######## hazard_scoreboard_unit_flat ########
hazard_scoreboard_unit_flat/clocks.png
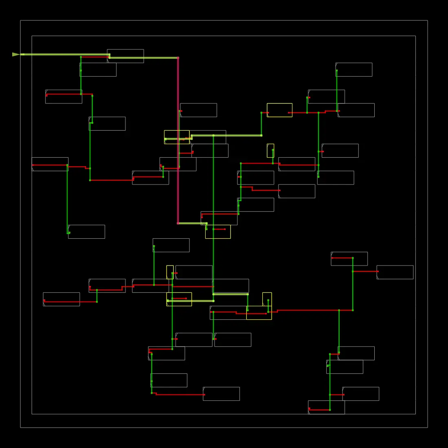

### src/rtl/hazard_control_unit_types_pkg.sv
// Shared types for the hazard scoreboard unit: FSM encoding, scoreboard entry
// layout and sizing limits.
package hazard_control_unit_types_pkg;

  localparam int HCU_DEPTH_MAX = 6;
  localparam int HCU_REGW_MAX  = 8;
  localparam int HCU_AGEW      = $clog2(HCU_DEPTH_MAX);

  typedef enum logic [1:0] {
    RUN      = 2'd0,
    MEMWAIT  = 2'd1,
    REDIRECT = 2'd2
  } hcu_state_t;

  // wsel is stored at the widest supported index width and zero-extended
  typedef struct packed {
    logic                    valid;
    logic [HCU_REGW_MAX-1:0] wsel;
    logic                    load;
    logic [HCU_AGEW-1:0]     age;
  } sb_entry_t;

endpackage

### src/rtl/hazard_scoreboard_unit_if.sv
// Decode/status inputs and enable/flush outputs of the hazard scoreboard unit;
// hc is the unit's view, tb the driver's view.
interface hazard_scoreboard_unit_if #(
  parameter int REGW = 5,
  parameter int CNTW = 16
);
  logic            ihit, dhit, dREQ, redirect;
  logic [REGW-1:0] IDrs, IDrt, IDwsel;
  logic            IDrsuse, IDrtuse, IDwen, IDload;
  logic            PCEN, IFIDEN, IDEXEN, EXMMEN, MMWBEN;
  logic            IFIDflush, IDEXflush, EXMMflush;
  logic [CNTW-1:0] stall_cnt;
  logic [1:0]      state_o;

  modport hc (
    input  ihit, dhit, dREQ, redirect, IDrs, IDrt, IDwsel,
           IDrsuse, IDrtuse, IDwen, IDload,
    output PCEN, IFIDEN, IDEXEN, EXMMEN, MMWBEN,
           IFIDflush, IDEXflush, EXMMflush, stall_cnt, state_o
  );

  modport tb (
    output ihit, dhit, dREQ, redirect, IDrs, IDrt, IDwsel,
           IDrsuse, IDrtuse, IDwen, IDload,
    input  PCEN, IFIDEN, IDEXEN, EXMMEN, MMWBEN,
           IFIDflush, IDEXflush, EXMMflush, stall_cnt, state_o
  );
endinterface

### src/rtl/hcu_scoreboard.sv
// In-flight write scoreboard (entry 0 = EX) with RAW match against the ID stage.
// HCU_FORWARD_EN selects load-use-only stalls; otherwise full interlock.
module hcu_scoreboard
  import hazard_control_unit_types_pkg::*;
#(
  parameter int REGW  = 5,
  parameter int DEPTH = 3,
  parameter int LDLAT = 1
) (
  input  logic            clk,
  input  logic            rst_n,
  input  logic            shift_i,
  input  logic            issue_i,
  input  logic            kill_i,
  input  logic [REGW-1:0] rs_i,
  input  logic            rsuse_i,
  input  logic [REGW-1:0] rt_i,
  input  logic            rtuse_i,
  input  logic [REGW-1:0] wsel_i,
  input  logic            wen_i,
  input  logic            load_i,
  output logic            raw_stall_o
);

`ifdef HCU_FORWARD_EN
  localparam bit FWD = 1'b1;
`else
  localparam bit FWD = 1'b0;
`endif
  // An entry of age a sits a+1 stages ahead of ID; forwarding only covers a
  // load once it is at least LDLAT stages further on.
  localparam int WIN = FWD ? LDLAT : DEPTH;

  sb_entry_t [DEPTH-1:0] sb_q, sb_d;

  always_comb begin
    sb_d = sb_q;
    if (shift_i) begin
      sb_d[0] = '0;
      if (issue_i) begin
        sb_d[0].valid = wen_i && (wsel_i != '0);
        sb_d[0].wsel  = HCU_REGW_MAX'(wsel_i);
        sb_d[0].load  = load_i;
      end
      for (int i = 1; i < DEPTH; i++) begin
        sb_d[i]     = sb_q[i-1];
        sb_d[i].age = sb_q[i-1].age + 1'b1;
      end
      if (kill_i) sb_d[1].valid = 1'b0;
    end
  end

  always_ff @(posedge clk) begin
    // NOTE: sequential state is written with non-blocking assignments only.
    if (!rst_n) sb_q <= '0;
    else        sb_q <= sb_d;
  end

  always_comb begin
    logic hit;
    raw_stall_o = 1'b0;
    for (int i = 0; i < DEPTH; i++) begin
      hit = sb_q[i].valid &&
            ((rsuse_i && rs_i != '0 && sb_q[i].wsel == HCU_REGW_MAX'(rs_i)) ||
             (rtuse_i && rt_i != '0 && sb_q[i].wsel == HCU_REGW_MAX'(rt_i)));
      if (hit && (sb_q[i].load || !FWD) && (int'(sb_q[i].age) < WIN))
        raw_stall_o = 1'b1;
    end
  end

endmodule

### src/rtl/hazard_scoreboard_unit.sv
// Pipeline hazard control: memory-wait/redirect FSM, stage enable/flush decode
// and stall counter around hcu_scoreboard. Build option: HCU_FORWARD_EN.
module hazard_scoreboard_unit
  import hazard_control_unit_types_pkg::*;
#(
  parameter int REGW  = 5,
  parameter int DEPTH = 3,
  parameter int LDLAT = 1,
  parameter int CNTW  = 16
) (
  input  logic                 CLK,
  input  logic                 nRST,
  hazard_scoreboard_unit_if.hc bus
);

  hcu_state_t      state_q;
  logic [CNTW-1:0] stall_cnt_q;
  logic            raw_stall, mem_wait;
  logic            pcen, ifiden, idexen, exmmen, mmwben;
  logic            ifidflush, idexflush, exmmflush;

  hcu_scoreboard #(
    .REGW (REGW),
    .DEPTH(DEPTH),
    .LDLAT(LDLAT)
  ) u_sb (
    .clk        (CLK),
    .rst_n      (nRST),
    .shift_i    (idexen),
    .issue_i    (idexen && !idexflush),
    .kill_i     (exmmflush),
    .rs_i       (bus.IDrs),
    .rsuse_i    (bus.IDrsuse),
    .rt_i       (bus.IDrt),
    .rtuse_i    (bus.IDrtuse),
    .wsel_i     (bus.IDwsel),
    .wen_i      (bus.IDwen),
    .load_i     (bus.IDload),
    .raw_stall_o(raw_stall)
  );

  // The pipeline freezes from the first cycle the miss is seen, not only once
  // the FSM has reached MEMWAIT.
  assign mem_wait = !bus.dhit &&
                    ((state_q == RUN && bus.dREQ) || state_q == MEMWAIT);

  always_comb begin
    // NOTE: every output gets a default first so no path can infer a latch.
    {pcen, ifiden, idexen, exmmen, mmwben} = '0;
    {ifidflush, idexflush, exmmflush}      = '0;
    if (nRST && !mem_wait) begin
      {pcen, ifiden, idexen, exmmen, mmwben} = '1;
      if (state_q == REDIRECT) begin
        {ifidflush, idexflush, exmmflush} = '1;
      end else if (raw_stall) begin
        {pcen, ifiden} = '0;
        idexflush      = 1'b1;
      end else if (!bus.ihit) begin
        pcen      = 1'b0;
        ifidflush = 1'b1;
      end
    end
  end

  always_ff @(posedge CLK) begin
    if (!nRST) begin
      state_q     <= RUN;
      stall_cnt_q <= '0;
    end else begin
      case (state_q)
        RUN: begin
          if (bus.dREQ && !bus.dhit) state_q <= MEMWAIT;
          else if (bus.redirect)     state_q <= REDIRECT;
        end
        MEMWAIT: begin
          if (bus.dhit) state_q <= bus.redirect ? REDIRECT : RUN;
        end
        default: state_q <= RUN;
      endcase
      if (!pcen && stall_cnt_q != '1) stall_cnt_q <= stall_cnt_q + 1'b1;
    end
  end

  assign bus.PCEN      = pcen;
  assign bus.IFIDEN    = ifiden;
  assign bus.IDEXEN    = idexen;
  assign bus.EXMMEN    = exmmen;
  assign bus.MMWBEN    = mmwben;
  assign bus.IFIDflush = ifidflush;
  assign bus.IDEXflush = idexflush;
  assign bus.EXMMflush = exmmflush;
  assign bus.stall_cnt = stall_cnt_q;
  assign bus.state_o   = state_q;

endmodule
### src/flat_wrapper.sv
// flat-port wrapper written by rule: the top's interface ports become plain ports
module hazard_scoreboard_unit_flat import hazard_control_unit_types_pkg::*;
#(
  parameter int REGW  = 5,
  parameter int DEPTH = 3,
  parameter int LDLAT = 1,
  parameter int CNTW  = 16
)
  (CLK, nRST, bus_ihit, bus_dhit, bus_dREQ, bus_redirect, bus_IDrs, bus_IDrt, bus_IDwsel, bus_IDrsuse, bus_IDrtuse, bus_IDwen, bus_IDload, bus_PCEN, bus_IFIDEN, bus_IDEXEN, bus_EXMMEN, bus_MMWBEN, bus_IFIDflush, bus_IDEXflush, bus_EXMMflush, bus_stall_cnt, bus_state_o);
  hazard_scoreboard_unit_if #(.REGW(REGW), .CNTW(CNTW)) bus_i ();
  input  logic CLK;
  input  logic nRST;
  input wire logic [$bits(bus_i.ihit)-1:0] bus_ihit;
  input wire logic [$bits(bus_i.dhit)-1:0] bus_dhit;
  input wire logic [$bits(bus_i.dREQ)-1:0] bus_dREQ;
  input wire logic [$bits(bus_i.redirect)-1:0] bus_redirect;
  input wire logic [$bits(bus_i.IDrs)-1:0] bus_IDrs;
  input wire logic [$bits(bus_i.IDrt)-1:0] bus_IDrt;
  input wire logic [$bits(bus_i.IDwsel)-1:0] bus_IDwsel;
  input wire logic [$bits(bus_i.IDrsuse)-1:0] bus_IDrsuse;
  input wire logic [$bits(bus_i.IDrtuse)-1:0] bus_IDrtuse;
  input wire logic [$bits(bus_i.IDwen)-1:0] bus_IDwen;
  input wire logic [$bits(bus_i.IDload)-1:0] bus_IDload;
  output wire logic [$bits(bus_i.PCEN)-1:0] bus_PCEN;
  output wire logic [$bits(bus_i.IFIDEN)-1:0] bus_IFIDEN;
  output wire logic [$bits(bus_i.IDEXEN)-1:0] bus_IDEXEN;
  output wire logic [$bits(bus_i.EXMMEN)-1:0] bus_EXMMEN;
  output wire logic [$bits(bus_i.MMWBEN)-1:0] bus_MMWBEN;
  output wire logic [$bits(bus_i.IFIDflush)-1:0] bus_IFIDflush;
  output wire logic [$bits(bus_i.IDEXflush)-1:0] bus_IDEXflush;
  output wire logic [$bits(bus_i.EXMMflush)-1:0] bus_EXMMflush;
  output wire logic [$bits(bus_i.stall_cnt)-1:0] bus_stall_cnt;
  output wire logic [$bits(bus_i.state_o)-1:0] bus_state_o;
  assign bus_i.ihit = bus_ihit;
  assign bus_i.dhit = bus_dhit;
  assign bus_i.dREQ = bus_dREQ;
  assign bus_i.redirect = bus_redirect;
  assign bus_i.IDrs = bus_IDrs;
  assign bus_i.IDrt = bus_IDrt;
  assign bus_i.IDwsel = bus_IDwsel;
  assign bus_i.IDrsuse = bus_IDrsuse;
  assign bus_i.IDrtuse = bus_IDrtuse;
  assign bus_i.IDwen = bus_IDwen;
  assign bus_i.IDload = bus_IDload;
  assign bus_PCEN = bus_i.PCEN;
  assign bus_IFIDEN = bus_i.IFIDEN;
  assign bus_IDEXEN = bus_i.IDEXEN;
  assign bus_EXMMEN = bus_i.EXMMEN;
  assign bus_MMWBEN = bus_i.MMWBEN;
  assign bus_IFIDflush = bus_i.IFIDflush;
  assign bus_IDEXflush = bus_i.IDEXflush;
  assign bus_EXMMflush = bus_i.EXMMflush;
  assign bus_stall_cnt = bus_i.stall_cnt;
  assign bus_state_o = bus_i.state_o;
  hazard_scoreboard_unit #(.REGW(REGW), .DEPTH(DEPTH), .LDLAT(LDLAT), .CNTW(CNTW)) u_core (.CLK(CLK), .nRST(nRST), .bus(bus_i));
endmodule
### config.mk
export PLATFORM = sky130hd
export DESIGN_NAME = hazard_scoreboard_unit_flat
export DESIGN_NICKNAME = d
export VERILOG_FILES = /design/src/rtl/hazard_control_unit_types_pkg.sv /design/src/rtl/hazard_scoreboard_unit_if.sv /design/src/rtl/hcu_scoreboard.sv /design/src/rtl/hazard_scoreboard_unit.sv /design/src/flat_wrapper.sv
export SDC_FILE = /design/constraint.sdc
export NUM_CORES = 1
export LEC_CHECK = 0
export CORE_MARGIN = 2
export CORE_UTILIZATION = 35
export CTS_CLUSTER_SIZE = 16
export DETAILED_ROUTE_END_ITERATION = 8
export GPL_TIMING_DRIVEN = 1
export SLEW_MARGIN = 30
export SYNTH_ARGS = -nofsm -noshare
export SYNTH_HDL_FRONTEND = slang
export SYNTH_SLANG_ARGS = --single-unit
export TNS_END_PERCENT = 1
### constraint.sdc
create_clock -name CLK -period 4.8 [get_ports CLK]
set_clock_uncertainty 0.15 [all_clocks]
set_input_delay 0.96 -clock CLK [delete_from_list [all_inputs] [get_ports CLK]]
set_output_delay 0.96 -clock CLK [all_outputs]
set_load 0.1 [all_outputs]
######## encode_deframer ########
## src/rtl/encode_deframer.sv

```systemverilog
// encode_deframer: packs the comparator encoder's bit stream into words (first bit in MSB),
// counts the ones per word and buffers completed words in a small first-word-fall-through
// FIFO that drains through a valid/ready handshake.
module encode_deframer #(
    parameter int WORD_W = 8,
    parameter int DEPTH  = 4,
    localparam int CNT_W  = $clog2(WORD_W + 1),
    localparam int POS_W  = $clog2(WORD_W),
    localparam int PTR_W  = $clog2(DEPTH),
    localparam int FCNT_W = $clog2(DEPTH + 1)
) (
    input  logic              CLK100MHZ,
    input  logic              reset,
    input  logic              bit_in,
    input  logic              bit_valid,
    input  logic              flush,
    output logic [WORD_W-1:0] word_out,
    output logic [CNT_W-1:0]  ones_out,
    output logic              word_valid,
    input  logic              word_ready,
    output logic [FCNT_W-1:0] fifo_count,
    output logic [POS_W-1:0]  bit_pos,
    output logic              overflow
);

    localparam logic [POS_W-1:0]  LAST_POS = POS_W'(WORD_W - 1);
    localparam logic [FCNT_W-1:0] FULL_CNT = FCNT_W'(DEPTH);

    logic [WORD_W-1:0] shreg;
    logic [CNT_W-1:0]  acc;

    logic [WORD_W-1:0] mem_word [DEPTH];
    logic [CNT_W-1:0]  mem_ones [DEPTH];
    logic [PTR_W-1:0]  wr_ptr;
    logic [PTR_W-1:0]  rd_ptr;

    logic [WORD_W-1:0] next_word;
    logic [CNT_W-1:0]  next_ones;
    logic              push;
    logic              pop;
    logic              full;
    logic              push_ok;

    // Word completion and FIFO handshake decode.
    always_comb begin
        next_word = {shreg[WORD_W-2:0], bit_in};
        next_ones = acc + CNT_W'(bit_in);
        push      = bit_valid && !flush && (bit_pos == LAST_POS);
        word_valid = (fifo_count != '0);
        pop       = word_valid && word_ready;
        full      = (fifo_count == FULL_CNT);
        // A pop on the same edge frees the slot a full FIFO needs for the push.
        push_ok   = push && (!full || pop);
    end

    // Bit assembly: shift in sampled bits, clear on flush or when a word completes.
    always_ff @(posedge CLK100MHZ) begin
        if (reset || flush) begin
            shreg   <= '0;
            acc     <= '0;
            bit_pos <= '0;
        end else if (bit_valid) begin
            if (bit_pos == LAST_POS) begin
                shreg   <= '0;
                acc     <= '0;
                bit_pos <= '0;
            end else begin
                shreg   <= next_word;
                acc     <= next_ones;
                bit_pos <= bit_pos + 1'b1;
            end
        end
    end

    // FIFO storage; zeroed on reset so an empty FIFO reads 0.
    always_ff @(posedge CLK100MHZ) begin
        if (reset) begin
            for (int i = 0; i < DEPTH; i++) begin
                mem_word[i] <= '0;
                mem_ones[i] <= '0;
            end
        end else if (push_ok) begin
            mem_word[wr_ptr] <= next_word;
            mem_ones[wr_ptr] <= next_ones;
        end
    end

    // FIFO pointers, occupancy and sticky overflow flag.
    always_ff @(posedge CLK100MHZ) begin
        if (reset) begin
            wr_ptr     <= '0;
            rd_ptr     <= '0;
            fifo_count <= '0;
            overflow   <= 1'b0;
        end else begin
            if (push_ok) begin
                wr_ptr <= wr_ptr + 1'b1;
            end
            if (pop) begin
                rd_ptr <= rd_ptr + 1'b1;
            end
            if (push_ok && !pop) begin
                fifo_count <= fifo_count + 1'b1;
            end else if (!push_ok && pop) begin
                fifo_count <= fifo_count - 1'b1;
            end
            if (push && !push_ok) begin
                overflow <= 1'b1;
            end
        end
    end

    // Fall-through head of FIFO.
    always_comb begin
        word_out = mem_word[rd_ptr];
        ones_out = mem_ones[rd_ptr];
    end

endmodule

```

## config.mk

```make
export PLATFORM = sky130hd
export DESIGN_NAME = encode_deframer
export DESIGN_NICKNAME = d
export VERILOG_FILES = /design/src/rtl/encode_deframer.sv
export SDC_FILE = /design/constraint.sdc
export NUM_CORES = 1
export LEC_CHECK = 0
export CORE_UTILIZATION = 55
export DETAILED_ROUTE_END_ITERATION = 16
export GPL_TIMING_DRIVEN = 0
export PLACE_DENSITY_LB_ADDON = 0.15
export SLEW_MARGIN = 20
export SYNTH_ARGS = -nofsm -noshare
export SYNTH_HDL_FRONTEND = slang
export SYNTH_SLANG_ARGS = --single-unit
```

## constraint.sdc

```tcl
create_clock -name CLK100MHZ -period 6.6 [get_ports CLK100MHZ]
set_clock_uncertainty 0.1 [all_clocks]
set_input_delay 1.98 -clock CLK100MHZ [delete_from_list [all_inputs] [get_ports CLK100MHZ]]
set_output_delay 1.98 -clock CLK100MHZ [all_outputs]
set_load 0.1 [all_outputs]
```

######## traffic_phase_seq_flat ########
File: config.mk
export PLATFORM = sky130hd
export DESIGN_NAME = traffic_phase_seq_flat
export DESIGN_NICKNAME = d
export VERILOG_FILES = /design/src/rtl/traffic_phase_seq_if.sv /design/src/rtl/traffic_phase_seq.sv /design/src/flat_wrapper.sv
export SDC_FILE = /design/constraint.sdc
export NUM_CORES = 1
export LEC_CHECK = 0
export ABC_CLOCK_PERIOD_IN_PS = 2700
export CORE_MARGIN = 1.5
export CORE_UTILIZATION = 40
export CTS_BUF_LIST = sky130_fd_sc_hd__clkbuf_8
export DETAILED_ROUTE_END_ITERATION = 10
export PLACE_DENSITY_LB_ADDON = 0.1
export SYNTH_ARGS = -nofsm -noshare
export SYNTH_HDL_FRONTEND = slang
export SYNTH_SLANG_ARGS = --single-unit
File: constraint.sdc
create_clock -name sys_clk -period 2.7 [get_ports sys_clk]
set_input_delay 0.54 -clock sys_clk [delete_from_list [all_inputs] [get_ports sys_clk]]
set_output_delay 0.54 -clock sys_clk [all_outputs]
set_load 0.1 [all_outputs]
File: src/rtl/traffic_phase_seq_if.sv
// Phase sequencer bundle: six green durations in, per-road lamps and display value out.
// Latency: none (wires only).
// Backpressure: none; durations are level inputs, lamps are level outputs.
interface traffic_phase_seq_if;
  logic [5:0] ew_left_time;
  logic [5:0] ew_stra_time;
  logic [5:0] ew_right_time;
  logic [5:0] sn_left_time;
  logic [5:0] sn_stra_time;
  logic [5:0] sn_right_time;
  logic [2:0] ew_green;
  logic       ew_yellow;
  logic       ew_red;
  logic [2:0] sn_green;
  logic       sn_yellow;
  logic       sn_red;
  logic [5:0] remain_time;
  logic [3:0] phase;

  // Duration producer / observer side
  modport master (
    output ew_left_time, ew_stra_time, ew_right_time,
    output sn_left_time, sn_stra_time, sn_right_time,
    input  ew_green, ew_yellow, ew_red, sn_green, sn_yellow, sn_red,
    input  remain_time, phase
  );

  // Sequencer side
  modport slave (
    input  ew_left_time, ew_stra_time, ew_right_time,
    input  sn_left_time, sn_stra_time, sn_right_time,
    output ew_green, ew_yellow, ew_red, sn_green, sn_yellow, sn_red,
    output remain_time, phase
  );
endinterface

File: src/rtl/traffic_phase_seq.sv
// Intersection phase sequencer: counts each phase down on a divided seconds tick, drives lamps.
// Latency: lamps/phase/remain_time registered; phase changes on the tick edge where remain_time==1.
// Backpressure: none; free-running. Optional ALL_RED_EN inserts all-red clearance after each yellow.
module traffic_phase_seq #(
  parameter int TICK_DIV    = 50_000_000,
  parameter int YELLOW_TIME = 3,
  parameter int RST_TIME    = 10,
  parameter int ALLRED_TIME = 2
) (
  input  logic               sys_clk,
  input  logic               sys_rst_n,
  traffic_phase_seq_if.slave bus
);

  localparam int CW = $clog2(TICK_DIV);

  typedef enum logic [3:0] {
    EW_LEFT   = 4'd0,
    EW_STRA   = 4'd1,
    EW_RIGHT  = 4'd2,
    EW_YEL    = 4'd3,
    SN_LEFT   = 4'd4,
    SN_STRA   = 4'd5,
    SN_RIGHT  = 4'd6,
    SN_YEL    = 4'd7,
    ALLRED_EW = 4'd8,
    ALLRED_SN = 4'd9
  } phase_e;

  typedef struct packed {
    logic [2:0] ew_green;
    logic       ew_yellow;
    logic       ew_red;
    logic [2:0] sn_green;
    logic       sn_yellow;
    logic       sn_red;
  } lamp_t;

  logic [CW-1:0] cnt;
  logic          tick;
  phase_e        state;
  phase_e        nxt_state;
  logic [5:0]    remain;
  logic [5:0]    nxt_raw;
  logic [5:0]    nxt_dur;
  lamp_t         lamps;

  // Lamp decode: exactly one lamp per road, red on any road that is not moving.
  function automatic lamp_t decode(input phase_e p);
    lamp_t l;
    l        = '0;
    l.ew_red = 1'b1;
    l.sn_red = 1'b1;
    case (p)
      EW_LEFT:  begin l.ew_green = 3'b100; l.ew_red = 1'b0; end
      EW_STRA:  begin l.ew_green = 3'b010; l.ew_red = 1'b0; end
      EW_RIGHT: begin l.ew_green = 3'b001; l.ew_red = 1'b0; end
      EW_YEL:   begin l.ew_yellow = 1'b1;  l.ew_red = 1'b0; end
      SN_LEFT:  begin l.sn_green = 3'b100; l.sn_red = 1'b0; end
      SN_STRA:  begin l.sn_green = 3'b010; l.sn_red = 1'b0; end
      SN_RIGHT: begin l.sn_green = 3'b001; l.sn_red = 1'b0; end
      SN_YEL:   begin l.sn_yellow = 1'b1;  l.sn_red = 1'b0; end
      default:  ;
    endcase
    return l;
  endfunction

  assign tick = (cnt == CW'(TICK_DIV - 1));

  // Seconds prescaler; restarts from zero on reset so the first tick is a full period later.
  always_ff @(posedge sys_clk) begin
    if (!sys_rst_n)
      cnt <= '0;
    else if (tick)
      cnt <= '0;
    else
      cnt <= cnt + 1'b1;
  end

  // Successor phase and its duration, sampled only when the transition actually happens.
  always_comb begin
    nxt_state = EW_LEFT;
    case (state)
      EW_LEFT:   nxt_state = EW_STRA;
      EW_STRA:   nxt_state = EW_RIGHT;
      EW_RIGHT:  nxt_state = EW_YEL;
      SN_LEFT:   nxt_state = SN_STRA;
      SN_STRA:   nxt_state = SN_RIGHT;
      SN_RIGHT:  nxt_state = SN_YEL;
`ifdef ALL_RED_EN
      EW_YEL:    nxt_state = ALLRED_EW;
      ALLRED_EW: nxt_state = SN_LEFT;
      SN_YEL:    nxt_state = ALLRED_SN;
      ALLRED_SN: nxt_state = EW_LEFT;
`else
      EW_YEL:    nxt_state = SN_LEFT;
      SN_YEL:    nxt_state = EW_LEFT;
`endif
      default:   nxt_state = EW_LEFT;
    endcase

    nxt_raw = 6'd1;
    case (nxt_state)
      EW_LEFT:             nxt_raw = bus.ew_left_time;
      EW_STRA:             nxt_raw = bus.ew_stra_time;
      EW_RIGHT:            nxt_raw = bus.ew_right_time;
      SN_LEFT:             nxt_raw = bus.sn_left_time;
      SN_STRA:             nxt_raw = bus.sn_stra_time;
      SN_RIGHT:            nxt_raw = bus.sn_right_time;
      EW_YEL, SN_YEL:      nxt_raw = 6'(YELLOW_TIME);
      ALLRED_EW, ALLRED_SN: nxt_raw = 6'(ALLRED_TIME);
      default:             nxt_raw = 6'd1;
    endcase
    // A zero duration would skip the phase; hold it for one tick instead.
    nxt_dur = (nxt_raw == 6'd0) ? 6'd1 : nxt_raw;
  end

  // Phase FSM: count down on tick, advance and reload on the last tick, lamps follow the phase.
  always_ff @(posedge sys_clk) begin
    if (!sys_rst_n) begin
      state  <= EW_LEFT;
      remain <= 6'(RST_TIME);
      lamps  <= decode(EW_LEFT);
    end else if (tick) begin
      if (remain > 6'd1) begin
        remain <= remain - 6'd1;
      end else begin
        state  <= nxt_state;
        remain <= nxt_dur;
        lamps  <= decode(nxt_state);
      end
    end
  end

  assign bus.ew_green    = lamps.ew_green;
  assign bus.ew_yellow   = lamps.ew_yellow;
  assign bus.ew_red      = lamps.ew_red;
  assign bus.sn_green    = lamps.sn_green;
  assign bus.sn_yellow   = lamps.sn_yellow;
  assign bus.sn_red      = lamps.sn_red;
  assign bus.remain_time = remain;
  assign bus.phase       = state;

endmodule

File: src/flat_wrapper.sv
// flat-port wrapper written by rule: the top's interface ports become plain ports
module traffic_phase_seq_flat 
#(
  parameter int TICK_DIV    = 50_000_000,
  parameter int YELLOW_TIME = 3,
  parameter int RST_TIME    = 10,
  parameter int ALLRED_TIME = 2
)
  (sys_clk, sys_rst_n, bus_ew_left_time, bus_ew_stra_time, bus_ew_right_time, bus_sn_left_time, bus_sn_stra_time, bus_sn_right_time, bus_ew_green, bus_ew_yellow, bus_ew_red, bus_sn_green, bus_sn_yellow, bus_sn_red, bus_remain_time, bus_phase);
  traffic_phase_seq_if bus_i ();
  input  logic sys_clk;
  input  logic sys_rst_n;
  input wire logic [$bits(bus_i.ew_left_time)-1:0] bus_ew_left_time;
  input wire logic [$bits(bus_i.ew_stra_time)-1:0] bus_ew_stra_time;
  input wire logic [$bits(bus_i.ew_right_time)-1:0] bus_ew_right_time;
  input wire logic [$bits(bus_i.sn_left_time)-1:0] bus_sn_left_time;
  input wire logic [$bits(bus_i.sn_stra_time)-1:0] bus_sn_stra_time;
  input wire logic [$bits(bus_i.sn_right_time)-1:0] bus_sn_right_time;
  output wire logic [$bits(bus_i.ew_green)-1:0] bus_ew_green;
  output wire logic [$bits(bus_i.ew_yellow)-1:0] bus_ew_yellow;
  output wire logic [$bits(bus_i.ew_red)-1:0] bus_ew_red;
  output wire logic [$bits(bus_i.sn_green)-1:0] bus_sn_green;
  output wire logic [$bits(bus_i.sn_yellow)-1:0] bus_sn_yellow;
  output wire logic [$bits(bus_i.sn_red)-1:0] bus_sn_red;
  output wire logic [$bits(bus_i.remain_time)-1:0] bus_remain_time;
  output wire logic [$bits(bus_i.phase)-1:0] bus_phase;
  assign bus_i.ew_left_time = bus_ew_left_time;
  assign bus_i.ew_stra_time = bus_ew_stra_time;
  assign bus_i.ew_right_time = bus_ew_right_time;
  assign bus_i.sn_left_time = bus_sn_left_time;
  assign bus_i.sn_stra_time = bus_sn_stra_time;
  assign bus_i.sn_right_time = bus_sn_right_time;
  assign bus_ew_green = bus_i.ew_green;
  assign bus_ew_yellow = bus_i.ew_yellow;
  assign bus_ew_red = bus_i.ew_red;
  assign bus_sn_green = bus_i.sn_green;
  assign bus_sn_yellow = bus_i.sn_yellow;
  assign bus_sn_red = bus_i.sn_red;
  assign bus_remain_time = bus_i.remain_time;
  assign bus_phase = bus_i.phase;
  traffic_phase_seq #(.TICK_DIV(TICK_DIV), .YELLOW_TIME(YELLOW_TIME), .RST_TIME(RST_TIME), .ALLRED_TIME(ALLRED_TIME)) u_core (.sys_clk(sys_clk), .sys_rst_n(sys_rst_n), .bus(bus_i));
endmodule
######## reg_wb_scheduler ########
$ cat src/rtl/reg_wb_pkg.sv
// Shared types and widths for the register writeback scheduler.
package reg_wb_pkg;

  localparam int unsigned NUM_REGS   = 32;
  localparam int unsigned ADDR_W     = 5;
  localparam int unsigned DATA_W     = 32;
  localparam int unsigned CNT_W      = 6;
  localparam int unsigned WB_NUM_SRC = 2;

  typedef enum logic {
    WB_SRC_ALU = 1'b0,
    WB_SRC_LSU = 1'b1
  } wb_src_e;

  typedef struct packed {
    logic              valid;
    logic [ADDR_W-1:0] rd;
    logic [DATA_W-1:0] data;
  } wb_req_t;

  // Number of set bits in the busy scoreboard.
  function automatic logic [CNT_W-1:0] popcount(input logic [NUM_REGS-1:0] v);
    logic [CNT_W-1:0] c;
    c = '0;
    for (int i = 0; i < NUM_REGS; i++) c = c + CNT_W'(v[i]);
    return c;
  endfunction

endpackage

$ cat src/rtl/rr_arbiter2.sv
// Two-way round-robin arbiter; the pointer moves only when both sources request.
module rr_arbiter2
  import reg_wb_pkg::*;
(
  input  logic                  clock,
  input  logic                  reset,
  input  logic [WB_NUM_SRC-1:0] req,
  output logic [WB_NUM_SRC-1:0] grant
);

  wb_src_e rr_ptr;

  // On conflict the source that did not win last time is granted.
  always_comb begin
    grant = '0;
    if (&req) begin
      if (rr_ptr == WB_SRC_ALU) grant = 2'b10;
      else                      grant = 2'b01;
    end else begin
      grant = req;
    end
  end

  always_ff @(posedge clock) begin
    if (reset) begin
      rr_ptr <= WB_SRC_ALU;
    end else if (&req) begin
      rr_ptr <= (rr_ptr == WB_SRC_ALU) ? WB_SRC_LSU : WB_SRC_ALU;
    end
  end

endmodule

$ cat src/rtl/reg_wb_scheduler.sv
// Arbitrates the register file write port between ALU and LSU and tracks busy destinations.
// Define REG_WB_FORWARD_EN to bypass writeback data to operands and release hazards in the clearing cycle.
module reg_wb_scheduler
  import reg_wb_pkg::*;
(
  input  logic              clock,
  input  logic              reset,
  input  logic              issue_valid,
  input  logic [ADDR_W-1:0] issue_rs1,
  input  logic [ADDR_W-1:0] issue_rs2,
  input  logic [ADDR_W-1:0] issue_rd,
  input  logic              issue_has_rd,
  output logic              issue_ready,
  input  logic              alu_wb_valid,
  input  logic [ADDR_W-1:0] alu_wb_rd,
  input  logic [DATA_W-1:0] alu_wb_data,
  output logic              alu_wb_ready,
  input  logic              lsu_wb_valid,
  input  logic [ADDR_W-1:0] lsu_wb_rd,
  input  logic [DATA_W-1:0] lsu_wb_data,
  output logic              lsu_wb_ready,
  output logic              rf_write_en,
  output logic [ADDR_W-1:0] rf_addr_rd,
  output logic [DATA_W-1:0] rf_data_rd,
  input  logic [DATA_W-1:0] rf_rs1_in,
  input  logic [DATA_W-1:0] rf_rs2_in,
  output logic [DATA_W-1:0] rs1_data,
  output logic [DATA_W-1:0] rs2_data,
  output logic [CNT_W-1:0]  pending_count,
  output logic              sb_error
);

  wb_req_t                alu_req, lsu_req, sel_req;
  logic [WB_NUM_SRC-1:0]  req, grant;
  logic [NUM_REGS-1:0]    busy, busy_eff, busy_nxt, clr_vec, set_vec;
  logic                   hz_rs1, hz_rs2, hz_rd, set_fire;

  assign alu_req = '{valid: alu_wb_valid, rd: alu_wb_rd, data: alu_wb_data};
  assign lsu_req = '{valid: lsu_wb_valid, rd: lsu_wb_rd, data: lsu_wb_data};
  assign req     = {lsu_req.valid, alu_req.valid};

  rr_arbiter2 u_arb (
    .clock (clock),
    .reset (reset),
    .req   (req),
    .grant (grant)
  );

  assign alu_wb_ready = grant[0] & ~reset;
  assign lsu_wb_ready = grant[1] & ~reset;
  assign sel_req      = grant[1] ? lsu_req : alu_req;

  // x0 writes are acknowledged but never reach the register file.
  assign rf_write_en = (|grant) & ~reset & (sel_req.rd != '0);
  assign rf_addr_rd  = sel_req.rd;
  assign rf_data_rd  = sel_req.data;

  assign clr_vec = rf_write_en ? (NUM_REGS'(1) << rf_addr_rd) : '0;

`ifdef REG_WB_FORWARD_EN
  assign busy_eff = busy & ~clr_vec;
  assign rs1_data = (rf_write_en && issue_rs1 == rf_addr_rd) ? rf_data_rd : rf_rs1_in;
  assign rs2_data = (rf_write_en && issue_rs2 == rf_addr_rd) ? rf_data_rd : rf_rs2_in;
`else
  assign busy_eff = busy;
  assign rs1_data = rf_rs1_in;
  assign rs2_data = rf_rs2_in;
`endif

  assign hz_rs1      = (issue_rs1 != '0) & busy_eff[issue_rs1];
  assign hz_rs2      = (issue_rs2 != '0) & busy_eff[issue_rs2];
  assign hz_rd       = (issue_rd  != '0) & busy_eff[issue_rd];
  assign issue_ready = ~reset & ~hz_rs1 & ~hz_rs2 & ~(issue_has_rd & hz_rd);

  assign set_fire = issue_valid & issue_ready & issue_has_rd & (issue_rd != '0);
  assign set_vec  = set_fire ? (NUM_REGS'(1) << issue_rd) : '0;

  // Set is applied after clear so a same-cycle set of the same register wins.
  assign busy_nxt = (busy & ~clr_vec) | set_vec;

  always_ff @(posedge clock) begin
    if (reset) begin
      busy          <= '0;
      pending_count <= '0;
      sb_error      <= 1'b0;
    end else begin
      busy          <= busy_nxt;
      pending_count <= popcount(busy_nxt);
      sb_error      <= sb_error | (rf_write_en & ~busy[rf_addr_rd]);
    end
  end

  // Writeback requesters must hold their request until it is granted.
  a_alu_hold: assert property (@(posedge clock)
    (!reset && alu_wb_valid && !alu_wb_ready) |=>
      (alu_wb_valid && $stable(alu_wb_rd) && $stable(alu_wb_data)));
  a_lsu_hold: assert property (@(posedge clock)
    (!reset && lsu_wb_valid && !lsu_wb_ready) |=>
      (lsu_wb_valid && $stable(lsu_wb_rd) && $stable(lsu_wb_data)));

endmodule

$ cat config.mk
export PLATFORM = sky130hd
export DESIGN_NAME = reg_wb_scheduler
export DESIGN_NICKNAME = d
export VERILOG_FILES = /design/src/rtl/reg_wb_pkg.sv /design/src/rtl/rr_arbiter2.sv /design/src/rtl/reg_wb_scheduler.sv
export SDC_FILE = /design/constraint.sdc
export NUM_CORES = 1
export LEC_CHECK = 0
export ABC_CLOCK_PERIOD_IN_PS = 17600
export CAP_MARGIN = 20
export CORE_UTILIZATION = 43
export CTS_CLUSTER_DIAMETER = 50
export DETAILED_ROUTE_END_ITERATION = 10
export PLACE_DENSITY_LB_ADDON = 0.15
export SLEW_MARGIN = 20
export SYNTH_ARGS = -nofsm -noshare
export SYNTH_HDL_FRONTEND = slang
export SYNTH_SLANG_ARGS = --single-unit
$ cat constraint.sdc
create_clock -name clock -period 17.6 [get_ports clock]
set_input_delay 2.64 -clock clock [delete_from_list [all_inputs] [get_ports clock]]
set_output_delay 2.64 -clock clock [all_outputs]
set_load 0.02 [all_outputs]

## Gallery

Clock nets.
Plate I
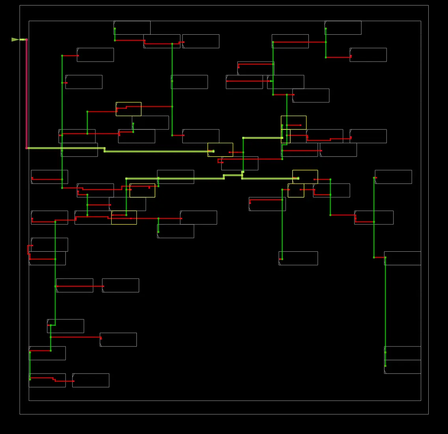
Plate II
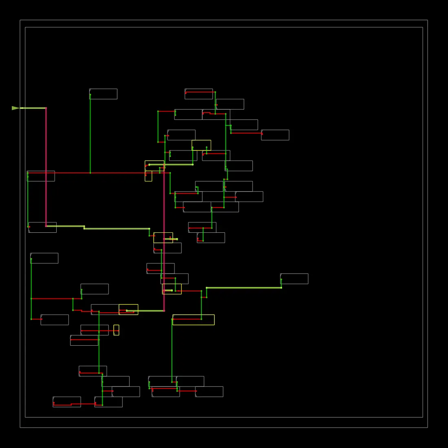
Plate III
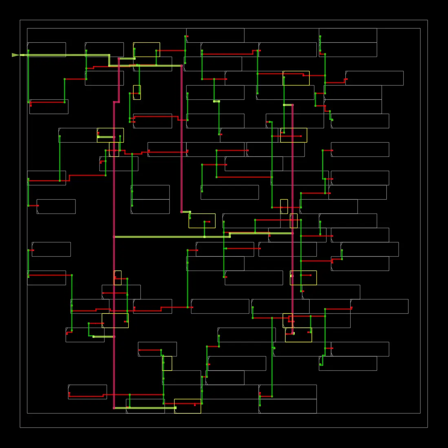
| from | picture |
|---|---|
| encode_deframer | Plate III |
| reg_wb_scheduler | Plate II |
| traffic_phase_seq_flat | Plate I |
Of these, most sequential cells: Plate III
Of these, most clock buffers: Plate III

hazard_scoreboard_unit_flat/placement_by_type.png
The bar under the picture is 20 um long.
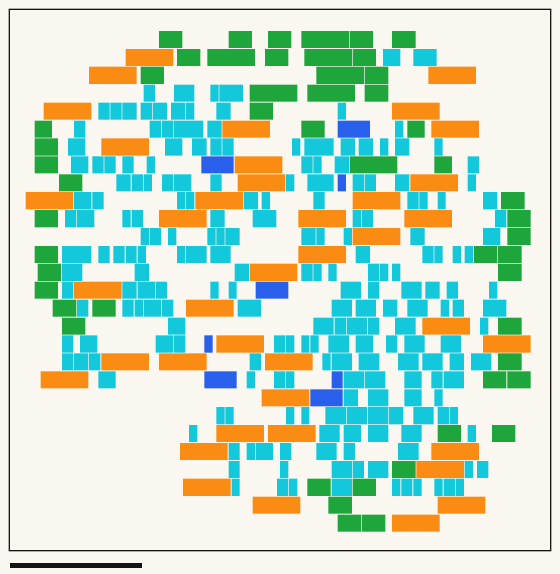
- clock drivers and dummy loads: blue (cells 8)
- combinational and other logic: cyan (cells 217)
- remaining buffers and delay cells: green (cells 51)
- sequential cells: orange (cells 39)
Row Count: 28
Core ar.: 5890 um^2
Final Util: 0.477
flop share of the area: 0.278
Final Instance Area: 2810 um^2

About hazard_scoreboard_unit_flat/clocks.png:
Clock group: 0.000211 W
CTS sink count: 39
clock buffer count: 7

==> impl_metrics.ini, hazard_scoreboard_unit_flat <==
; physical design summary
[synthesis]
topCellsByArea = dfxtp_1 37%, xor2_1 9.0%, nand2_1 8.3%
top_cell_area_share = 0.367
synth_nets = 296
syn_avg_cell_area_um2 = 7.89
ys_sh_adder = 0.00588
ys_sh_simple = 0.291
edf_count = 0
flop_cell = dfxtp_1
async_flop_share = 0
yosysMostFrequentCell = nand2_1
synth.area.mux_share = 0.0141

[finish]
flop_area_um2 = 781
mi_logic_area_um2 = 1260
flop-count = 39
dominant_cells = logic gates
drive_gt1_frac = 0.0698
largest_reg_flops = 21
top_register = u_core.u_sb.sb_q
comb-cell-share = 0.449
inverters_excl_clock = 5
final-nonclk-buf-share = 0.204

[die]
nWellTaps = 75

[drt]
drt_wl_total_mm = 5.63
drt-pass1-iter-count = 4
dr_total_vias = 2075
drt_iter0_drc = 88

[worst_setup_path]
r2r_cells = 7
critical_path_class = input port to primary output
worst-path-stages = 7

[outcome]
run_status = complete, no violations

[power]
p_sw_frac = 0.320
pg_comb_w = 0.000179

[grt]
grt_pass1_vias = 1869

[clock_tree]
htreeDepth = 2
numCtsBuffers = 5

[place]
dpl.hpwl_mm = 3.97
-- hazard_scoreboard_unit_flat: worst min-delay path, cell delays in order (launching register included) --
cell	delay (ns)
dfxtp_1	0.31
nand2_1	0.05
a21oi_1	0.05
-- hazard_scoreboard_unit_flat: cell usage in the layout, fill, tap and decap left out, drive strengths merged, types with 2 or more instances in the layout --
cell type,Yosys,layout
or4,11,11
xor2,22,22
and3,2,2
nand4,5,5
nand2b,4,4
inv,5,5
o31ai,6,6
buf,4,10
nor2,11,11
clkdlybuf4s50,0,41
mux2i,3,3
o21ai,14,14
dfxtp,39,39
nand2,47,47
nor4,5,5
a21oi,28,28
nor3,2,2
and4,2,2
clkbuf,10,7
xnor2,8,8
nand3,18,18
or3,6,6
a31o,2,2
and2,4,4
-- hazard_scoreboard_unit_flat: metrics by stage --
| step | instance area [um^2] | util | std cells | total power [W] |
|---|---|---|---|---|
| final | 2810 | 0.477 | 390 | 0.000742 |
| after detailed placement | 2730 | 0.463 | 382 | 0.000539 |
| after floorplan | 2130 | - | 270 | 0.000473 |
| after global placement | 2730 | 0.463 | 382 | 0.000537 |
| after global routing | 2810 | 0.477 | 390 | 0.000781 |
| after CTS | 2810 | 0.477 | 390 | 0.000756 |
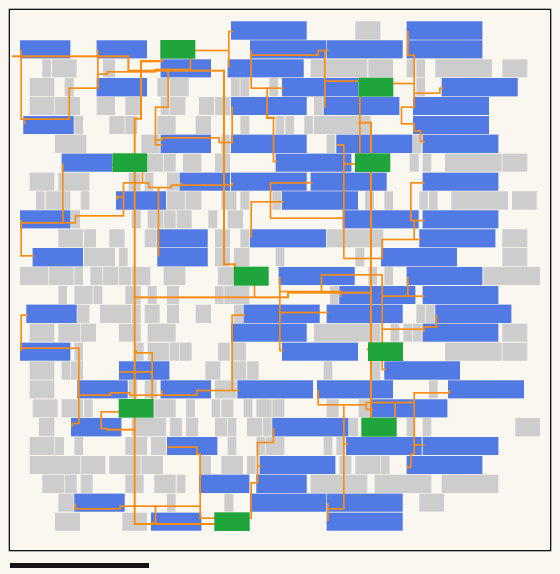
encode_deframer/clk_routes.png
The bar under the picture is 20 um long.
- clock drivers: green (count 9)
- clock wires: orange (length 853 um)
- flip-flops: blue (count 72)
- flops lie: all over the die
clock group share of total power: 0.300
clk latency late pin: 0.35 ns
Clock group: 0.000285 W

==> impl_metrics.ini, encode_deframer <==
; physical design summary
[synthesis]
top_cell_area_share = 0.457
synth.area.mux_share = 0.102
synthXorXnorAreaFrac = 0.0139
top_logic_kind = simple AND/OR/NAND/NOR gates
synthAoiAreaFrac = 0.0385

[clock_tree]
htreeDepth = 3
post_cts_buffers = 0

[finish]
drive_gt1_frac = 0.116
synthToLayoutAreaGrowth_pct = 15.3
inverters_excl_clock = 4
nets = 301
flop_area_um2 = 1920

[timing]
rsz0062_at_grt = false
whs_ns = 0.375
hold_viol_final = 0

[worst_hold_path]
hold_path_class = register to register
worstHoldEndpoint = shreg[6]$_SDFFE_PP0P_

[outcome]
run_status = complete, no violations

[place]
post-place-ws_ns = 2.01
place.gp.congestion = 0.771

[die]
nWellTaps = 72
rows = 27
fp.dieW_um = 77.7

[grt]
antenna_found_initial = 0
grt_use_met2 = 0.344

[drt]
drt_wl_total_mm = 5.54
top_layer = met4
wl_met3_um = 202

[worst_setup_path]
worst-path-buf-inv = 2

[run]
tool_warnings = 26

[power]
p_int_w = 0.000672
p_leak_nw = 1.23
==> encode_deframer: placed cells by master, fill, tap and decap left out, types with 2 or more instances in the layout <==
cell type,synthesis,layout
nor2_1,61,61
edfxtp_1,48,48
dfxtp_1,24,24
clkdlybuf4s50_1,0,24
nand2b_1,20,20
a21oi_1,13,13
mux4_2,12,12
clkbuf_1,8,9
clkbuf_8,0,9
nor2b_1,7,7
nand3b_1,6,6
nand3_1,5,5
mux2i_1,5,5
ha_1,5,5
inv_1,4,4
buf_2,4,4
xor2_1,4,4
o21ai_0,3,3
clkinv_2,0,3
clkinv_1,0,3
nand2_1,2,2
or3_1,2,2
nor3_1,2,2
==> encode_deframer: flip-flops by register name, indices dropped and copies added, names as in the netlist, named ones only <==
register	flops
mem_word	32
rd_ptr	2
acc	4
overflow	1
shreg	7
wr_ptr	2
fifo_count	3
bit_pos	3
mem_ones	16
==> encode_deframer: logic make-up after synthesis <==
family | Yosys count
xor gates and xnor gates | 5
muxes | 17
adders and majority gates | 6
DFF | 72
and+or+nand+nor | 114
buffers and inverters | 19
AOI/OAI and AO/OA | 21
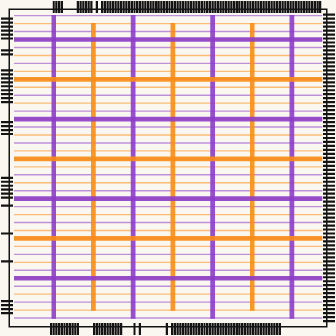
reg_wb_scheduler/power_grid.png
Pins as bars on the die edge.
- VDD: orange
- VSS: purple
- met1 rails: 39
- met4 straps: 7
- met5 straps: 7
- rows: 38
die span in x: 108 um
VDD IR max: 0.0000264 V

reg_wb_scheduler/wires.png
Only two layers are drawn.
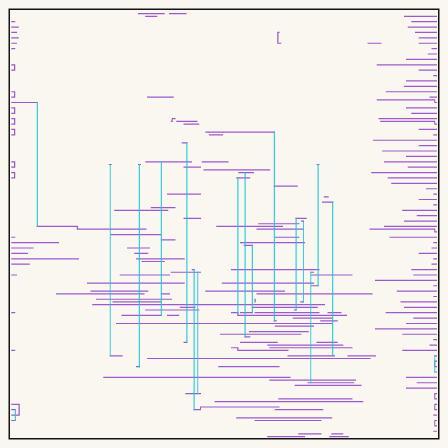
- metal 3: purple (wire length 1760 um)
- metal 4: cyan (wire length 573 um)
Wirelength per Cell: 20.9 um
GRT Util Overall: 0.280
via count: 4657
Routed WL: 16.4 mm

==> impl_metrics.ini, reg_wb_scheduler <==
; physical design summary
[clock_tree]
clock_latency_ns = 0.30
clkTransAtPathRegs_ns = 0.09
hold_buffers = 0

[timing]
fmaxAchievable_mhz = 95.5
hold_viol_final = 0
fin_ws_ns = 7.13
relSlewSlack = 0.295
finalCritPeriodShare = 0.595

[worst_setup_path]
r2r_start = busy[17]$_SDFF_PP0_
cp_max_fo = 16
critPathRequiredTime_ns = 17.78
worst-endpoint-arrival_ns = 10.65
cp_common_cell = fa_1

[grt]
grtUsageMet1 = 0.377
grt_pass1_vias = 4375

[worst_hold_path]
min-delay-start = sb_error$_SDFF_PP0_

[power]
finalPower_w = 0.000272
p_leak_nw = 2.38

[finish]
top_regs = busy x32, pending_count x6
final_core_util = 0.544
drive_gt1_frac = 0.0764
antenna_cells = 0

[place]
post-place-ws_ns = 6.80

[synthesis]
syn_area_um2 = 4830
flop_cell = dfxtp_1
yosysMostFrequentCell = nand2_1
ys_cells = 588

[die]
die-area_um2 = 11700

[outcome]
run_status = complete, no violations

[run]
tool_warnings = 26
-- reg_wb_scheduler: final cells by class --
| cell class | count | area (um^2) | share of cell area |
|---|---|---|---|
| flip-flops and latches | 40 | 801 | 0.135 |
| repair buffers | 145 | 1440 | 0.244 |
| multi-input cells | 412 | 3260 | 0.550 |
| clock inverters | 2 | 35.0 | 0.00592 |
| inverters | 36 | 135 | 0.0228 |
| clock buffers | 6 | 72.6 | 0.0123 |
| well taps | 140 | 175 | 0.0296 |
-- reg_wb_scheduler: logic make-up after synthesis --
| logic type | synth area share |
|---|---|
| multiplexers | 0.183 |
| flip-flops | 0.166 |
| XOR/XNOR | 0.00725 |
| buffers and inverters | 0.162 |
| AND-OR/OR-AND | 0.188 |
| AND/OR/NAND/NOR | 0.177 |
| adder cells (fa/ha/maj) | 0.118 |
-- reg_wb_scheduler: power by group --
group	switching [W]	total [W]	leakage, nW	internal, W
Combinational	0.0000524	0.000102	2.00	0.0000493
Clock	0.0000350	0.0000771	0.0552	0.0000422
Sequential	0.00000131	0.0000929	0.323	0.0000916
Total	0.0000886	0.000272	2.38	0.000183
traffic_phase_seq_flat/power_grid.png
Pins as bars on the die edge.
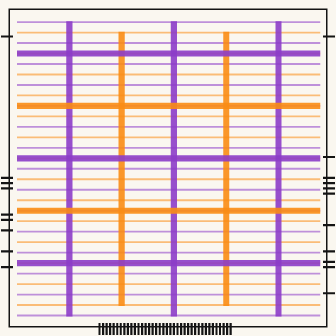
- VDD: orange
- VSS: purple
- signal pins: 58
- rows: 28
- met5 straps: 5
die span in x: 82.0 um
Die Height: 82.0 um

==> impl_metrics.ini, traffic_phase_seq_flat <==
; physical design summary
[outcome]
run_status = complete, no violations

[die]
nWellTaps = 75

[drt]
vias_per_cell = 5.28

[synthesis]
ys_sh_adder = 0.0251
ys_seq_share = 0.385
ys_sh_simple = 0.281
topCellsByArea = dfxtp_1 38%, nor2_1 6.3%, xor2_1 4.6%

[place]
post-place-ws_ns = 0.158
place_inst = 422

[finish]
fin_area_um2 = 3210
comb-cell-share = 0.449
signal_buffers = 65
flop_area_um2 = 963

[grt]
gr-total-overflow = 0

[run]
maxCapViolCount = 0

[worst_hold_path]
hold_depth = 2

[clock_tree]
clock_latency_ns = 0.30

[power]
p_sw_frac = 0.224
traffic_phase_seq_flat: registers in the layout, summed over array words and instances, names as in the netlist:
| signal | flops |
|---|---|
| u_core.bus.ew_red | 1 |
| u_core.nxt_state | 3 |
| u_core.bus.sn_green | 3 |
| u_core.bus.phase | 3 |
| u_core.bus.remain_time | 6 |
| u_core.cnt | 26 |
| u_core.bus.sn_yellow | 1 |
| u_core.bus.sn_red | 1 |
| u_core.bus.ew_yellow | 1 |
| u_core.bus.ew_green | 3 |
traffic_phase_seq_flat: worst reg2reg max path, cell delays in order (launching register included):
cell	delay, ns
dfxtp_1	0.59
buf_4	0.30
mux2_2	0.36
a221o_1	0.29
o21ai_0	0.13
nand4_1	0.13
a311o_1	0.28
a31oi_1	0.15
traffic_phase_seq_flat: metal layers:
metal / up-vias / wire length (um) / GRT usage
li1: 1158 / - / -
met5: - / 0 / 0
met4: 0 / 21 / 0.0305
met3: 2 / 167 / 0.0367
met1: 1077 / 3000 / 0.256
met2: 33 / 2930 / 0.326

######## kpad_scan_debounce_flat ########
kpad_scan_debounce_flat/wires.png
Only two layers are drawn.
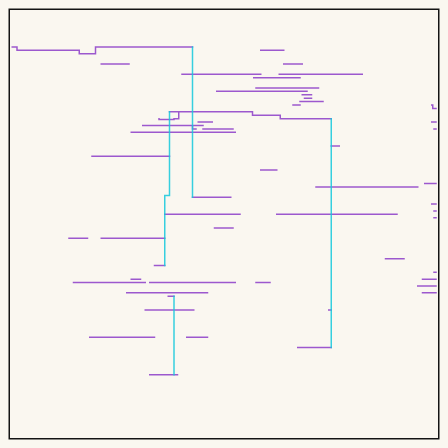

**src/rtl/kpad_scan_debounce_if.sv**
```systemverilog
// Keypad front-end signal bundle: matrix rows/columns plus the accepted-key outputs.
// The master side is the scanner; the slave side is the keypad/consumer.
interface kpad_scan_debounce_if;
    logic [3:0] col;
    logic [3:0] row;
    logic [3:0] key;
    logic       key_valid;
    logic       key_held;

    modport master (
        input  col,
        output row,
        output key,
        output key_valid,
        output key_held
    );

    modport slave (
        output col,
        input  row,
        input  key,
        input  key_valid,
        input  key_held
    );
endinterface

```
**src/rtl/kpad_scan_debounce.sv**
```systemverilog
// 4x4 keypad scanner: rotates an active-low row strobe, freezes it while a key is down,
// debounces press and release, and emits one key code per physical press.
module kpad_scan_debounce #(
    parameter int unsigned SCAN_DIV = 50000,
    parameter int unsigned DEBOUNCE = 500000
) (
    input  logic           clk,
    input  logic           rst_n,
    kpad_scan_debounce_if.master kp
);

    localparam int unsigned PcW = (SCAN_DIV > 1) ? $clog2(SCAN_DIV) : 1;
    localparam int unsigned DcW = $clog2(DEBOUNCE + 1);
    localparam logic [PcW-1:0] PcLast = PcW'(SCAN_DIV - 1);
    localparam logic [DcW-1:0] DcLast = DcW'(DEBOUNCE);
    localparam logic [DcW-1:0] DcOne  = DcW'(1);

    typedef enum logic [1:0] {StScan, StDebPress, StHeld, StDebRel} state_e;

    state_e         state_q, state_d;
    logic [PcW-1:0] pc_q, pc_d;
    logic [DcW-1:0] dc_q, dc_d;
    logic [3:0]     sync_q, cs_q;
    logic [3:0]     pat_q, pat_d;
    logic [3:0]     row_q, row_d;
    logic [3:0]     key_q, key_d;
    logic           key_valid_q, key_valid_d;
    logic           key_held_q, key_held_d;

    logic [3:0]     row_next;
    logic [1:0]     row_idx;
    logic [1:0]     col_idx;
    logic [3:0]     key_code;

    assign row_next = {row_q[2:0], row_q[3]};

    always_comb begin
        row_idx = 2'd0;
        unique case (row_q)
            4'b1110: row_idx = 2'd0;
            4'b1101: row_idx = 2'd1;
            4'b1011: row_idx = 2'd2;
            4'b0111: row_idx = 2'd3;
            default: row_idx = 2'd0;
        endcase
    end

    // Lowest low column wins when several are pressed together.
    always_comb begin
        if (!pat_q[0]) begin
            col_idx = 2'd0;
        end else if (!pat_q[1]) begin
            col_idx = 2'd1;
        end else if (!pat_q[2]) begin
            col_idx = 2'd2;
        end else begin
            col_idx = 2'd3;
        end
    end

    always_comb begin
        key_code = 4'h0;
        case ({row_idx, col_idx})
            4'h0: key_code = 4'h1;
            4'h1: key_code = 4'h2;
            4'h2: key_code = 4'h3;
            4'h3: key_code = 4'hA;
            4'h4: key_code = 4'h4;
            4'h5: key_code = 4'h5;
            4'h6: key_code = 4'h6;
            4'h7: key_code = 4'hB;
            4'h8: key_code = 4'h7;
            4'h9: key_code = 4'h8;
            4'hA: key_code = 4'h9;
            4'hB: key_code = 4'hC;
            4'hC: key_code = 4'h0;
            4'hD: key_code = 4'hF;
            4'hE: key_code = 4'hE;
            4'hF: key_code = 4'hD;
            default: key_code = 4'h0;
        endcase
    end

    always_comb begin
        state_d     = state_q;
        pc_d        = pc_q;
        dc_d        = dc_q;
        pat_d       = pat_q;
        row_d       = row_q;
        key_d       = key_q;
        key_valid_d = 1'b0;
        key_held_d  = key_held_q;
        case (state_q)
            StScan: begin
                if (pc_q == PcLast) begin
                    pc_d = '0;
                    if (cs_q != 4'b1111) begin
                        pat_d   = cs_q;
                        dc_d    = DcOne;
                        state_d = StDebPress;
                    end else begin
                        row_d = row_next;
                    end
                end else begin
                    pc_d = pc_q + 1'b1;
                end
            end
            StDebPress: begin
                // Any change, including on the final count, abandons the press.
                if (cs_q != pat_q) begin
                    pc_d    = '0;
                    row_d   = row_next;
                    state_d = StScan;
                end else if (dc_q == DcLast) begin
                    key_d       = key_code;
                    key_valid_d = 1'b1;
                    key_held_d  = 1'b1;
                    state_d     = StHeld;
                end else begin
                    dc_d = dc_q + 1'b1;
                end
            end
            StHeld: begin
                if (cs_q == 4'b1111) begin
                    dc_d    = DcOne;
                    state_d = StDebRel;
                end
            end
            StDebRel: begin
                if (cs_q != 4'b1111) begin
                    state_d = StHeld;
                end else if (dc_q == DcLast) begin
                    key_held_d = 1'b0;
                    row_d      = row_next;
                    pc_d       = '0;
                    state_d    = StScan;
                end else begin
                    dc_d = dc_q + 1'b1;
                end
            end
            default: state_d = StScan;
        endcase
    end

    always_ff @(posedge clk) begin
        if (!rst_n) begin
            state_q     <= StScan;
            pc_q        <= '0;
            dc_q        <= '0;
            sync_q      <= 4'b1111;
            cs_q        <= 4'b1111;
            pat_q       <= 4'b1111;
            row_q       <= 4'b1110;
            key_q       <= 4'h0;
            key_valid_q <= 1'b0;
            key_held_q  <= 1'b0;
        end else begin
            state_q     <= state_d;
            pc_q        <= pc_d;
            dc_q        <= dc_d;
            sync_q      <= kp.col;
            cs_q        <= sync_q;
            pat_q       <= pat_d;
            row_q       <= row_d;
            key_q       <= key_d;
            key_valid_q <= key_valid_d;
            key_held_q  <= key_held_d;
        end
    end

    assign kp.row       = row_q;
    assign kp.key       = key_q;
    assign kp.key_valid = key_valid_q;
    assign kp.key_held  = key_held_q;

endmodule

```
**src/flat_wrapper.sv**
```systemverilog
// flat-port wrapper written by rule: the top's interface ports become plain ports
module kpad_scan_debounce_flat 
#(
    parameter int unsigned SCAN_DIV = 50000,
    parameter int unsigned DEBOUNCE = 500000
)
  (clk, rst_n, kp_col, kp_row, kp_key, kp_key_valid, kp_key_held);
  kpad_scan_debounce_if kp_i ();
  input  logic clk;
  input  logic rst_n;
  input wire logic [$bits(kp_i.col)-1:0] kp_col;
  output wire logic [$bits(kp_i.row)-1:0] kp_row;
  output wire logic [$bits(kp_i.key)-1:0] kp_key;
  output wire logic [$bits(kp_i.key_valid)-1:0] kp_key_valid;
  output wire logic [$bits(kp_i.key_held)-1:0] kp_key_held;
  assign kp_i.col = kp_col;
  assign kp_row = kp_i.row;
  assign kp_key = kp_i.key;
  assign kp_key_valid = kp_i.key_valid;
  assign kp_key_held = kp_i.key_held;
  kpad_scan_debounce #(.SCAN_DIV(SCAN_DIV), .DEBOUNCE(DEBOUNCE)) u_core (.clk(clk), .rst_n(rst_n), .kp(kp_i));
endmodule
```
**config.mk**
```make
export PLATFORM = sky130hd
export DESIGN_NAME = kpad_scan_debounce_flat
export DESIGN_NICKNAME = d
export VERILOG_FILES = /design/src/rtl/kpad_scan_debounce_if.sv /design/src/rtl/kpad_scan_debounce.sv /design/src/flat_wrapper.sv
export SDC_FILE = /design/constraint.sdc
export NUM_CORES = 1
export LEC_CHECK = 0
export ABC_AREA = 1
export CORE_UTILIZATION = 55
export DETAILED_ROUTE_END_ITERATION = 12
export PLACE_DENSITY = 0.73
export SLEW_MARGIN = 40
export SYNTH_ARGS = -nofsm -noshare
export SYNTH_HDL_FRONTEND = slang
export SYNTH_SLANG_ARGS = --single-unit
```
**constraint.sdc**
```tcl
create_clock -name clk -period 1.9 [get_ports clk]
set_input_delay 0.38 -clock clk [delete_from_list [all_inputs] [get_ports clk]]
set_output_delay 0.38 -clock clk [all_outputs]
set_load 0.03 [all_outputs]
```
######## psum_acc_ctrl_flat ########
**src/rtl/psum_acc_ctrl_pkg.sv**
```systemverilog
// Shared types and constants for the psum accumulation controller.
package psum_acc_ctrl_pkg;

    // Adder-tree depth: psum0/1 -> psum2 -> out_r.
    localparam int ADD_TREE_LAT = 3;

    typedef enum logic [1:0] {
        IDLE  = 2'd0,
        RUN   = 2'd1,
        DRAIN = 2'd2
    } state_t;

    typedef struct packed {
        logic valid;
        logic first;
        logic last;
    } tag_t;

endpackage

```
**src/rtl/psum_acc_ctrl_if.sv**
```systemverilog
// PE-array, psum-FIFO and downstream handshake signals of the psum controller.
interface psum_acc_ctrl_if;

    logic pe_en;
    logic pe_valid;
    logic stall;
    logic fifo_zero;
    logic fifo_rd_en;
    logic fifo_empty;
    logic fifo_wr_en;
    logic fifo_full;
    logic out_valid;
    logic out_ready;

    modport master (
        output pe_en, stall, fifo_zero, fifo_rd_en, fifo_wr_en, out_valid,
        input  pe_valid, fifo_empty, fifo_full, out_ready
    );

    modport slave (
        input  pe_en, stall, fifo_zero, fifo_rd_en, fifo_wr_en, out_valid,
        output pe_valid, fifo_empty, fifo_full, out_ready
    );

endinterface

```
**src/rtl/psum_tag_pipe.sv**
```systemverilog
// Stall-gated tag shift register tracking beats through the 3-stage adder tree.
module psum_tag_pipe
    import psum_acc_ctrl_pkg::*;
(
    input  logic clk,
    input  logic rst_n,
    input  logic stall,
    input  tag_t tag_in,
    output tag_t v1,
    output tag_t v2,
    output tag_t v3
);

    tag_t [ADD_TREE_LAT-1:0] stage;

    // NOTE: the tags are control state, so unlike the adder datapath they take
    // the async reset; a stale valid bit after reset would fake a result.
    always_ff @(posedge clk or negedge rst_n) begin
        if (!rst_n) begin
            stage <= '0;
        end else if (!stall) begin
            // NOTE: non-blocking so every stage shifts from its pre-edge value.
            stage <= {stage[ADD_TREE_LAT-2:0], tag_in};
        end
    end

    assign v1 = stage[0];
    assign v2 = stage[1];
    assign v3 = stage[2];

endmodule

```
**src/rtl/psum_acc_ctrl.sv**
```systemverilog
// psum_acc_ctrl: sequences multi-pass psum accumulation for one output row.
// The stall_cnt performance counter is built only when PSUM_CTRL_PERF_EN is defined.
module psum_acc_ctrl
    import psum_acc_ctrl_pkg::*;
#(
    parameter int LEN_W  = 10,
    parameter int PASS_W = 8,
    parameter int PERF_W = 32
) (
    input  logic              clk,
    input  logic              rst_n,
    input  logic              cfg_start,
    input  logic [LEN_W-1:0]  cfg_row_len,
    input  logic [PASS_W-1:0] cfg_num_pass,
    output logic              busy,
    output logic              done,
    psum_acc_ctrl_if.master   bus,
    output logic [PERF_W-1:0] stall_cnt
);

    state_t            state, state_nxt;
    logic [LEN_W-1:0]  row_len_q, col_cnt;
    logic [PASS_W-1:0] num_pass_q, pass_cnt;
    tag_t              tag_in, v1, v2, v3;
    logic              start_acc, accept, col_wrap, last_pass, stall;
    logic              unused_tag_bits;

    assign start_acc = (state == IDLE) && cfg_start;
    assign col_wrap  = (col_cnt == row_len_q - LEN_W'(1));
    assign last_pass = (pass_cnt == num_pass_q - PASS_W'(1));

    assign stall = (v3.valid &&  v3.last  && !bus.out_ready)
                || (v3.valid && !v3.last  &&  bus.fifo_full)
                || (v2.valid && !v2.first &&  bus.fifo_empty);

    assign bus.pe_en  = (state == RUN) && (row_len_q != '0);
    assign accept     = bus.pe_en && bus.pe_valid && !stall;

    assign tag_in.valid = accept;
    assign tag_in.first = accept && (pass_cnt == '0);
    assign tag_in.last  = accept && last_pass;

    psum_tag_pipe u_tag_pipe (
        .clk    (clk),
        .rst_n  (rst_n),
        .stall  (stall),
        .tag_in (tag_in),
        .v1     (v1),
        .v2     (v2),
        .v3     (v3)
    );

    // FIFO is show-ahead: its head is summed on the same edge as the pop.
    assign bus.stall      = stall;
    assign bus.fifo_zero  = v2.valid && v2.first;
    assign bus.fifo_rd_en = v2.valid && !v2.first && !stall;
    assign bus.fifo_wr_en = v3.valid && !v3.last && !stall;
    assign bus.out_valid  = v3.valid && v3.last;
    assign busy           = (state != IDLE);

    assign unused_tag_bits = ^{v1.first, v1.last, v3.first};

    always_comb begin
        // NOTE: default first so no path through the case leaves state_nxt
        // unassigned, which would infer a latch.
        state_nxt = state;
        case (state)
            IDLE:  if (cfg_start) state_nxt = RUN;
            RUN: begin
                if (row_len_q == '0)
                    state_nxt = IDLE;
                else if (accept && col_wrap && last_pass)
                    state_nxt = DRAIN;
            end
            // Leave once the final result in out_r is consumed this edge.
            DRAIN: if (!v1.valid && !v2.valid && !(v3.valid && stall))
                state_nxt = IDLE;
            default: state_nxt = IDLE;
        endcase
    end

    always_ff @(posedge clk or negedge rst_n) begin
        if (!rst_n) begin
            state      <= IDLE;
            done       <= 1'b0;
            row_len_q  <= '0;
            num_pass_q <= '0;
            col_cnt    <= '0;
            pass_cnt   <= '0;
        end else begin
            state <= state_nxt;
            done  <= (state != IDLE) && (state_nxt == IDLE);
            if (start_acc) begin
                row_len_q  <= cfg_row_len;
                num_pass_q <= (cfg_num_pass == '0) ? PASS_W'(1) : cfg_num_pass;
                col_cnt    <= '0;
                pass_cnt   <= '0;
            end else if (accept) begin
                if (col_wrap) begin
                    col_cnt  <= '0;
                    pass_cnt <= pass_cnt + PASS_W'(1);
                end else begin
                    col_cnt  <= col_cnt + LEN_W'(1);
                end
            end
        end
    end

`ifdef PSUM_CTRL_PERF_EN
    always_ff @(posedge clk or negedge rst_n) begin
        if (!rst_n)
            stall_cnt <= '0;
        else if (start_acc)
            stall_cnt <= '0;
        else if (busy && stall && (stall_cnt != '1))
            stall_cnt <= stall_cnt + PERF_W'(1);
    end
`else
    assign stall_cnt = '0;
`endif

endmodule

```
**src/flat_wrapper.sv**
```systemverilog
// flat-port wrapper written by rule: the top's interface ports become plain ports
module psum_acc_ctrl_flat import psum_acc_ctrl_pkg::*;
#(
    parameter int LEN_W  = 10,
    parameter int PASS_W = 8,
    parameter int PERF_W = 32
)
  (clk, rst_n, cfg_start, cfg_row_len, cfg_num_pass, busy, done, stall_cnt, bus_pe_en, bus_stall, bus_fifo_zero, bus_fifo_rd_en, bus_fifo_wr_en, bus_out_valid, bus_pe_valid, bus_fifo_empty, bus_fifo_full, bus_out_ready);
  psum_acc_ctrl_if bus_i ();
  input  logic clk;
  input  logic rst_n;
  input  logic cfg_start;
  input  logic [LEN_W-1:0] cfg_row_len;
  input  logic [PASS_W-1:0] cfg_num_pass;
  output logic busy;
  output logic done;
  output logic [PERF_W-1:0] stall_cnt;
  output wire logic [$bits(bus_i.pe_en)-1:0] bus_pe_en;
  output wire logic [$bits(bus_i.stall)-1:0] bus_stall;
  output wire logic [$bits(bus_i.fifo_zero)-1:0] bus_fifo_zero;
  output wire logic [$bits(bus_i.fifo_rd_en)-1:0] bus_fifo_rd_en;
  output wire logic [$bits(bus_i.fifo_wr_en)-1:0] bus_fifo_wr_en;
  output wire logic [$bits(bus_i.out_valid)-1:0] bus_out_valid;
  input wire logic [$bits(bus_i.pe_valid)-1:0] bus_pe_valid;
  input wire logic [$bits(bus_i.fifo_empty)-1:0] bus_fifo_empty;
  input wire logic [$bits(bus_i.fifo_full)-1:0] bus_fifo_full;
  input wire logic [$bits(bus_i.out_ready)-1:0] bus_out_ready;
  assign bus_pe_en = bus_i.pe_en;
  assign bus_stall = bus_i.stall;
  assign bus_fifo_zero = bus_i.fifo_zero;
  assign bus_fifo_rd_en = bus_i.fifo_rd_en;
  assign bus_fifo_wr_en = bus_i.fifo_wr_en;
  assign bus_out_valid = bus_i.out_valid;
  assign bus_i.pe_valid = bus_pe_valid;
  assign bus_i.fifo_empty = bus_fifo_empty;
  assign bus_i.fifo_full = bus_fifo_full;
  assign bus_i.out_ready = bus_out_ready;
  psum_acc_ctrl #(.LEN_W(LEN_W), .PASS_W(PASS_W), .PERF_W(PERF_W)) u_core (.clk(clk), .rst_n(rst_n), .cfg_start(cfg_start), .cfg_row_len(cfg_row_len), .cfg_num_pass(cfg_num_pass), .busy(busy), .done(done), .bus(bus_i), .stall_cnt(stall_cnt));
endmodule
```
**config.mk**
```make
export PLATFORM = sky130hd
export DESIGN_NAME = psum_acc_ctrl_flat
export DESIGN_NICKNAME = d
export VERILOG_FILES = /design/src/rtl/psum_acc_ctrl_pkg.sv /design/src/rtl/psum_acc_ctrl_if.sv /design/src/rtl/psum_tag_pipe.sv /design/src/rtl/psum_acc_ctrl.sv /design/src/flat_wrapper.sv
export SDC_FILE = /design/constraint.sdc
export NUM_CORES = 1
export LEC_CHECK = 0
export CAP_MARGIN = 15
export CORE_MARGIN = 2
export CORE_UTILIZATION = 55
export CTS_CLUSTER_SIZE = 14
export DETAILED_ROUTE_END_ITERATION = 10
export PLACE_DENSITY_LB_ADDON = 0.2
export SETUP_SLACK_MARGIN = 0.02
export SLEW_MARGIN = 20
export SYNTH_ARGS = -nofsm -noshare
export SYNTH_HDL_FRONTEND = slang
export SYNTH_SLANG_ARGS = --single-unit
```
**constraint.sdc**
```tcl
create_clock -name clk -period 6.2 [get_ports clk]
set_input_delay 0.62 -clock clk [delete_from_list [all_inputs] [get_ports clk]]
set_output_delay 0.62 -clock clk [all_outputs]
set_load 0.05 [all_outputs]
```
######## dds_out_scaler ########
<file path="config.mk">
export PLATFORM = sky130hd
export DESIGN_NAME = dds_out_scaler
export DESIGN_NICKNAME = d
export VERILOG_FILES = /design/src/rtl/dds_pkg.sv /design/src/rtl/dds_gain_ramp.sv /design/src/rtl/dds_out_scaler.sv
export SDC_FILE = /design/constraint.sdc
export NUM_CORES = 1
export LEC_CHECK = 0
export CELL_PAD_IN_SITES_DETAIL_PLACEMENT = 0
export CELL_PAD_IN_SITES_GLOBAL_PLACEMENT = 1
export CORE_AREA = 5 5 163 165
export CTS_CLUSTER_DIAMETER = 120
export CTS_CLUSTER_SIZE = 28
export DETAILED_ROUTE_END_ITERATION = 10
export DIE_AREA = 0 0 168 170
export PLACE_DENSITY = 0.78
export SYNTH_ARGS = -nofsm -noshare
export SYNTH_HDL_FRONTEND = slang
export SYNTH_SLANG_ARGS = --single-unit
</file>
<file path="constraint.sdc">
create_clock -name clk -period 8.3 [get_ports clk]
set_input_delay 1.245 -clock clk [delete_from_list [all_inputs] [get_ports clk]]
set_output_delay 1.245 -clock clk [all_outputs]
set_load 0.1 [all_outputs]
</file>
<file path="src/rtl/dds_pkg.sv">
// Shared types and helpers for the DDS output scaler: gain FSM states,
// dither LFSR constants and a generic saturating clip.
package dds_pkg;

    typedef enum logic {
        IDLE = 1'b0,
        RAMP = 1'b1
    } gain_state_t;

    // x^16 + x^14 + x^13 + x^11 + 1, Fibonacci form, shifting left
    localparam logic [15:0] LFSR_TAPS = 16'hB400;
    localparam logic [15:0] LFSR_SEED = 16'hACE1;

    function automatic logic signed [63:0] sat_clip(input logic signed [63:0] value,
                                                    input int unsigned width);
        logic signed [63:0] hi;
        logic signed [63:0] lo;
        hi = (64'sd1 <<< (width - 1)) - 64'sd1;
        lo = -(64'sd1 <<< (width - 1));
        if (value > hi)
            return hi;
        else if (value < lo)
            return lo;
        else
            return value;
    endfunction

endpackage

</file>
<file path="src/rtl/dds_gain_ramp.sv">
// Gain ramp controller: target/current gain registers and the IDLE/RAMP FSM.
// Current gain slews toward the target by at most RAMP_STEP per valid sample.
module dds_gain_ramp
    import dds_pkg::*;
#(
    parameter int unsigned        W_GAIN    = 16,
    parameter logic [W_GAIN-1:0]  RAMP_STEP = 16'h0400
) (
    input  logic              clk,
    input  logic              rst,
    input  logic              valid,
    input  logic              gain_wr,
    input  logic [W_GAIN-1:0] gain_new,
    output logic [W_GAIN-1:0] gain_cur,
    output logic              gain_busy
);

    gain_state_t       state, state_next;
    logic [W_GAIN-1:0] gain_tgt, tgt_next, cur_next;
    logic signed [W_GAIN:0] diff;
    logic [W_GAIN:0]   mag, step;

    always_ff @(posedge clk) begin
        if (rst) begin
            state    <= IDLE;
            gain_cur <= '0;
            gain_tgt <= '0;
        end else begin
            state    <= state_next;
            gain_cur <= cur_next;
            gain_tgt <= tgt_next;
        end
    end

    // A retarget takes effect immediately, so the step heads for the new target
    always_comb begin
        tgt_next   = gain_wr ? gain_new : gain_tgt;
        diff       = $signed({tgt_next[W_GAIN-1], tgt_next}) - $signed({gain_cur[W_GAIN-1], gain_cur});
        mag        = diff[W_GAIN] ? (W_GAIN+1)'(-diff) : (W_GAIN+1)'(diff);
        step       = (mag > {1'b0, RAMP_STEP}) ? {1'b0, RAMP_STEP} : mag;
        cur_next   = gain_cur;
        if (state == RAMP) begin
            if (RAMP_STEP == '0)
                cur_next = gain_tgt;
            else if (valid)
                cur_next = diff[W_GAIN] ? gain_cur - step[W_GAIN-1:0]
                                        : gain_cur + step[W_GAIN-1:0];
        end
        state_next = (cur_next != tgt_next) ? RAMP : IDLE;
    end

    assign gain_busy = (state == RAMP);

endmodule

</file>
<file path="src/rtl/dds_out_scaler.sv">
// DDS output scaler: gain multiply, round, offset, saturate, format for the DAC.
// Define DDS_OUT_DITHER_EN to replace the fixed rounding constant with LFSR dither.
module dds_out_scaler
    import dds_pkg::*;
#(
    parameter int unsigned        W_IN      = 8,
    parameter int unsigned        W_OUT     = 8,
    parameter int unsigned        W_GAIN    = 16,
    parameter int unsigned        GAIN_FRAC = 15,
    parameter logic [W_GAIN-1:0]  RAMP_STEP = 16'h0400
) (
    input  logic              clk,
    input  logic              rst,
    input  logic [W_IN-1:0]   in,
    input  logic              valid,
    input  logic              gain_wr,
    input  logic [W_GAIN-1:0] gain_new,
    input  logic [W_OUT-1:0]  offset,
    input  logic              fmt_ob,
    input  logic              sat_clr,
    output logic [W_OUT-1:0]  o,
    output logic              o_valid,
    output logic              gain_busy,
    output logic [15:0]       sat_cnt
);

    localparam int unsigned WP = W_IN + W_GAIN;
    localparam int unsigned WA = WP + 1;

    logic [W_GAIN-1:0]   gain_cur;
    logic                v1, v2;
    logic signed [WP-1:0] p1;
    logic signed [WA-1:0] s2;
    logic signed [WA-1:0] rnd, sum, s_next, off_ext;
    logic signed [63:0]  clip_val;
    logic                clipped;
    logic [W_OUT-1:0]    o_next;

    dds_gain_ramp #(
        .W_GAIN    (W_GAIN),
        .RAMP_STEP (RAMP_STEP)
    ) u_ramp (
        .clk       (clk),
        .rst       (rst),
        .valid     (valid),
        .gain_wr   (gain_wr),
        .gain_new  (gain_new),
        .gain_cur  (gain_cur),
        .gain_busy (gain_busy)
    );

`ifdef DDS_OUT_DITHER_EN
    logic [15:0] lfsr;

    always_ff @(posedge clk) begin
        if (rst)
            lfsr <= LFSR_SEED;
        else if (v1)
            lfsr <= {lfsr[14:0], ^(lfsr & LFSR_TAPS)};
    end

    always_comb begin
        rnd = WA'(lfsr[GAIN_FRAC-1:0]);
    end
`else
    always_comb begin
        rnd                = '0;
        rnd[GAIN_FRAC-1]   = 1'b1;
    end
`endif

    always_comb begin
        off_ext  = WA'($signed(offset));
        sum      = WA'(p1) + rnd;
        s_next   = (sum >>> GAIN_FRAC) + off_ext;
        clip_val = sat_clip(64'(s2), W_OUT);
        clipped  = (clip_val != 64'(s2));
        o_next   = clip_val[W_OUT-1:0] ^ {fmt_ob, {(W_OUT-1){1'b0}}};
    end

    always_ff @(posedge clk) begin
        if (rst) begin
            v1      <= 1'b0;
            v2      <= 1'b0;
            p1      <= '0;
            s2      <= '0;
            o       <= {fmt_ob, {(W_OUT-1){1'b0}}};
            o_valid <= 1'b0;
        end else begin
            v1      <= valid;
            v2      <= v1;
            o_valid <= v2;
            if (valid)
                p1 <= $signed(in) * $signed(gain_cur);
            if (v1)
                s2 <= s_next;
            if (v2)
                o  <= o_next;
        end
    end

    // Clear has priority over a coincident clip
    always_ff @(posedge clk) begin
        if (rst || sat_clr)
            sat_cnt <= '0;
        else if (v2 && clipped && sat_cnt != 16'hFFFF)
            sat_cnt <= sat_cnt + 16'd1;
    end

endmodule

</file>
psum_acc_ctrl_flat/wires.png
Only two layers are drawn.
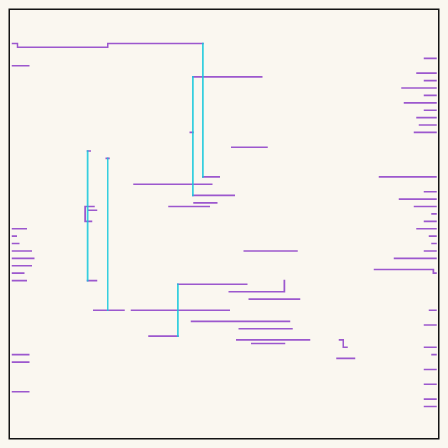
- metal 3: purple (wire length 358 um)
- metal 4: cyan (wire length 107 um)
via count: 2383
GRT Util Overall: 0.211
Routed WL: 6.15 mm

==> impl_metrics.ini, psum_acc_ctrl_flat <==
; physical design summary
[synthesis]
ys_chip_area_um2 = 3060
synthXorXnorAreaFrac = 0.0888
async_flop_share = 1.00
synth.distinct_cells = 50
syn_area_um2 = 3060
edf_count = 0
top_logic_kind = simple AND/OR/NAND/NOR gates
synth_flops = 47

[clock_tree]
clkTransAtPathRegs_ns = 0.09
tritoncts = yes
cts.repair.resized = 0
htreeDepth = 2
post_cts_buffers = 0
numCtsBuffers = 5

[power]
p_per_area_nw_per_um2 = 429
p_comb_frac = 0.471
p_leak_nw = 1.39
finalPower_w = 0.00146

[finish]
fin_cells = 424
inverters_excl_clock = 14
fin_area_um2 = 3410
multi_input_comb_cells = 249
flop_area_um2 = 1180
dominant_cells = logic gates
final_cell_mix = 47 x dfrtp_1, 32 x conb_1, 31 x clkdlybuf4s50_1

[run]
tool_warnings = 28

[die]
die_h_um = 78.6

[drt]
vias_per_cell = 5.62
route.detailed.drc = 0
drt-pass1-iter-count = 4

[outcome]
run_status = complete, no violations

[timing]
relSlewSlack = 0.325
fin_ws_ns = 3.05
worst-slew-pin-transition_ns = 1.01

[place]
place.gp.congestion = 0.880

[worst_setup_path]
cp_common_cell = clkdlybuf4s50_1
reg2reg_to = u_core.pass_cnt[5]$_DFFE_PN0P_
r2r_slack_ns = 3.15
worst-endpoint-arrival_ns = 2.53
psum_acc_ctrl_flat: flip-flops by register name, summed over array words and instances, names as in the netlist:
signal	count
u_core.col_cnt	10
u_core.done	1
u_core.num_pass_q	8
u_core.pass_cnt	8
u_core.row_len_q	10
u_core.state	2
u_core.u_tag_pipe.v1	3
u_core.u_tag_pipe.v2	3
u_core.u_tag_pipe.v3	2
psum_acc_ctrl_flat: critical path, delay by kind of cell:
kind,cells,cell delay (ns)
buffers and inverters,3,1.45
AND-OR/OR-AND,1,0.17
AND/OR/NAND/NOR,2,0.30
psum_acc_ctrl_flat: how the worst max path moves through the flow:
stage	endpoint	slack (ns)	cells after the start
floorplan	bus_fifo_rd_en	3.04	4
global placement	u_core.pass_cnt[5]$_DFFE_PN0P_	2.95	8
detailed placement	u_core.pass_cnt[5]$_DFFE_PN0P_	2.90	8
CTS	bus_fifo_wr_en	3.02	6
global route	bus_fifo_rd_en	2.87	6
finish	bus_fifo_wr_en	3.05	6
psum_acc_ctrl_flat: layer usage:
metal / wire (um) / GRT usage
met4: 107 / 0.0825
met3: 358 / 0.0448
met1: 2800 / 0.260
met5: 0 / 0
met2: 2890 / 0.359
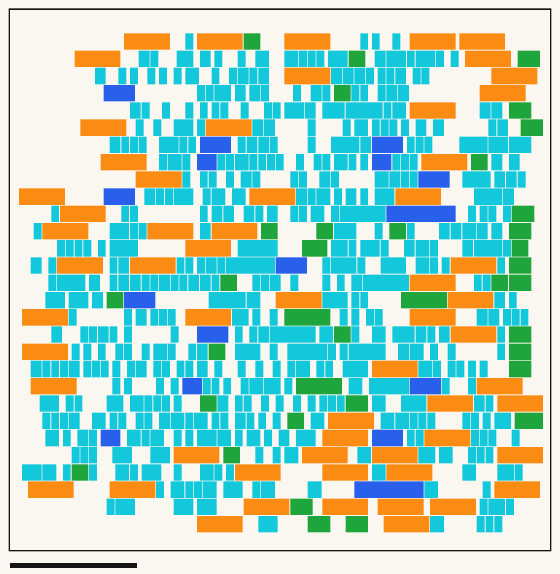
kpad_scan_debounce_flat/placement_by_type.png
The bar under the picture is 20 um long.
- sequential cells: orange (cells 59)
- combinational and other logic: cyan (cells 497)
- remaining buffers and delay cells: green (cells 36)
- clock drivers and dummy loads: blue (cells 16)
Row Count: 29
Final Instance Area: 4400 um^2
Core ar.: 6530 um^2

## Picture notes: kpad_scan_debounce_flat/wires.png
- metal 4: cyan (wire length 123 um)
- metal 3: purple (wire length 436 um)
Wirelength per Cell: 13.2 um
GRT Util Overall: 0.270

==> impl_metrics.ini, kpad_scan_debounce_flat <==
; physical design summary
[synthesis]
synthXorXnorAreaFrac = 0.0276
edf_count = 0
ys_cells = 576
largest_area_cell = dfxtp_1
yosysWarnings = 0
yosysMostFrequentCell = nand2_1
synth.distinct_cells = 40
topCellsByArea = dfxtp_1 31%, nand2_1 14%, nor2_1 8.8%

[grt]
top_usage_layer = met2
grt_pass1_wl_mm = 15.4
grtUsageMet1 = 0.341
grt_max_degree = 32

[timing]
fin_tns_setup_ns = 0
fin_ws_ns = 0.0637
finalCritPeriodShare = 0.966
whs_ns = 0.404

[finish]
final_core_util = 0.674
drive_gt1_frac = 0.176

[worst_setup_path]
worst-path-stages = 1
critPathLaunch = u_core.kp.row[0]$_SDFFE_PN0P_
slowest_stage = clkdlybuf4s50_1

[drt]
dr_total_vias = 3702
drt_iter0_drc = 199
vias_per_cell = 5.40

[run]
maxCapViolCount = 0

[clock_tree]
tritoncts = yes
clkTransAtPathRegs_ns = 0.08
clock-sinks = 59
hold_buffers = 0
cts.repair.resized = 0
clk_path_buf_depth = 2

[place]
io_buffers = 15

[die]
die-area_um2 = 7260

[power]
power.group.top = clock
ir_drop_v = 0.000435
switching_power_w = 0.000780
power_frac_clock = 0.460
pg_comb_w = 0.000299
p_comb_frac = 0.101

[worst_hold_path]
hold_depth = 1
hold_path_class = register to register

[outcome]
run_status = complete, no violations
## kpad_scan_debounce_flat: final cells by class
class,instances,area [um^2],area share
Clock inverter,6,95.1,0.0216
Sequential cell,59,1180,0.268
Inverter,65,244,0.0554
Tap cell,77,96.3,0.0219
Timing Repair Buffer,36,352,0.0799
Clock buffer,10,138,0.0313
Multi-Input combinational cell,432,2300,0.522
## kpad_scan_debounce_flat: registers in the layout, indices dropped and copies added, names as in the netlist
name and count:
u_core.cs_q 4, u_core.dc_q 19, u_core.kp.key 4, u_core.kp.key_held 1, u_core.kp.key_valid 1, u_core.kp.row 4, u_core.pat_q 4, u_core.pc_q 16
u_core.state_q 2, u_core.sync_q 4
## kpad_scan_debounce_flat: cells by family (layout without fill, tap and decap cells)
group | count (synthesis) | count (layout)
AND-OR/OR-AND | 68 | 68
XOR/XNOR | 12 | 12
adder cells (fa/ha/maj) | 7 | 7
buffers and inverters | 85 | 117
flip-flops | 59 | 59
AND/OR/NAND/NOR | 345 | 345
## kpad_scan_debounce_flat: metal layers
layer,vias up,part of all wire
li1,1897,-
met1,1699,0.45
met2,93,0.49
met3,13,0.048
met4,0,0.013
met5,-,0
dds_out_scaler/wires.png
Only two layers are drawn.
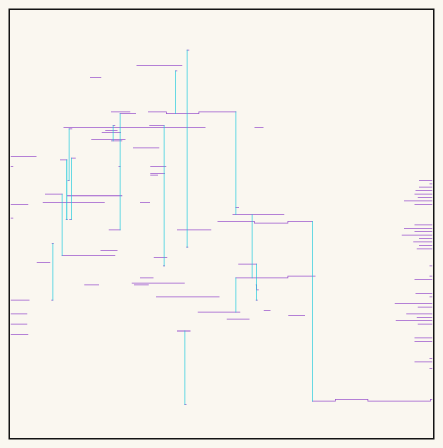
- metal 3: purple (wire length 810 um)
- metal 4: cyan (wire length 513 um)
Routed WL: 25.0 mm
GRT Util Overall: 0.177
via count: 8782

==> impl_metrics.ini, dds_out_scaler <==
; physical design summary
[timing]
finClkSkew_ns = 0.0147
fmaxAchievable_mhz = 127
fin_tns_setup_ns = 0

[place]
dpl.hpwl_mm = 20.8
place_area_um2 = 12200
place_inst = 1727

[worst_setup_path]
cp_max_fo = 4
worst-path-buf-inv = 5
slowest_stage = or4_1

[power]
pg_comb_w = 0.00443
powerClk_w = 0.000398

[clock_tree]
clkTransAtPathRegs_ns = 0.08
tritoncts = yes

[synthesis]
syn_avg_cell_area_um2 = 8.26
ys_cells = 1245
synth_cells = 1245
top_cell_area_share = 0.202
async_flop_share = 0
synth.distinct_cells = 65
topCellsByArea = fa_1 20%, dfxtp_1 16%, ha_1 11%
ys_seq_share = 0.159

[finish]
synthToLayoutAreaGrowth_pct = 21.5
antenna_cells = 0
fin_area_um2 = 12500

[worst_hold_path]
hold_path_class = register to register
min-delay-start = o[1]$_SDFFE_PP0P_

[outcome]
run_status = complete, no violations

[die]
die_h_um = 170
die-area_um2 = 28600

[drt]
ant_nets = 0
-- dds_out_scaler: routing by layer --
layer / share of wire / track usage / vias up
met3: 0.032 / 0.0258 / 34
met2: 0.49 / 0.312 / 135
met1: 0.46 / 0.226 / 4160
met4: 0.021 / 0.0480 / 0
li1: - / - / 4453
met5: 0 / 0 / -
-- dds_out_scaler: layout make-up --
type	instances	area [um^2]
multi-input combinational	949	7900
tap	330	413
sequential	81	1630
clock inverter	7	62.6
inverter	170	638
clock buffer	9	225
fill	2396	12400
timing repair buffer	198	1630
-- dds_out_scaler: registers in the layout (all words and copies together) (netlist names) --
| name | count |
|---|---|
| u_ramp.gain_tgt | 16 |
| sat_cnt | 16 |
| v2 | 1 |
| v1 | 1 |
| s2 | 11 |
| u_ramp.gain_busy | 1 |
| o_valid | 1 |
| p1 | 10 |
| u_ramp.gain_cur | 16 |
| o | 8 |
-- dds_out_scaler: final timing paths --
path	endpoint	depth (start not counted)	slack, ns
min reg2reg	o[1]$_SDFFE_PP0P_	1	0.48
max	u_ramp.gain_busy$_SDFF_PP0_	32	0.44
max reg2reg	u_ramp.gain_busy$_SDFF_PP0_	30	1.27
min	o[1]$_SDFFE_PP0P_	1	0.48

######## hw_frame_latch ########
hw_frame_latch/placement_by_type.png
The bar under the picture is 100 um long.
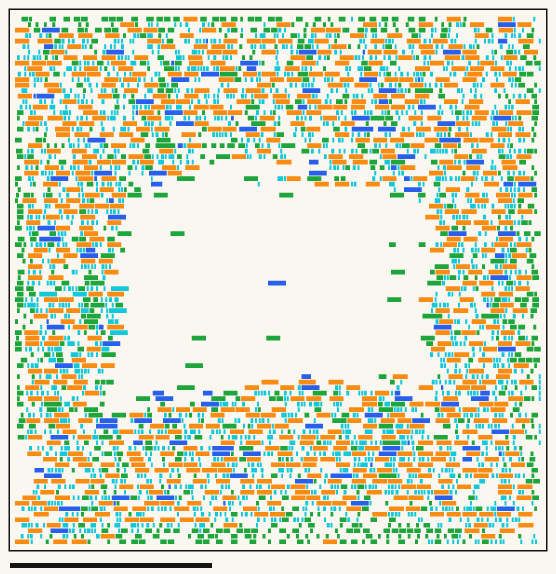

`src/rtl/hw_frame_latch.sv`:
```
// rtl/hw_frame_latch.sv - double-buffered object word latch with SW handshake, optional FRAME_LATCH_STATS_EN counters
module hw_frame_latch #(
    parameter int NUM_PORTS = 10,
    parameter int DATA_W    = 32,
    parameter int CNT_W     = 16
) (
    input  logic                        Clk,
    input  logic                        Reset,
    input  logic [NUM_PORTS*DATA_W-1:0] port_data,
    input  logic [1:0]                  to_hw_sig,
    input  logic                        frame_start,
    output logic [1:0]                  to_sw_sig,
    output logic [NUM_PORTS*DATA_W-1:0] obj_data,
    output logic                        frame_valid,
    output logic                        pending,
    output logic [CNT_W-1:0]            frame_count,
    output logic [CNT_W-1:0]            drop_count
);

    localparam int BANK_W = NUM_PORTS * DATA_W;

    typedef enum logic [1:0] {
        ST_IDLE     = 2'd0,
        ST_ACK_LOAD = 2'd1,
        ST_ACK_CLR  = 2'd2
    } state_t;

    state_t              state_q, state_d;
    logic [BANK_W-1:0]   staging_q, staging_d;
    logic [BANK_W-1:0]   active_q, active_d;
    logic                pending_q, pending_d;
    logic                valid_q, valid_d;
    logic                capture;
    logic                commit;
    logic                drop;

    // Handshake FSM next state, ack encoding and capture decode
    always_comb begin
        state_d   = state_q;
        to_sw_sig = 2'b00;
        capture   = 1'b0;
        staging_d = staging_q;
        case (state_q)
            ST_IDLE: begin
                if (to_hw_sig == 2'b01) begin
                    capture   = 1'b1;
                    staging_d = port_data;
                    state_d   = ST_ACK_LOAD;
                end else if (to_hw_sig == 2'b10) begin
                    capture   = 1'b1;
                    staging_d = '0;
                    state_d   = ST_ACK_CLR;
                end
            end
            ST_ACK_LOAD: begin
                to_sw_sig = 2'b01;
                if (to_hw_sig == 2'b00) state_d = ST_IDLE;
            end
            ST_ACK_CLR: begin
                to_sw_sig = 2'b10;
                if (to_hw_sig == 2'b00) state_d = ST_IDLE;
            end
            default: state_d = ST_IDLE;
        endcase
    end

    // Commit staging to the active bank at vsync; a same-edge capture keeps pending set
    always_comb begin
        commit    = frame_start && pending_q;
        drop      = capture && pending_q && !frame_start;
        active_d  = commit ? staging_q : active_q;
        valid_d   = valid_q | commit;
        pending_d = pending_q;
        if (capture) begin
            pending_d = 1'b1;
        end else if (commit) begin
            pending_d = 1'b0;
        end
    end

    // Core state registers
    always_ff @(posedge Clk) begin
        if (Reset) begin
            state_q   <= ST_IDLE;
            staging_q <= '0;
            active_q  <= '0;
            pending_q <= 1'b0;
            valid_q   <= 1'b0;
        end else begin
            state_q   <= state_d;
            staging_q <= staging_d;
            active_q  <= active_d;
            pending_q <= pending_d;
            valid_q   <= valid_d;
        end
    end

    assign obj_data    = active_q;
    assign frame_valid = valid_q;
    assign pending     = pending_q;

`ifdef FRAME_LATCH_STATS_EN
    localparam logic [CNT_W-1:0] CNT_ONE = {{(CNT_W-1){1'b0}}, 1'b1};

    logic [CNT_W-1:0] frame_count_q, frame_count_d;
    logic [CNT_W-1:0] drop_count_q, drop_count_d;

    // Saturating commit and overwrite counters
    always_comb begin
        frame_count_d = frame_count_q;
        drop_count_d  = drop_count_q;
        if (commit && (frame_count_q != '1)) frame_count_d = frame_count_q + CNT_ONE;
        if (drop && (drop_count_q != '1))    drop_count_d  = drop_count_q + CNT_ONE;
    end

    // Counter registers
    always_ff @(posedge Clk) begin
        if (Reset) begin
            frame_count_q <= '0;
            drop_count_q  <= '0;
        end else begin
            frame_count_q <= frame_count_d;
            drop_count_q  <= drop_count_d;
        end
    end

    assign frame_count = frame_count_q;
    assign drop_count  = drop_count_q;
`else
    logic unused_stats;
    assign unused_stats = drop;
    assign frame_count  = '0;
    assign drop_count   = '0;
`endif

endmodule

```
`config.mk`:
```
export PLATFORM = sky130hd
export DESIGN_NAME = hw_frame_latch
export DESIGN_NICKNAME = d
export VERILOG_FILES = /design/src/rtl/hw_frame_latch.sv
export SDC_FILE = /design/constraint.sdc
export NUM_CORES = 1
export LEC_CHECK = 0
export ABC_AREA = 1
export ABC_CLOCK_PERIOD_IN_PS = 1600
export CAP_MARGIN = 40
export CORE_AREA = 2 2 263 265
export DETAILED_ROUTE_END_ITERATION = 7
export DIE_AREA = 0 0 265 267
export SYNTH_ARGS = -nofsm -noshare
export SYNTH_HDL_FRONTEND = slang
export SYNTH_SLANG_ARGS = --single-unit
export TNS_END_PERCENT = 10
```
`constraint.sdc`:
```
create_clock -name Clk -period 1.6 [get_ports Clk]
set_input_delay 0.48 -clock Clk [delete_from_list [all_inputs] [get_ports Clk]]
set_output_delay 0.48 -clock Clk [all_outputs]
set_load 0.005 [all_outputs]
```
######## serdes_rx_charbuf ########
`config.mk`:
```
export PLATFORM = sky130hd
export DESIGN_NAME = serdes_rx_charbuf
export DESIGN_NICKNAME = d
export VERILOG_FILES = /design/src/rtl/serdes_pkg.sv /design/src/rtl/char_ram_32x8.sv /design/src/rtl/serdes_rx_charbuf.sv
export SDC_FILE = /design/constraint.sdc
export NUM_CORES = 1
export LEC_CHECK = 0
export ABC_AREA = 1
export ABC_CLOCK_PERIOD_IN_PS = 5000
export CORE_UTILIZATION = 55
export DETAILED_ROUTE_END_ITERATION = 10
export PLACE_DENSITY = 0.8
export SLEW_MARGIN = 20
export SYNTH_ARGS = -nofsm -noshare
export SYNTH_HDL_FRONTEND = slang
export SYNTH_SLANG_ARGS = --single-unit
```
`constraint.sdc`:
```
create_clock -name Clk50 -period 5 [get_ports Clk50]
set_input_delay 0.75 -clock Clk50 [delete_from_list [all_inputs] [get_ports Clk50]]
set_output_delay 0.75 -clock Clk50 [all_outputs]
set_load 0.01 [all_outputs]
```
`src/rtl/serdes_pkg.sv`:
```
// serdes_pkg: shared state encoding and constants for the SERDES receive buffer; PARITY_CHECK_EN selects 9-bit parity frames
package serdes_pkg;
   typedef enum logic {HUNT = 1'b0, LOCKED = 1'b1} state_e;
   localparam logic [7:0] SYNC_WORD_DEF = 8'hA5;
   localparam logic [7:0] ERR_CHAR_DEF  = 8'h3F;
   localparam int LOS_COUNT_DEF = 4;
   localparam int DATA_BITS = 8;
   localparam int RAM_DEPTH = 32;
   localparam int ADDR_W = 5;
`ifdef PARITY_CHECK_EN
   localparam bit PARITY_EN = 1'b1;
`else
   localparam bit PARITY_EN = 1'b0;
`endif
   localparam int FRAME_LEN = PARITY_EN ? DATA_BITS + 1 : DATA_BITS;
endpackage

```
`src/rtl/char_ram_32x8.sv`:
```
// char_ram_32x8: 32x8 character RAM, synchronous write, combinational read
module char_ram_32x8 import serdes_pkg::*; (
   input  logic              clk_i,
   input  logic              we_i,
   input  logic [ADDR_W-1:0] waddr_i,
   input  logic [7:0]        wdata_i,
   input  logic [ADDR_W-1:0] raddr_i,
   output logic [7:0]        rdata_o
);
   logic [7:0] mem_q [RAM_DEPTH];
   // write port; contents are deliberately not reset
   always_ff @(posedge clk_i) if (we_i) mem_q[waddr_i] <= wdata_i;
   assign rdata_o = mem_q[raddr_i];
endmodule

```
`src/rtl/serdes_rx_charbuf.sv`:
```
// serdes_rx_charbuf: sync hunt, frame assembly and character RAM writer; PARITY_CHECK_EN enables parity, error counting and loss of sync
module serdes_rx_charbuf import serdes_pkg::*; #(
   parameter logic [7:0] SYNC_WORD = SYNC_WORD_DEF,
   parameter int         LOS_COUNT = LOS_COUNT_DEF,
   parameter logic [7:0] ERR_CHAR  = ERR_CHAR_DEF
) (
   input  logic       Clk50,
   input  logic       resetN,
   input  logic       serIn,
   input  logic       bitValid,
   input  logic       oneSecTick,
   input  logic [4:0] rdAddr,
   output logic [7:0] dataFromMem,
   output logic [4:0] MCC,
   output logic       syncState,
   output logic [7:0] errPerSec
);
   state_e     state_q, state_d;
   logic [7:0] hunt_q, hunt_d, shift_q, win_q, eps_q, consec_q, wr_data_q;
   logic [3:0] bitcnt_q;
   logic [4:0] mcc_q;
   logic       par_q, wr_pend_q, wr_bad_q;
   logic       hunt_hit, take, last_bit, frame_bad, err, los;

   assign hunt_d    = {hunt_q[6:0], serIn};
   assign hunt_hit  = bitValid && state_q == HUNT && hunt_d == SYNC_WORD;
   assign err       = wr_pend_q && wr_bad_q;
   assign los       = err && consec_q + 8'd1 == 8'(LOS_COUNT);
   assign take      = bitValid && state_q == LOCKED && !los;
   assign last_bit  = take && bitcnt_q == 4'(FRAME_LEN - 1);
   assign frame_bad = PARITY_EN && (par_q ^ serIn);

   // lock state register
   always_ff @(posedge Clk50 or negedge resetN)
      if (!resetN) state_q <= HUNT;
      else state_q <= state_d;

   // lock on sync word, drop lock when the error run reaches LOS_COUNT
   always_comb state_d = hunt_hit ? LOCKED : los ? HUNT : state_q;

   // hunting flag follows the state directly
   always_comb syncState = state_q == HUNT;

   // sync hunt shifter and frame assembly; completed frames go to a separate capture stage
   always_ff @(posedge Clk50 or negedge resetN)
      if (!resetN) begin
         hunt_q    <= '0;
         shift_q   <= '0;
         bitcnt_q  <= '0;
         par_q     <= 1'b0;
         wr_pend_q <= 1'b0;
         wr_bad_q  <= 1'b0;
         wr_data_q <= '0;
      end else begin
         wr_pend_q <= last_bit;
         if (last_bit) begin
            wr_data_q <= frame_bad ? ERR_CHAR : PARITY_EN ? shift_q : {shift_q[6:0], serIn};
            wr_bad_q  <= frame_bad;
         end
         if (los) hunt_q <= '0;
         else if (bitValid && state_q == HUNT) hunt_q <= hunt_d;
         if (hunt_hit || los) begin
            bitcnt_q <= '0;
            par_q    <= 1'b0;
         end else if (take) begin
            bitcnt_q <= last_bit ? 4'd0 : bitcnt_q + 4'd1;
            par_q    <= last_bit ? 1'b0 : par_q ^ serIn;
            if (bitcnt_q < 4'(DATA_BITS)) shift_q <= {shift_q[6:0], serIn};
         end
      end

   // commit stage: advance write pointer and track the consecutive error run
   always_ff @(posedge Clk50 or negedge resetN)
      if (!resetN) begin
         mcc_q    <= '0;
         consec_q <= '0;
      end else begin
         if (wr_pend_q) mcc_q <= mcc_q + 5'd1;
         if (los || (wr_pend_q && !wr_bad_q)) consec_q <= '0;
         else if (err) consec_q <= consec_q + 8'd1;
      end

   // per-second error window; an error on the tick edge opens the new window at 1
   always_ff @(posedge Clk50 or negedge resetN)
      if (!resetN) begin
         win_q <= '0;
         eps_q <= '0;
      end else if (oneSecTick) begin
         eps_q <= win_q;
         win_q <= {7'd0, err};
      end else if (err && win_q != 8'hFF) win_q <= win_q + 8'd1;

   char_ram_32x8 u_ram (
      .clk_i   (Clk50),
      .we_i    (wr_pend_q),
      .waddr_i (mcc_q),
      .wdata_i (wr_data_q),
      .raddr_i (rdAddr),
      .rdata_o (dataFromMem)
   );

   assign MCC       = mcc_q;
   assign errPerSec = eps_q;
endmodule

```
######## gray_ptr_fifo8 ########
`config.mk`:
```
export PLATFORM = sky130hd
export DESIGN_NAME = gray_ptr_fifo8
export DESIGN_NICKNAME = d
export VERILOG_FILES = /design/src/rtl/gray_ptr_fifo8.sv
export SDC_FILE = /design/constraint.sdc
export NUM_CORES = 1
export LEC_CHECK = 0
export ABC_AREA = 1
export CORE_ASPECT_RATIO = 1.25
export CORE_MARGIN = 8
export CORE_UTILIZATION = 46
export DETAILED_ROUTE_END_ITERATION = 7
export GPL_ROUTABILITY_DRIVEN = 0
export GPL_TIMING_DRIVEN = 0
export HOLD_SLACK_MARGIN = 0.12
export PLACE_DENSITY = 0.66
export SYNTH_ARGS = -nofsm -noshare
export SYNTH_HDL_FRONTEND = slang
export SYNTH_SLANG_ARGS = --single-unit
export TNS_END_PERCENT = 30
```
`constraint.sdc`:
```
create_clock -name clk -period 4.1 [get_ports clk]
set_input_delay 0.82 -clock clk [delete_from_list [all_inputs] [get_ports clk]]
set_output_delay 0.82 -clock clk [all_outputs]
set_load 0.01 [all_outputs]
```
`src/rtl/gray_ptr_fifo8.sv`:
```
// gray_ptr_fifo8: 8-entry single-clock sample FIFO addressed by Gray pointers.
// Ports: clk/rst (sync, active-high), wr_en/wr_data, rd_en -> rd_data/rd_valid,
//        full/empty/count occupancy, wr/rd Gray pointers, sticky overflow/underflow.
module gray_ptr_fifo8 #(
  parameter int DATA_W = 10
) (
  input  logic              clk,
  input  logic              rst,
  input  logic              wr_en,
  input  logic [DATA_W-1:0] wr_data,
  input  logic              rd_en,
  output logic [DATA_W-1:0] rd_data,
  output logic              rd_valid,
  output logic              full,
  output logic              empty,
  output logic [3:0]        count,
  output logic [2:0]        wr_ptr_gray,
  output logic [2:0]        rd_ptr_gray,
  output logic              overflow,
  output logic              underflow
);

  // One-bit-change successor in the Gray ring.
  function automatic logic [2:0] f_gray_next(
    input logic [2:0] g
  );
    logic [2:0] n;
    case (g)
      3'b000:  n = 3'b001;
      3'b001:  n = 3'b011;
      3'b011:  n = 3'b010;
      3'b010:  n = 3'b110;
      3'b110:  n = 3'b111;
      3'b111:  n = 3'b101;
      3'b101:  n = 3'b100;
      default: n = 3'b000;
    endcase
    return n;
  endfunction

  logic [DATA_W-1:0] r_mem [8];
  logic [2:0]        r_wr_ptr;
  logic [2:0]        r_rd_ptr;
  logic              r_wr_wrap;
  logic              r_rd_wrap;
  logic [3:0]        r_count;
  logic [DATA_W-1:0] r_rd_data;
  logic              r_rd_valid;
  logic              r_ovf;
  logic              r_unf;

  logic              w_ptr_eq;
  logic              w_full;
  logic              w_empty;
  logic              w_wr_acc;
  logic              w_rd_acc;
  logic [2:0]        w_wr_nxt;
  logic [2:0]        w_rd_nxt;

  // Flags come only from registered pointers and wrap bits.
  assign w_ptr_eq = (r_wr_ptr == r_rd_ptr);
  assign w_empty  = w_ptr_eq & (r_wr_wrap == r_rd_wrap);
  assign w_full   = w_ptr_eq & (r_wr_wrap != r_rd_wrap);

  // At full only the read can go; at empty only the write can go.
  assign w_wr_acc = wr_en & ~w_full;
  assign w_rd_acc = rd_en & ~w_empty;

  assign w_wr_nxt = f_gray_next(r_wr_ptr);
  assign w_rd_nxt = f_gray_next(r_rd_ptr);

  always_ff @(posedge clk) begin
    if (rst) begin
      r_wr_ptr  <= 3'b000;
      r_wr_wrap <= 1'b0;
    end else if (w_wr_acc) begin
      r_wr_ptr <= w_wr_nxt;
      if (r_wr_ptr == 3'b100)
        r_wr_wrap <= ~r_wr_wrap;
    end
  end

  always_ff @(posedge clk) begin
    if (rst) begin
      r_rd_ptr  <= 3'b000;
      r_rd_wrap <= 1'b0;
    end else if (w_rd_acc) begin
      r_rd_ptr <= w_rd_nxt;
      if (r_rd_ptr == 3'b100)
        r_rd_wrap <= ~r_rd_wrap;
    end
  end

  // Storage is left unreset; the Gray code is used directly as the address.
  always_ff @(posedge clk) begin
    if (!rst && w_wr_acc)
      r_mem[r_wr_ptr] <= wr_data;
  end

  always_ff @(posedge clk) begin
    if (rst) begin
      r_rd_data  <= '0;
      r_rd_valid <= 1'b0;
    end else begin
      r_rd_valid <= w_rd_acc;
      if (w_rd_acc)
        r_rd_data <= r_mem[r_rd_ptr];
    end
  end

  always_ff @(posedge clk) begin
    if (rst) begin
      r_count <= 4'd0;
    end else begin
      unique case (1'b1)
        (w_wr_acc & ~w_rd_acc): r_count <= r_count + 4'd1;
        (w_rd_acc & ~w_wr_acc): r_count <= r_count - 4'd1;
        default:                r_count <= r_count;
      endcase
    end
  end

  // Sticky error flags; a request against the blocking flag is dropped.
  always_ff @(posedge clk) begin
    if (rst) begin
      r_ovf <= 1'b0;
      r_unf <= 1'b0;
    end else begin
      if (wr_en && w_full)
        r_ovf <= 1'b1;
      if (rd_en && w_empty)
        r_unf <= 1'b1;
    end
  end

  assign rd_data     = r_rd_data;
  assign rd_valid    = r_rd_valid;
  assign full        = w_full;
  assign empty       = w_empty;
  assign count       = r_count;
  assign wr_ptr_gray = r_wr_ptr;
  assign rd_ptr_gray = r_rd_ptr;
  assign overflow    = r_ovf;
  assign underflow   = r_unf;

endmodule

```
######## sipo_rx ########
[config.mk]
export PLATFORM = sky130hd
export DESIGN_NAME = sipo_rx
export DESIGN_NICKNAME = d
export VERILOG_FILES = /design/src/rtl/plc_pkg.sv /design/src/rtl/sipo_shreg.sv /design/src/rtl/sipo_rx.sv
export SDC_FILE = /design/constraint.sdc
export NUM_CORES = 1
export LEC_CHECK = 0
export CORE_AREA = 2 2 52 54
export CTS_CLUSTER_SIZE = 12
export DETAILED_ROUTE_END_ITERATION = 10
export DIE_AREA = 0 0 54 56
export PLACE_DENSITY = 0.86
export SLEW_MARGIN = 25
export SYNTH_ARGS = -nofsm -noshare
export SYNTH_HDL_FRONTEND = slang
export SYNTH_SLANG_ARGS = --single-unit
[constraint.sdc]
create_clock -name clk -period 1.2 [get_ports clk]
set_input_delay 0.24 -clock clk [delete_from_list [all_inputs] [get_ports clk]]
set_output_delay 0.24 -clock clk [all_outputs]
set_load 0.1 [all_outputs]
[src/rtl/plc_pkg.sv]
// Shared types and constants for the PLC serial receive path.
// PLC_RX_PARITY_EN adds an even-parity bit after each data frame.
package plc_pkg;

    localparam int PLC_DATA_W = 8;

    typedef enum logic [1:0] {
        IDLE  = 2'd0,
        SHIFT = 2'd1,
        PAR   = 2'd2,
        DONE  = 2'd3
    } rx_state_t;

    // Serial bits per frame: payload plus the optional parity bit.
    function automatic int frame_len(input int data_w, input bit parity_en);
        return data_w + (parity_en ? 1 : 0);
    endfunction

endpackage

[src/rtl/sipo_shreg.sv]
// Deserializer datapath: shift register plus count of bits taken so far.
// load starts a new frame with din as its first bit; clr returns to empty.
module sipo_shreg
    import plc_pkg::*;
#(
    parameter int DATA_W    = PLC_DATA_W,
    parameter bit MSB_FIRST = 1'b1
) (
    input  logic                            clk,
    input  logic                            rst,
    input  logic                            load,
    input  logic                            shift,
    input  logic                            clr,
    input  logic                            din,
    output logic [DATA_W-1:0]               data,
    output logic [$clog2(DATA_W+1)-1:0]     cnt
);

    localparam int CNT_W = $clog2(DATA_W + 1);

    // First bit is placed so that DATA_W-1 further shifts land it at its final position.
    always_ff @(posedge clk or posedge rst) begin
        if (rst) begin
            data <= '0;
            cnt  <= '0;
        end else if (load) begin
            data <= MSB_FIRST ? {{(DATA_W-1){1'b0}}, din} : {din, {(DATA_W-1){1'b0}}};
            cnt  <= CNT_W'(1);
        end else if (shift) begin
            data <= MSB_FIRST ? {data[DATA_W-2:0], din} : {din, data[DATA_W-1:1]};
            cnt  <= cnt + CNT_W'(1);
        end else if (clr) begin
            data <= '0;
            cnt  <= '0;
        end
    end

endmodule

[src/rtl/sipo_rx.sv]
// Serial-to-parallel receiver feeding the RX FIFO write port.
// Optional even parity per frame when PLC_RX_PARITY_EN is defined (adds parity_err).
module sipo_rx
    import plc_pkg::*;
#(
    parameter int DATA_W    = PLC_DATA_W,
    parameter bit MSB_FIRST = 1'b1
) (
    input  logic              clk,
    input  logic              rst,
    input  logic              ser_out,
    input  logic              piso_start,
    input  logic              fifo_full,
    output logic              wr_fifo,
    output logic [DATA_W-1:0] wr_data,
    output logic [DATA_W-1:0] prl_out,
    output logic              prl_valid,
    output logic              rx_busy,
    output logic              overflow,
    output logic              frame_err
`ifdef PLC_RX_PARITY_EN
    ,
    output logic              parity_err
`endif
);

    localparam int CNT_W = $clog2(DATA_W + 1);

    rx_state_t         state, state_nxt;
    logic [DATA_W-1:0] sr_data;
    logic [CNT_W-1:0]  sr_cnt;
    logic              sr_load, sr_shift, sr_clr;
    logic              last_bit, byte_good;
    logic              wr_nxt, ovf_nxt, ferr_nxt;
`ifdef PLC_RX_PARITY_EN
    logic              par_bit, par_cap, perr_nxt;
`endif

    sipo_shreg #(
        .DATA_W    (DATA_W),
        .MSB_FIRST (MSB_FIRST)
    ) u_shreg (
        .clk   (clk),
        .rst   (rst),
        .load  (sr_load),
        .shift (sr_shift),
        .clr   (sr_clr),
        .din   (ser_out),
        .data  (sr_data),
        .cnt   (sr_cnt)
    );

    assign last_bit = (sr_cnt == CNT_W'(DATA_W - 1));

`ifdef PLC_RX_PARITY_EN
    always_ff @(posedge clk or posedge rst) begin
        if (rst)          par_bit <= 1'b0;
        else if (par_cap) par_bit <= ser_out;
    end
    assign byte_good = ~(^{sr_data, par_bit});
`else
    assign byte_good = 1'b1;
`endif

    always_ff @(posedge clk or posedge rst) begin
        if (rst) state <= IDLE;
        else     state <= state_nxt;
    end

    // A start pulse always opens a new frame, whatever state it lands in.
    always_comb begin
        state_nxt = state;
        case (state)
            IDLE:  if (piso_start) state_nxt = SHIFT;
            SHIFT: if (!piso_start && last_bit)
`ifdef PLC_RX_PARITY_EN
                       state_nxt = PAR;
`else
                       state_nxt = DONE;
`endif
`ifdef PLC_RX_PARITY_EN
            PAR:   state_nxt = piso_start ? SHIFT : DONE;
`endif
            DONE:  state_nxt = piso_start ? SHIFT : IDLE;
            default: state_nxt = IDLE;
        endcase
    end

    always_comb begin
        sr_load  = piso_start;
        sr_shift = 1'b0;
        sr_clr   = 1'b0;
        wr_nxt   = 1'b0;
        ovf_nxt  = 1'b0;
        ferr_nxt = 1'b0;
`ifdef PLC_RX_PARITY_EN
        par_cap  = 1'b0;
        perr_nxt = 1'b0;
`endif
        case (state)
            SHIFT: begin
                sr_shift = !piso_start;
                ferr_nxt = piso_start;
            end
`ifdef PLC_RX_PARITY_EN
            PAR: begin
                par_cap  = !piso_start;
                ferr_nxt = piso_start;
            end
`endif
            DONE: begin
                sr_clr  = !piso_start;
                wr_nxt  = byte_good && !fifo_full;
                ovf_nxt = byte_good && fifo_full;
`ifdef PLC_RX_PARITY_EN
                perr_nxt = !byte_good;
`endif
            end
            default: ;
        endcase
    end

    // wr_data/prl_out capture the byte at the same edge the shift register reloads or clears.
    always_ff @(posedge clk or posedge rst) begin
        if (rst) begin
            wr_fifo   <= 1'b0;
            prl_valid <= 1'b0;
            overflow  <= 1'b0;
            frame_err <= 1'b0;
            wr_data   <= '0;
            prl_out   <= '0;
        end else begin
            wr_fifo   <= wr_nxt;
            prl_valid <= wr_nxt;
            overflow  <= ovf_nxt;
            frame_err <= ferr_nxt;
            if (wr_nxt) begin
                wr_data <= sr_data;
                prl_out <= sr_data;
            end
        end
    end

`ifdef PLC_RX_PARITY_EN
    always_ff @(posedge clk or posedge rst) begin
        if (rst) parity_err <= 1'b0;
        else     parity_err <= perr_nxt;
    end
`endif

    assign rx_busy = (state != IDLE);

endmodule

gray_ptr_fifo8/wires.png
Only two layers are drawn.
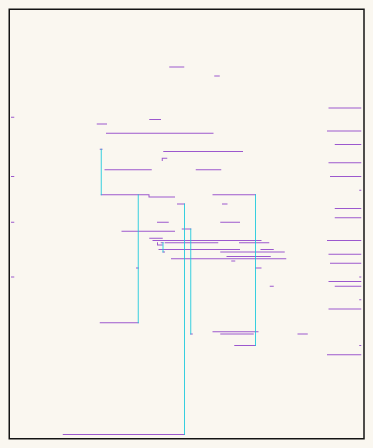
- metal 3: purple (wire length 524 um)
- metal 4: cyan (wire length 199 um)
GRT Util Overall: 0.161
via count: 3267
Wirelength per Cell: 15.4 um
Routed WL: 10.1 mm

gray_ptr_fifo8/clocks.png
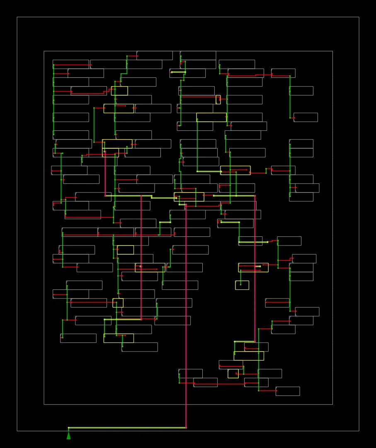
clock buffer count: 13
Flops: 105
clk latency late pin: 0.35 ns
clock buffer count from CTS: 9
Clock group: 0.000844 W

==> impl_metrics.ini, gray_ptr_fifo8 <==
; physical design summary
[power]
power_frac_clock = 0.305
pwr-share-seq = 0.453
p_sw_frac = 0.297
p_per_area_nw_per_um2 = 506
ir_drop_v = 0.000271

[finish]
layout_top_cell = nor2_1

[worst_hold_path]
hold_path_class = register to register

[synthesis]
flop_cell = edfxtp_1
yosysWarnings = 0
edf_count = 80

[outcome]
run_status = complete, no violations

[worst_setup_path]
critPathRequiredTime_ns = 3.28
critPathTopFamily = buffers and inverters

[grt]
grtUsageMet1 = 0.168

[timing]
relSlewSlack = 0.348
fmaxAchievable_mhz = 354

[place]
dpl.hpwl_mm = 7.17
place_area_um2 = 5170

[drt]
ant_nets = 0
## gray_ptr_fifo8: cells by family (layout without fill, tap and decap cells)
group,Yosys count,in the layout,share of synthesized area
xor+xnor,3,3,0.00739
buf+inv,65,121,0.0635
compound gates,55,55,0.0610
fa+ha+maj,7,7,0.0192
simple gates,240,240,0.214
flops,105,105,0.635
## gray_ptr_fifo8: final timing paths
kind                     startpoint                endpoint  slack (ns)  cells past startpoint
max                        register                    full        1.28                      6
min          underflow$_SDFFE_PP0P_  underflow$_SDFFE_PP0P_        0.45                      2
max reg2reg                register   r_mem[1][9]$_DFFE_PP_        1.65                      6
min reg2reg  underflow$_SDFFE_PP0P_  underflow$_SDFFE_PP0P_        0.45                      2
## gray_ptr_fifo8: area by class of cell
| class | count | area [um^2] |
|---|---|---|
| Fill cell | 850 | 4190 |
| Sequential cell | 105 | 2900 |
| Multi-Input combinational cell | 305 | 1420 |
| Timing Repair Buffer | 40 | 405 |
| Clock buffer | 13 | 270 |
| Inverter | 43 | 164 |
| Tap cell | 126 | 158 |
| Buffer | 22 | 126 |
| Clock inverter | 3 | 28.8 |
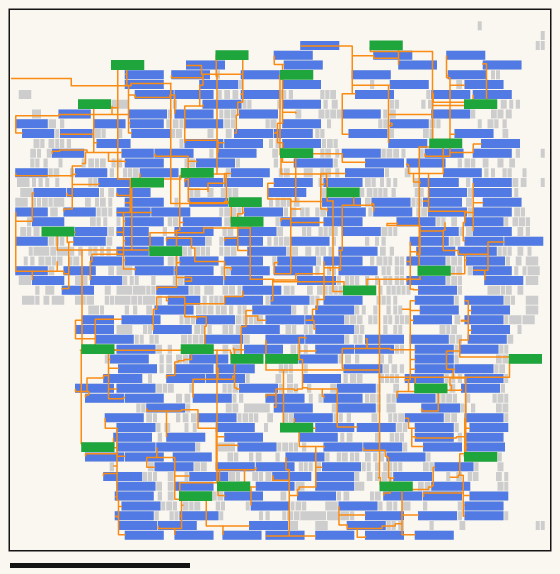
serdes_rx_charbuf/clk_routes.png
The bar under the picture is 50 um long.
- flip-flops: blue (count 289)
- clock wires: orange (length 3060 um)
- clock drivers: green (count 29)
- flops lie: all over the die
- routed clock nets: 30
clock group share of total power: 0.343
Clock group: 0.00195 W

==> impl_metrics.ini, serdes_rx_charbuf <==
; physical design summary
[outcome]
run_status = complete, no violations

[clock_tree]
hold_buffers = 0
tritoncts = yes
numCtsBuffers = 29
clk_path_buf_depth = 3

[drt]
route.detailed.drc = 0
met1Wirelength_mm = 10.4
dr_total_vias = 7758
drt_wl_total_mm = 25.4

[synthesis]
ys_cells = 1067
synth_flops = 289
synth.distinct_cells = 22
synth_cells = 1067

[worst_setup_path]
cp_cell_sequence = buf_4 -> clkinv_2 -> buf_12 -> nand2_1 -> nand3_1 -> nand3_1 -> nand2_1 -> nand2_1 -> nand2_1 -> nand2_1 -> nand2_1 -> clkdlybuf4s50_1
r2r_cells = 4
crit_path_end = dataFromMem[5]
cp-start-kind = input port
cp_common_cell = nand2_1
worst-endpoint-arrival_ns = 3.49

[place]
io_buffers = 22
dpl.hpwl_mm = 14.5
place_inst = 1317

[power]
switching_power_w = 0.00146
p_int_w = 0.00422
seq-power_w = 0.00333
pg_comb_w = 0.000408

[finish]
antenna_cells = 0
inverters_excl_clock = 27
clock_area_frac = 0.0648
seq_share = 0.650
multi_input_comb_cells = 693
final_cell_mix = 408 x nand2_1, 256 x edfxtp_1, 206 x nand3_1
synthToLayoutAreaGrowth_pct = 8.93
drive_gt1_frac = 0.0566

[die]
die_h_um = 150
fp_util = 0.567

[worst_hold_path]
min-delay-start = shift_q[1]$_DFFE_PN0P_

[timing]
relSlewSlack = 0.218

[grt]
grt_pass1_vias = 7537
[serdes_rx_charbuf: logic make-up after synthesis]
| logic type | count (synthesis) | synth area share |
|---|---|---|
| flops | 289 | 0.707 |
| simple gates | 654 | 0.227 |
| compound gates | 23 | 0.00977 |
| other cells | 1 | 0.000312 |
| fa+ha+maj | 5 | 0.00520 |
| xor+xnor | 3 | 0.00218 |
| buf+inv | 92 | 0.0480 |
[serdes_rx_charbuf: critical path: cells and delay by family]
kind                   cells  cell delay [ns]
AND/OR/NAND/NOR            8             0.67
buffers and inverters      4             2.03
[serdes_rx_charbuf: sequential cells by signal, indices dropped and copies added, names as in the netlist]
name,flops
wr_data_q,8
bitcnt_q,4
u_ram.mem_q,256
hunt_q,7
MCC,5
wr_pend_q,1
shift_q,7
state_q,1
[serdes_rx_charbuf: stage by stage]
stage | hold slack, ns | setup WS, ns
detailed placement | 0.481 | 0.780
finish | 0.478 | 0.760
floorplan | 0.449 | 2.64
CTS | 0.494 | 0.769
global route | 0.513 | 0.509
global placement | 0.463 | 0.795
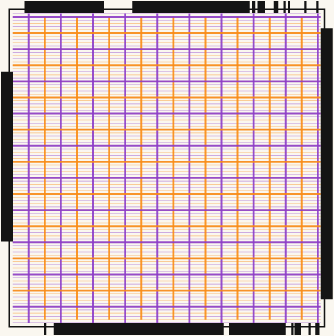
hw_frame_latch/power_grid.png
Pins as bars on the die edge.
- VSS: purple
- VDD: orange
- met5 straps: 19
- met1 rails: 97
- signal pins: 681
Core ar.: 68000 um^2
Die Height: 267 um

About hw_frame_latch/placement_by_type.png:
- sequential cells: orange (cells 644)
- combinational and other logic: cyan (cells 1983)
- clock drivers and dummy loads: blue (cells 118)
- remaining buffers and delay cells: green (cells 775)
Final Instance Area: 32200 um^2
Row Count: 96

==> impl_metrics.ini, hw_frame_latch <==
; physical design summary
[timing]
fin_ws_ns = -0.145
finalSetupViolations = 214
whs_ns = 0.158

[die]
ioPinCount = 681

[grt]
antenna_found_initial = 7
grt_pass1_vias = 18709

[clock_tree]
tritoncts = yes
clk_path_buf_depth = 3
clock_latency_ns = 0.61

[finish]
clock_buffers = 99

[synthesis]
synth.distinct_cells = 14
yosysMostFrequentCell = nand2_1
topCellsByArea = dfxtp_1 58%, nand2_1 22%, a21oi_1 14%

[power]
p_comb_frac = 0.101
switching_power_w = 0.00873
p_leak_nw = 12.0

[outcome]
violations = setup timing
run_status = complete, but fails checks

[worst_setup_path]
worst-endpoint-arrival_ns = 1.27

[worst_hold_path]
hold_depth = 2
hw_frame_latch: cell families (layout without fill, tap and decap cells):
| logic type | count (synthesis) | after routing | synth area share |
|---|---|---|---|
| compound gates | 643 | 643 | 0.144 |
| fa+ha+maj | 5 | 5 | 0.00281 |
| buf+inv | 253 | 902 | 0.0549 |
| flops | 644 | 644 | 0.579 |
| other cells | 1 | 34 | 0.000168 |
| simple gates | 1294 | 1294 | 0.219 |
hw_frame_latch: worst max path at each step:
stage | endpoint | slack (ns) | depth (start not counted)
2_1_floorplan | staging_q[160]$_SDFFE_PP0P_ | -0.05 | 7
3_3_place_gp | staging_q[281]$_SDFFE_PP0P_ | -0.76 | 9
3_5_place_dp | staging_q[172]$_SDFFE_PP0P_ | -0.78 | 9
4_1_cts | to_sw_sig[0] | -0.19 | 3
5_1_grt | to_sw_sig[0] | -0.20 | 3
6_report | to_sw_sig[0] | -0.15 | 3
hw_frame_latch: routing by layer:
metal  share of wire  global-route usage  vias to the layer above
met5         0.00076                   0                        -
li1                -                   -                    10287
met2            0.48               0.321                      565
met4           0.030              0.0712                       10
met1            0.42               0.244                     9607
met3           0.070              0.0509                      131
sipo_rx/clocks.png
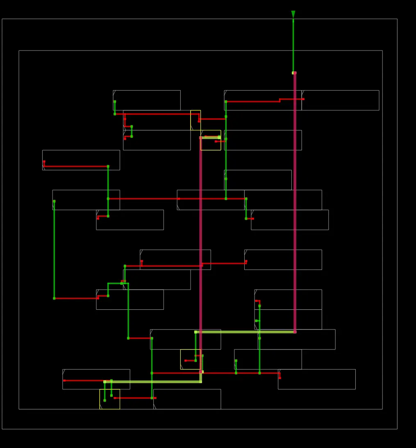
clk latency late pin: 0.33 ns
CTS sink count: 25
clock buffer count: 4

==> impl_metrics.ini, sipo_rx <==
; physical design summary
[finish]
fin_cells = 157
fin_area_um2 = 1780
mi_logic_area_um2 = 439
flop_area_um2 = 662

[power]
p_per_area_nw_per_um2 = 1150
powerClk_w = 0.000383
finalPower_w = 0.00204
ir_drop_v = 0.00103

[worst_setup_path]
cp-start-kind = register
worst-endpoint-arrival_ns = 1.71

[outcome]
violations = setup timing
run_status = complete, but fails checks

[grt]
top_usage_layer = met2
grt_use_met2 = 0.275
use_met3 = 0.0269
track_usage = 0.172

[timing]
finClkSkew_ns = 0.00767
finalSetupViolations = 34
fin_ws_ns = -0.250

[synthesis]
topCellsByArea = dfrtp_1 56%, mux2_2 8.0%, buf_4 6.7%
ys_cells = 97
edf_count = 0
ys_sh_simple = 0.158

[clock_tree]
clkTransAtPathRegs_ns = 0.13

[worst_hold_path]
hold_path_class = input port to asynchronous set/reset pin
## sipo_rx: state kept, by name, summed over array words and instances, names as in the netlist
register	count
u_shreg.data	8
u_shreg.cnt	4
prl_valid	1
prl_out	8
frame_err	1
overflow	1
state	2
## sipo_rx: placed cells by master, fill, tap and decap left out, types with 2 or more instances in the layout
cell             instances
nand2_1                  9
a21oi_2                  2
buf_6                    5
dfrtp_2                  2
dfrtp_4                  9
dfrtp_1                 14
nand3b_4                 2
clkdlybuf4s50_1          4
mux2_4                   8
buf_12                  22
nor2_1                   6
inv_1                    2
buf_4                    7
a21oi_1                  6
clkinvlp_4               2
nand3_1                  7
clkbuf_4                 3
## sipo_rx: critical path: stages, from the launching register on
cell and delay [ns]:
dfrtp_2 0.43, buf_4 0.13, buf_6 0.13, buf_6 0.13, nor2b_4 0.21, buf_6 0.13, a22oi_1 0.06, nor2_1 0.15
## sipo_rx: timing repair
item / CTS / global route
setup endpoints to repair: 19 / 33
buffers inserted: 2 / 4
cloned: 0 / 1
resized: 2 / 20
pin swaps: 1 / 5
## sipo_rx: layer usage
layer / vias to the layer above / wire, um
li1: 381 / -
met1: 444 / 1060
met2: 40 / 1380
met3: 4 / 177
met4: 0 / 67
met5: - / 0


## Gallery

Routed metal, one color a layer.
Only two layers are drawn.
shot_01.png
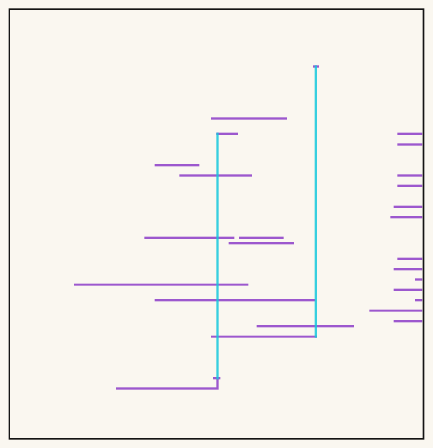
shot_02.png
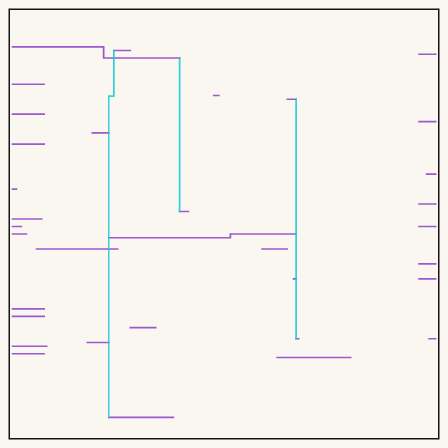
shot_03.png
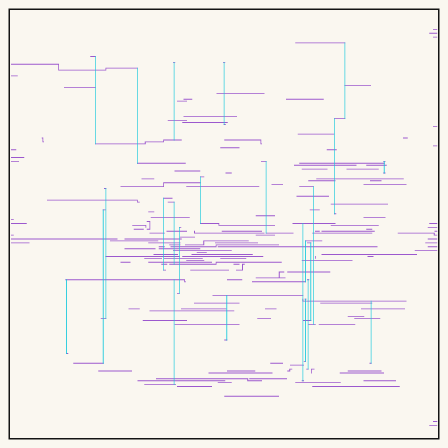
shot_04.png
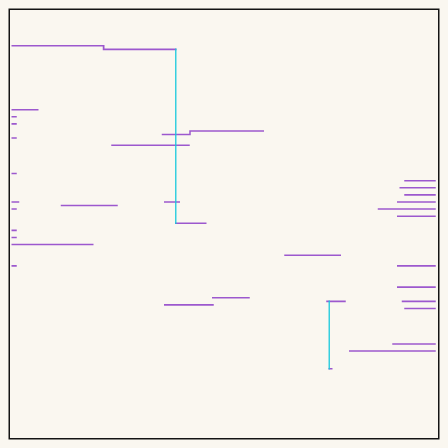
shot_05.png
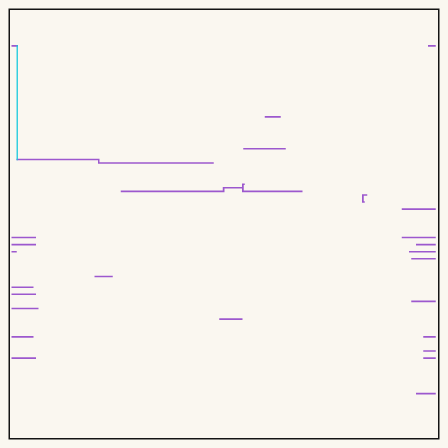
shot_06.png
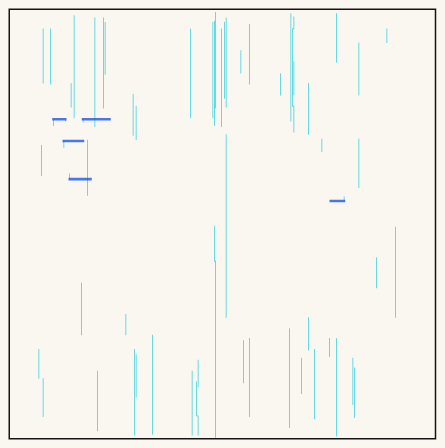
Of these, most wire: shot_06.png
| from | picture |
|---|---|
| sipo_rx | shot_01.png |
| hazard_scoreboard_unit_flat | shot_04.png |
| hw_frame_latch | shot_06.png |
| encode_deframer | shot_02.png |
| serdes_rx_charbuf | shot_03.png |
| traffic_phase_seq_flat | shot_05.png |


==> gallery <==
Cells colored by class.
image #1
The bar under the picture is 20 um long.
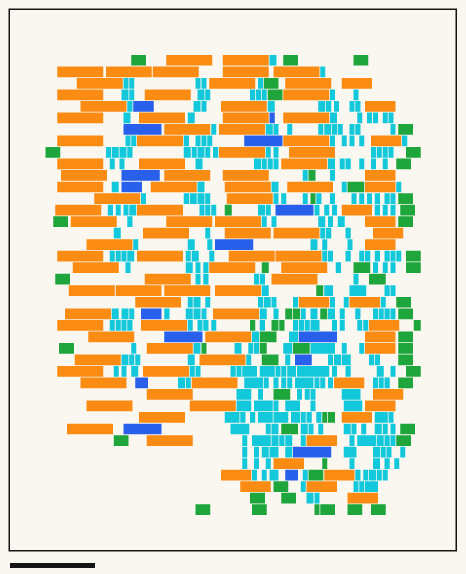
image #2
The bar under the picture is 20 um long.
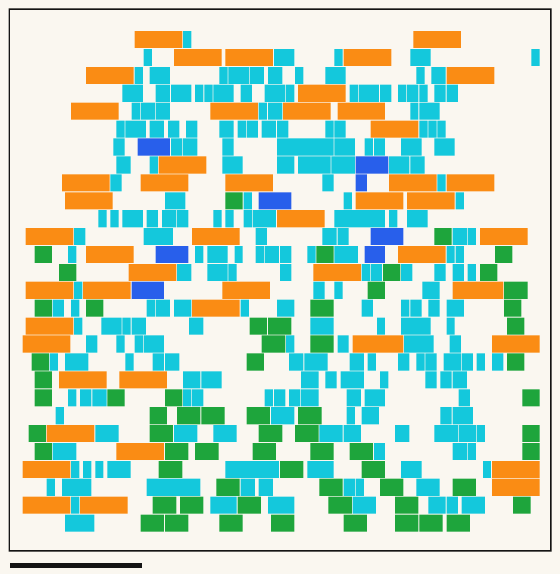
image #3
The bar under the picture is 20 um long.
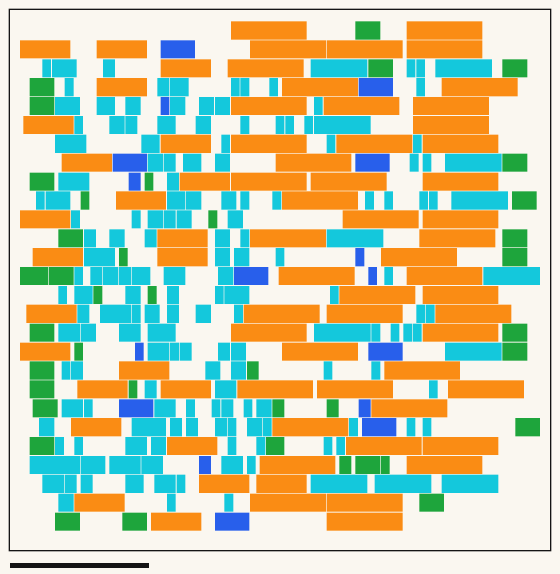
image #4
The bar under the picture is 20 um long.
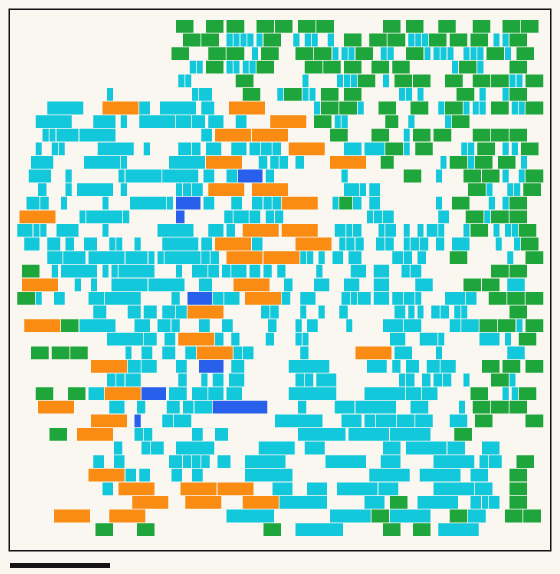
image #5
The bar under the picture is 50 um long.
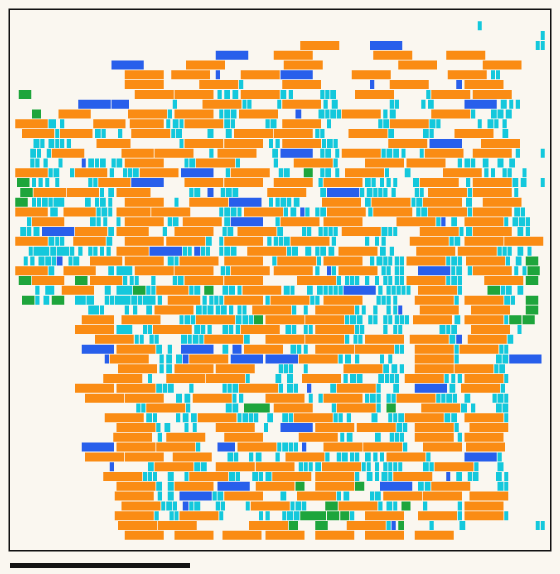
image #6
The bar under the picture is 20 um long.
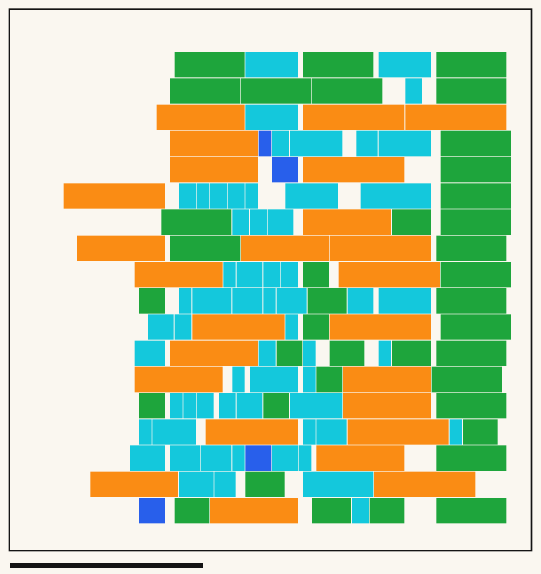
serdes_rx_charbuf: image #5
encode_deframer: image #3
gray_ptr_fifo8: image #1
sipo_rx: image #6
traffic_phase_seq_flat: image #2
reg_wb_scheduler: image #4
Of these, smallest die: image #6
Of these, largest die: image #5

Key to image #1:
- clock drivers and dummy loads: blue (cells 16)
- remaining buffers and delay cells: green (cells 62)
- sequential cells: orange (cells 105)
- combinational and other logic: cyan (cells 348)

Power is estimated from default activity; no workload was simulated.
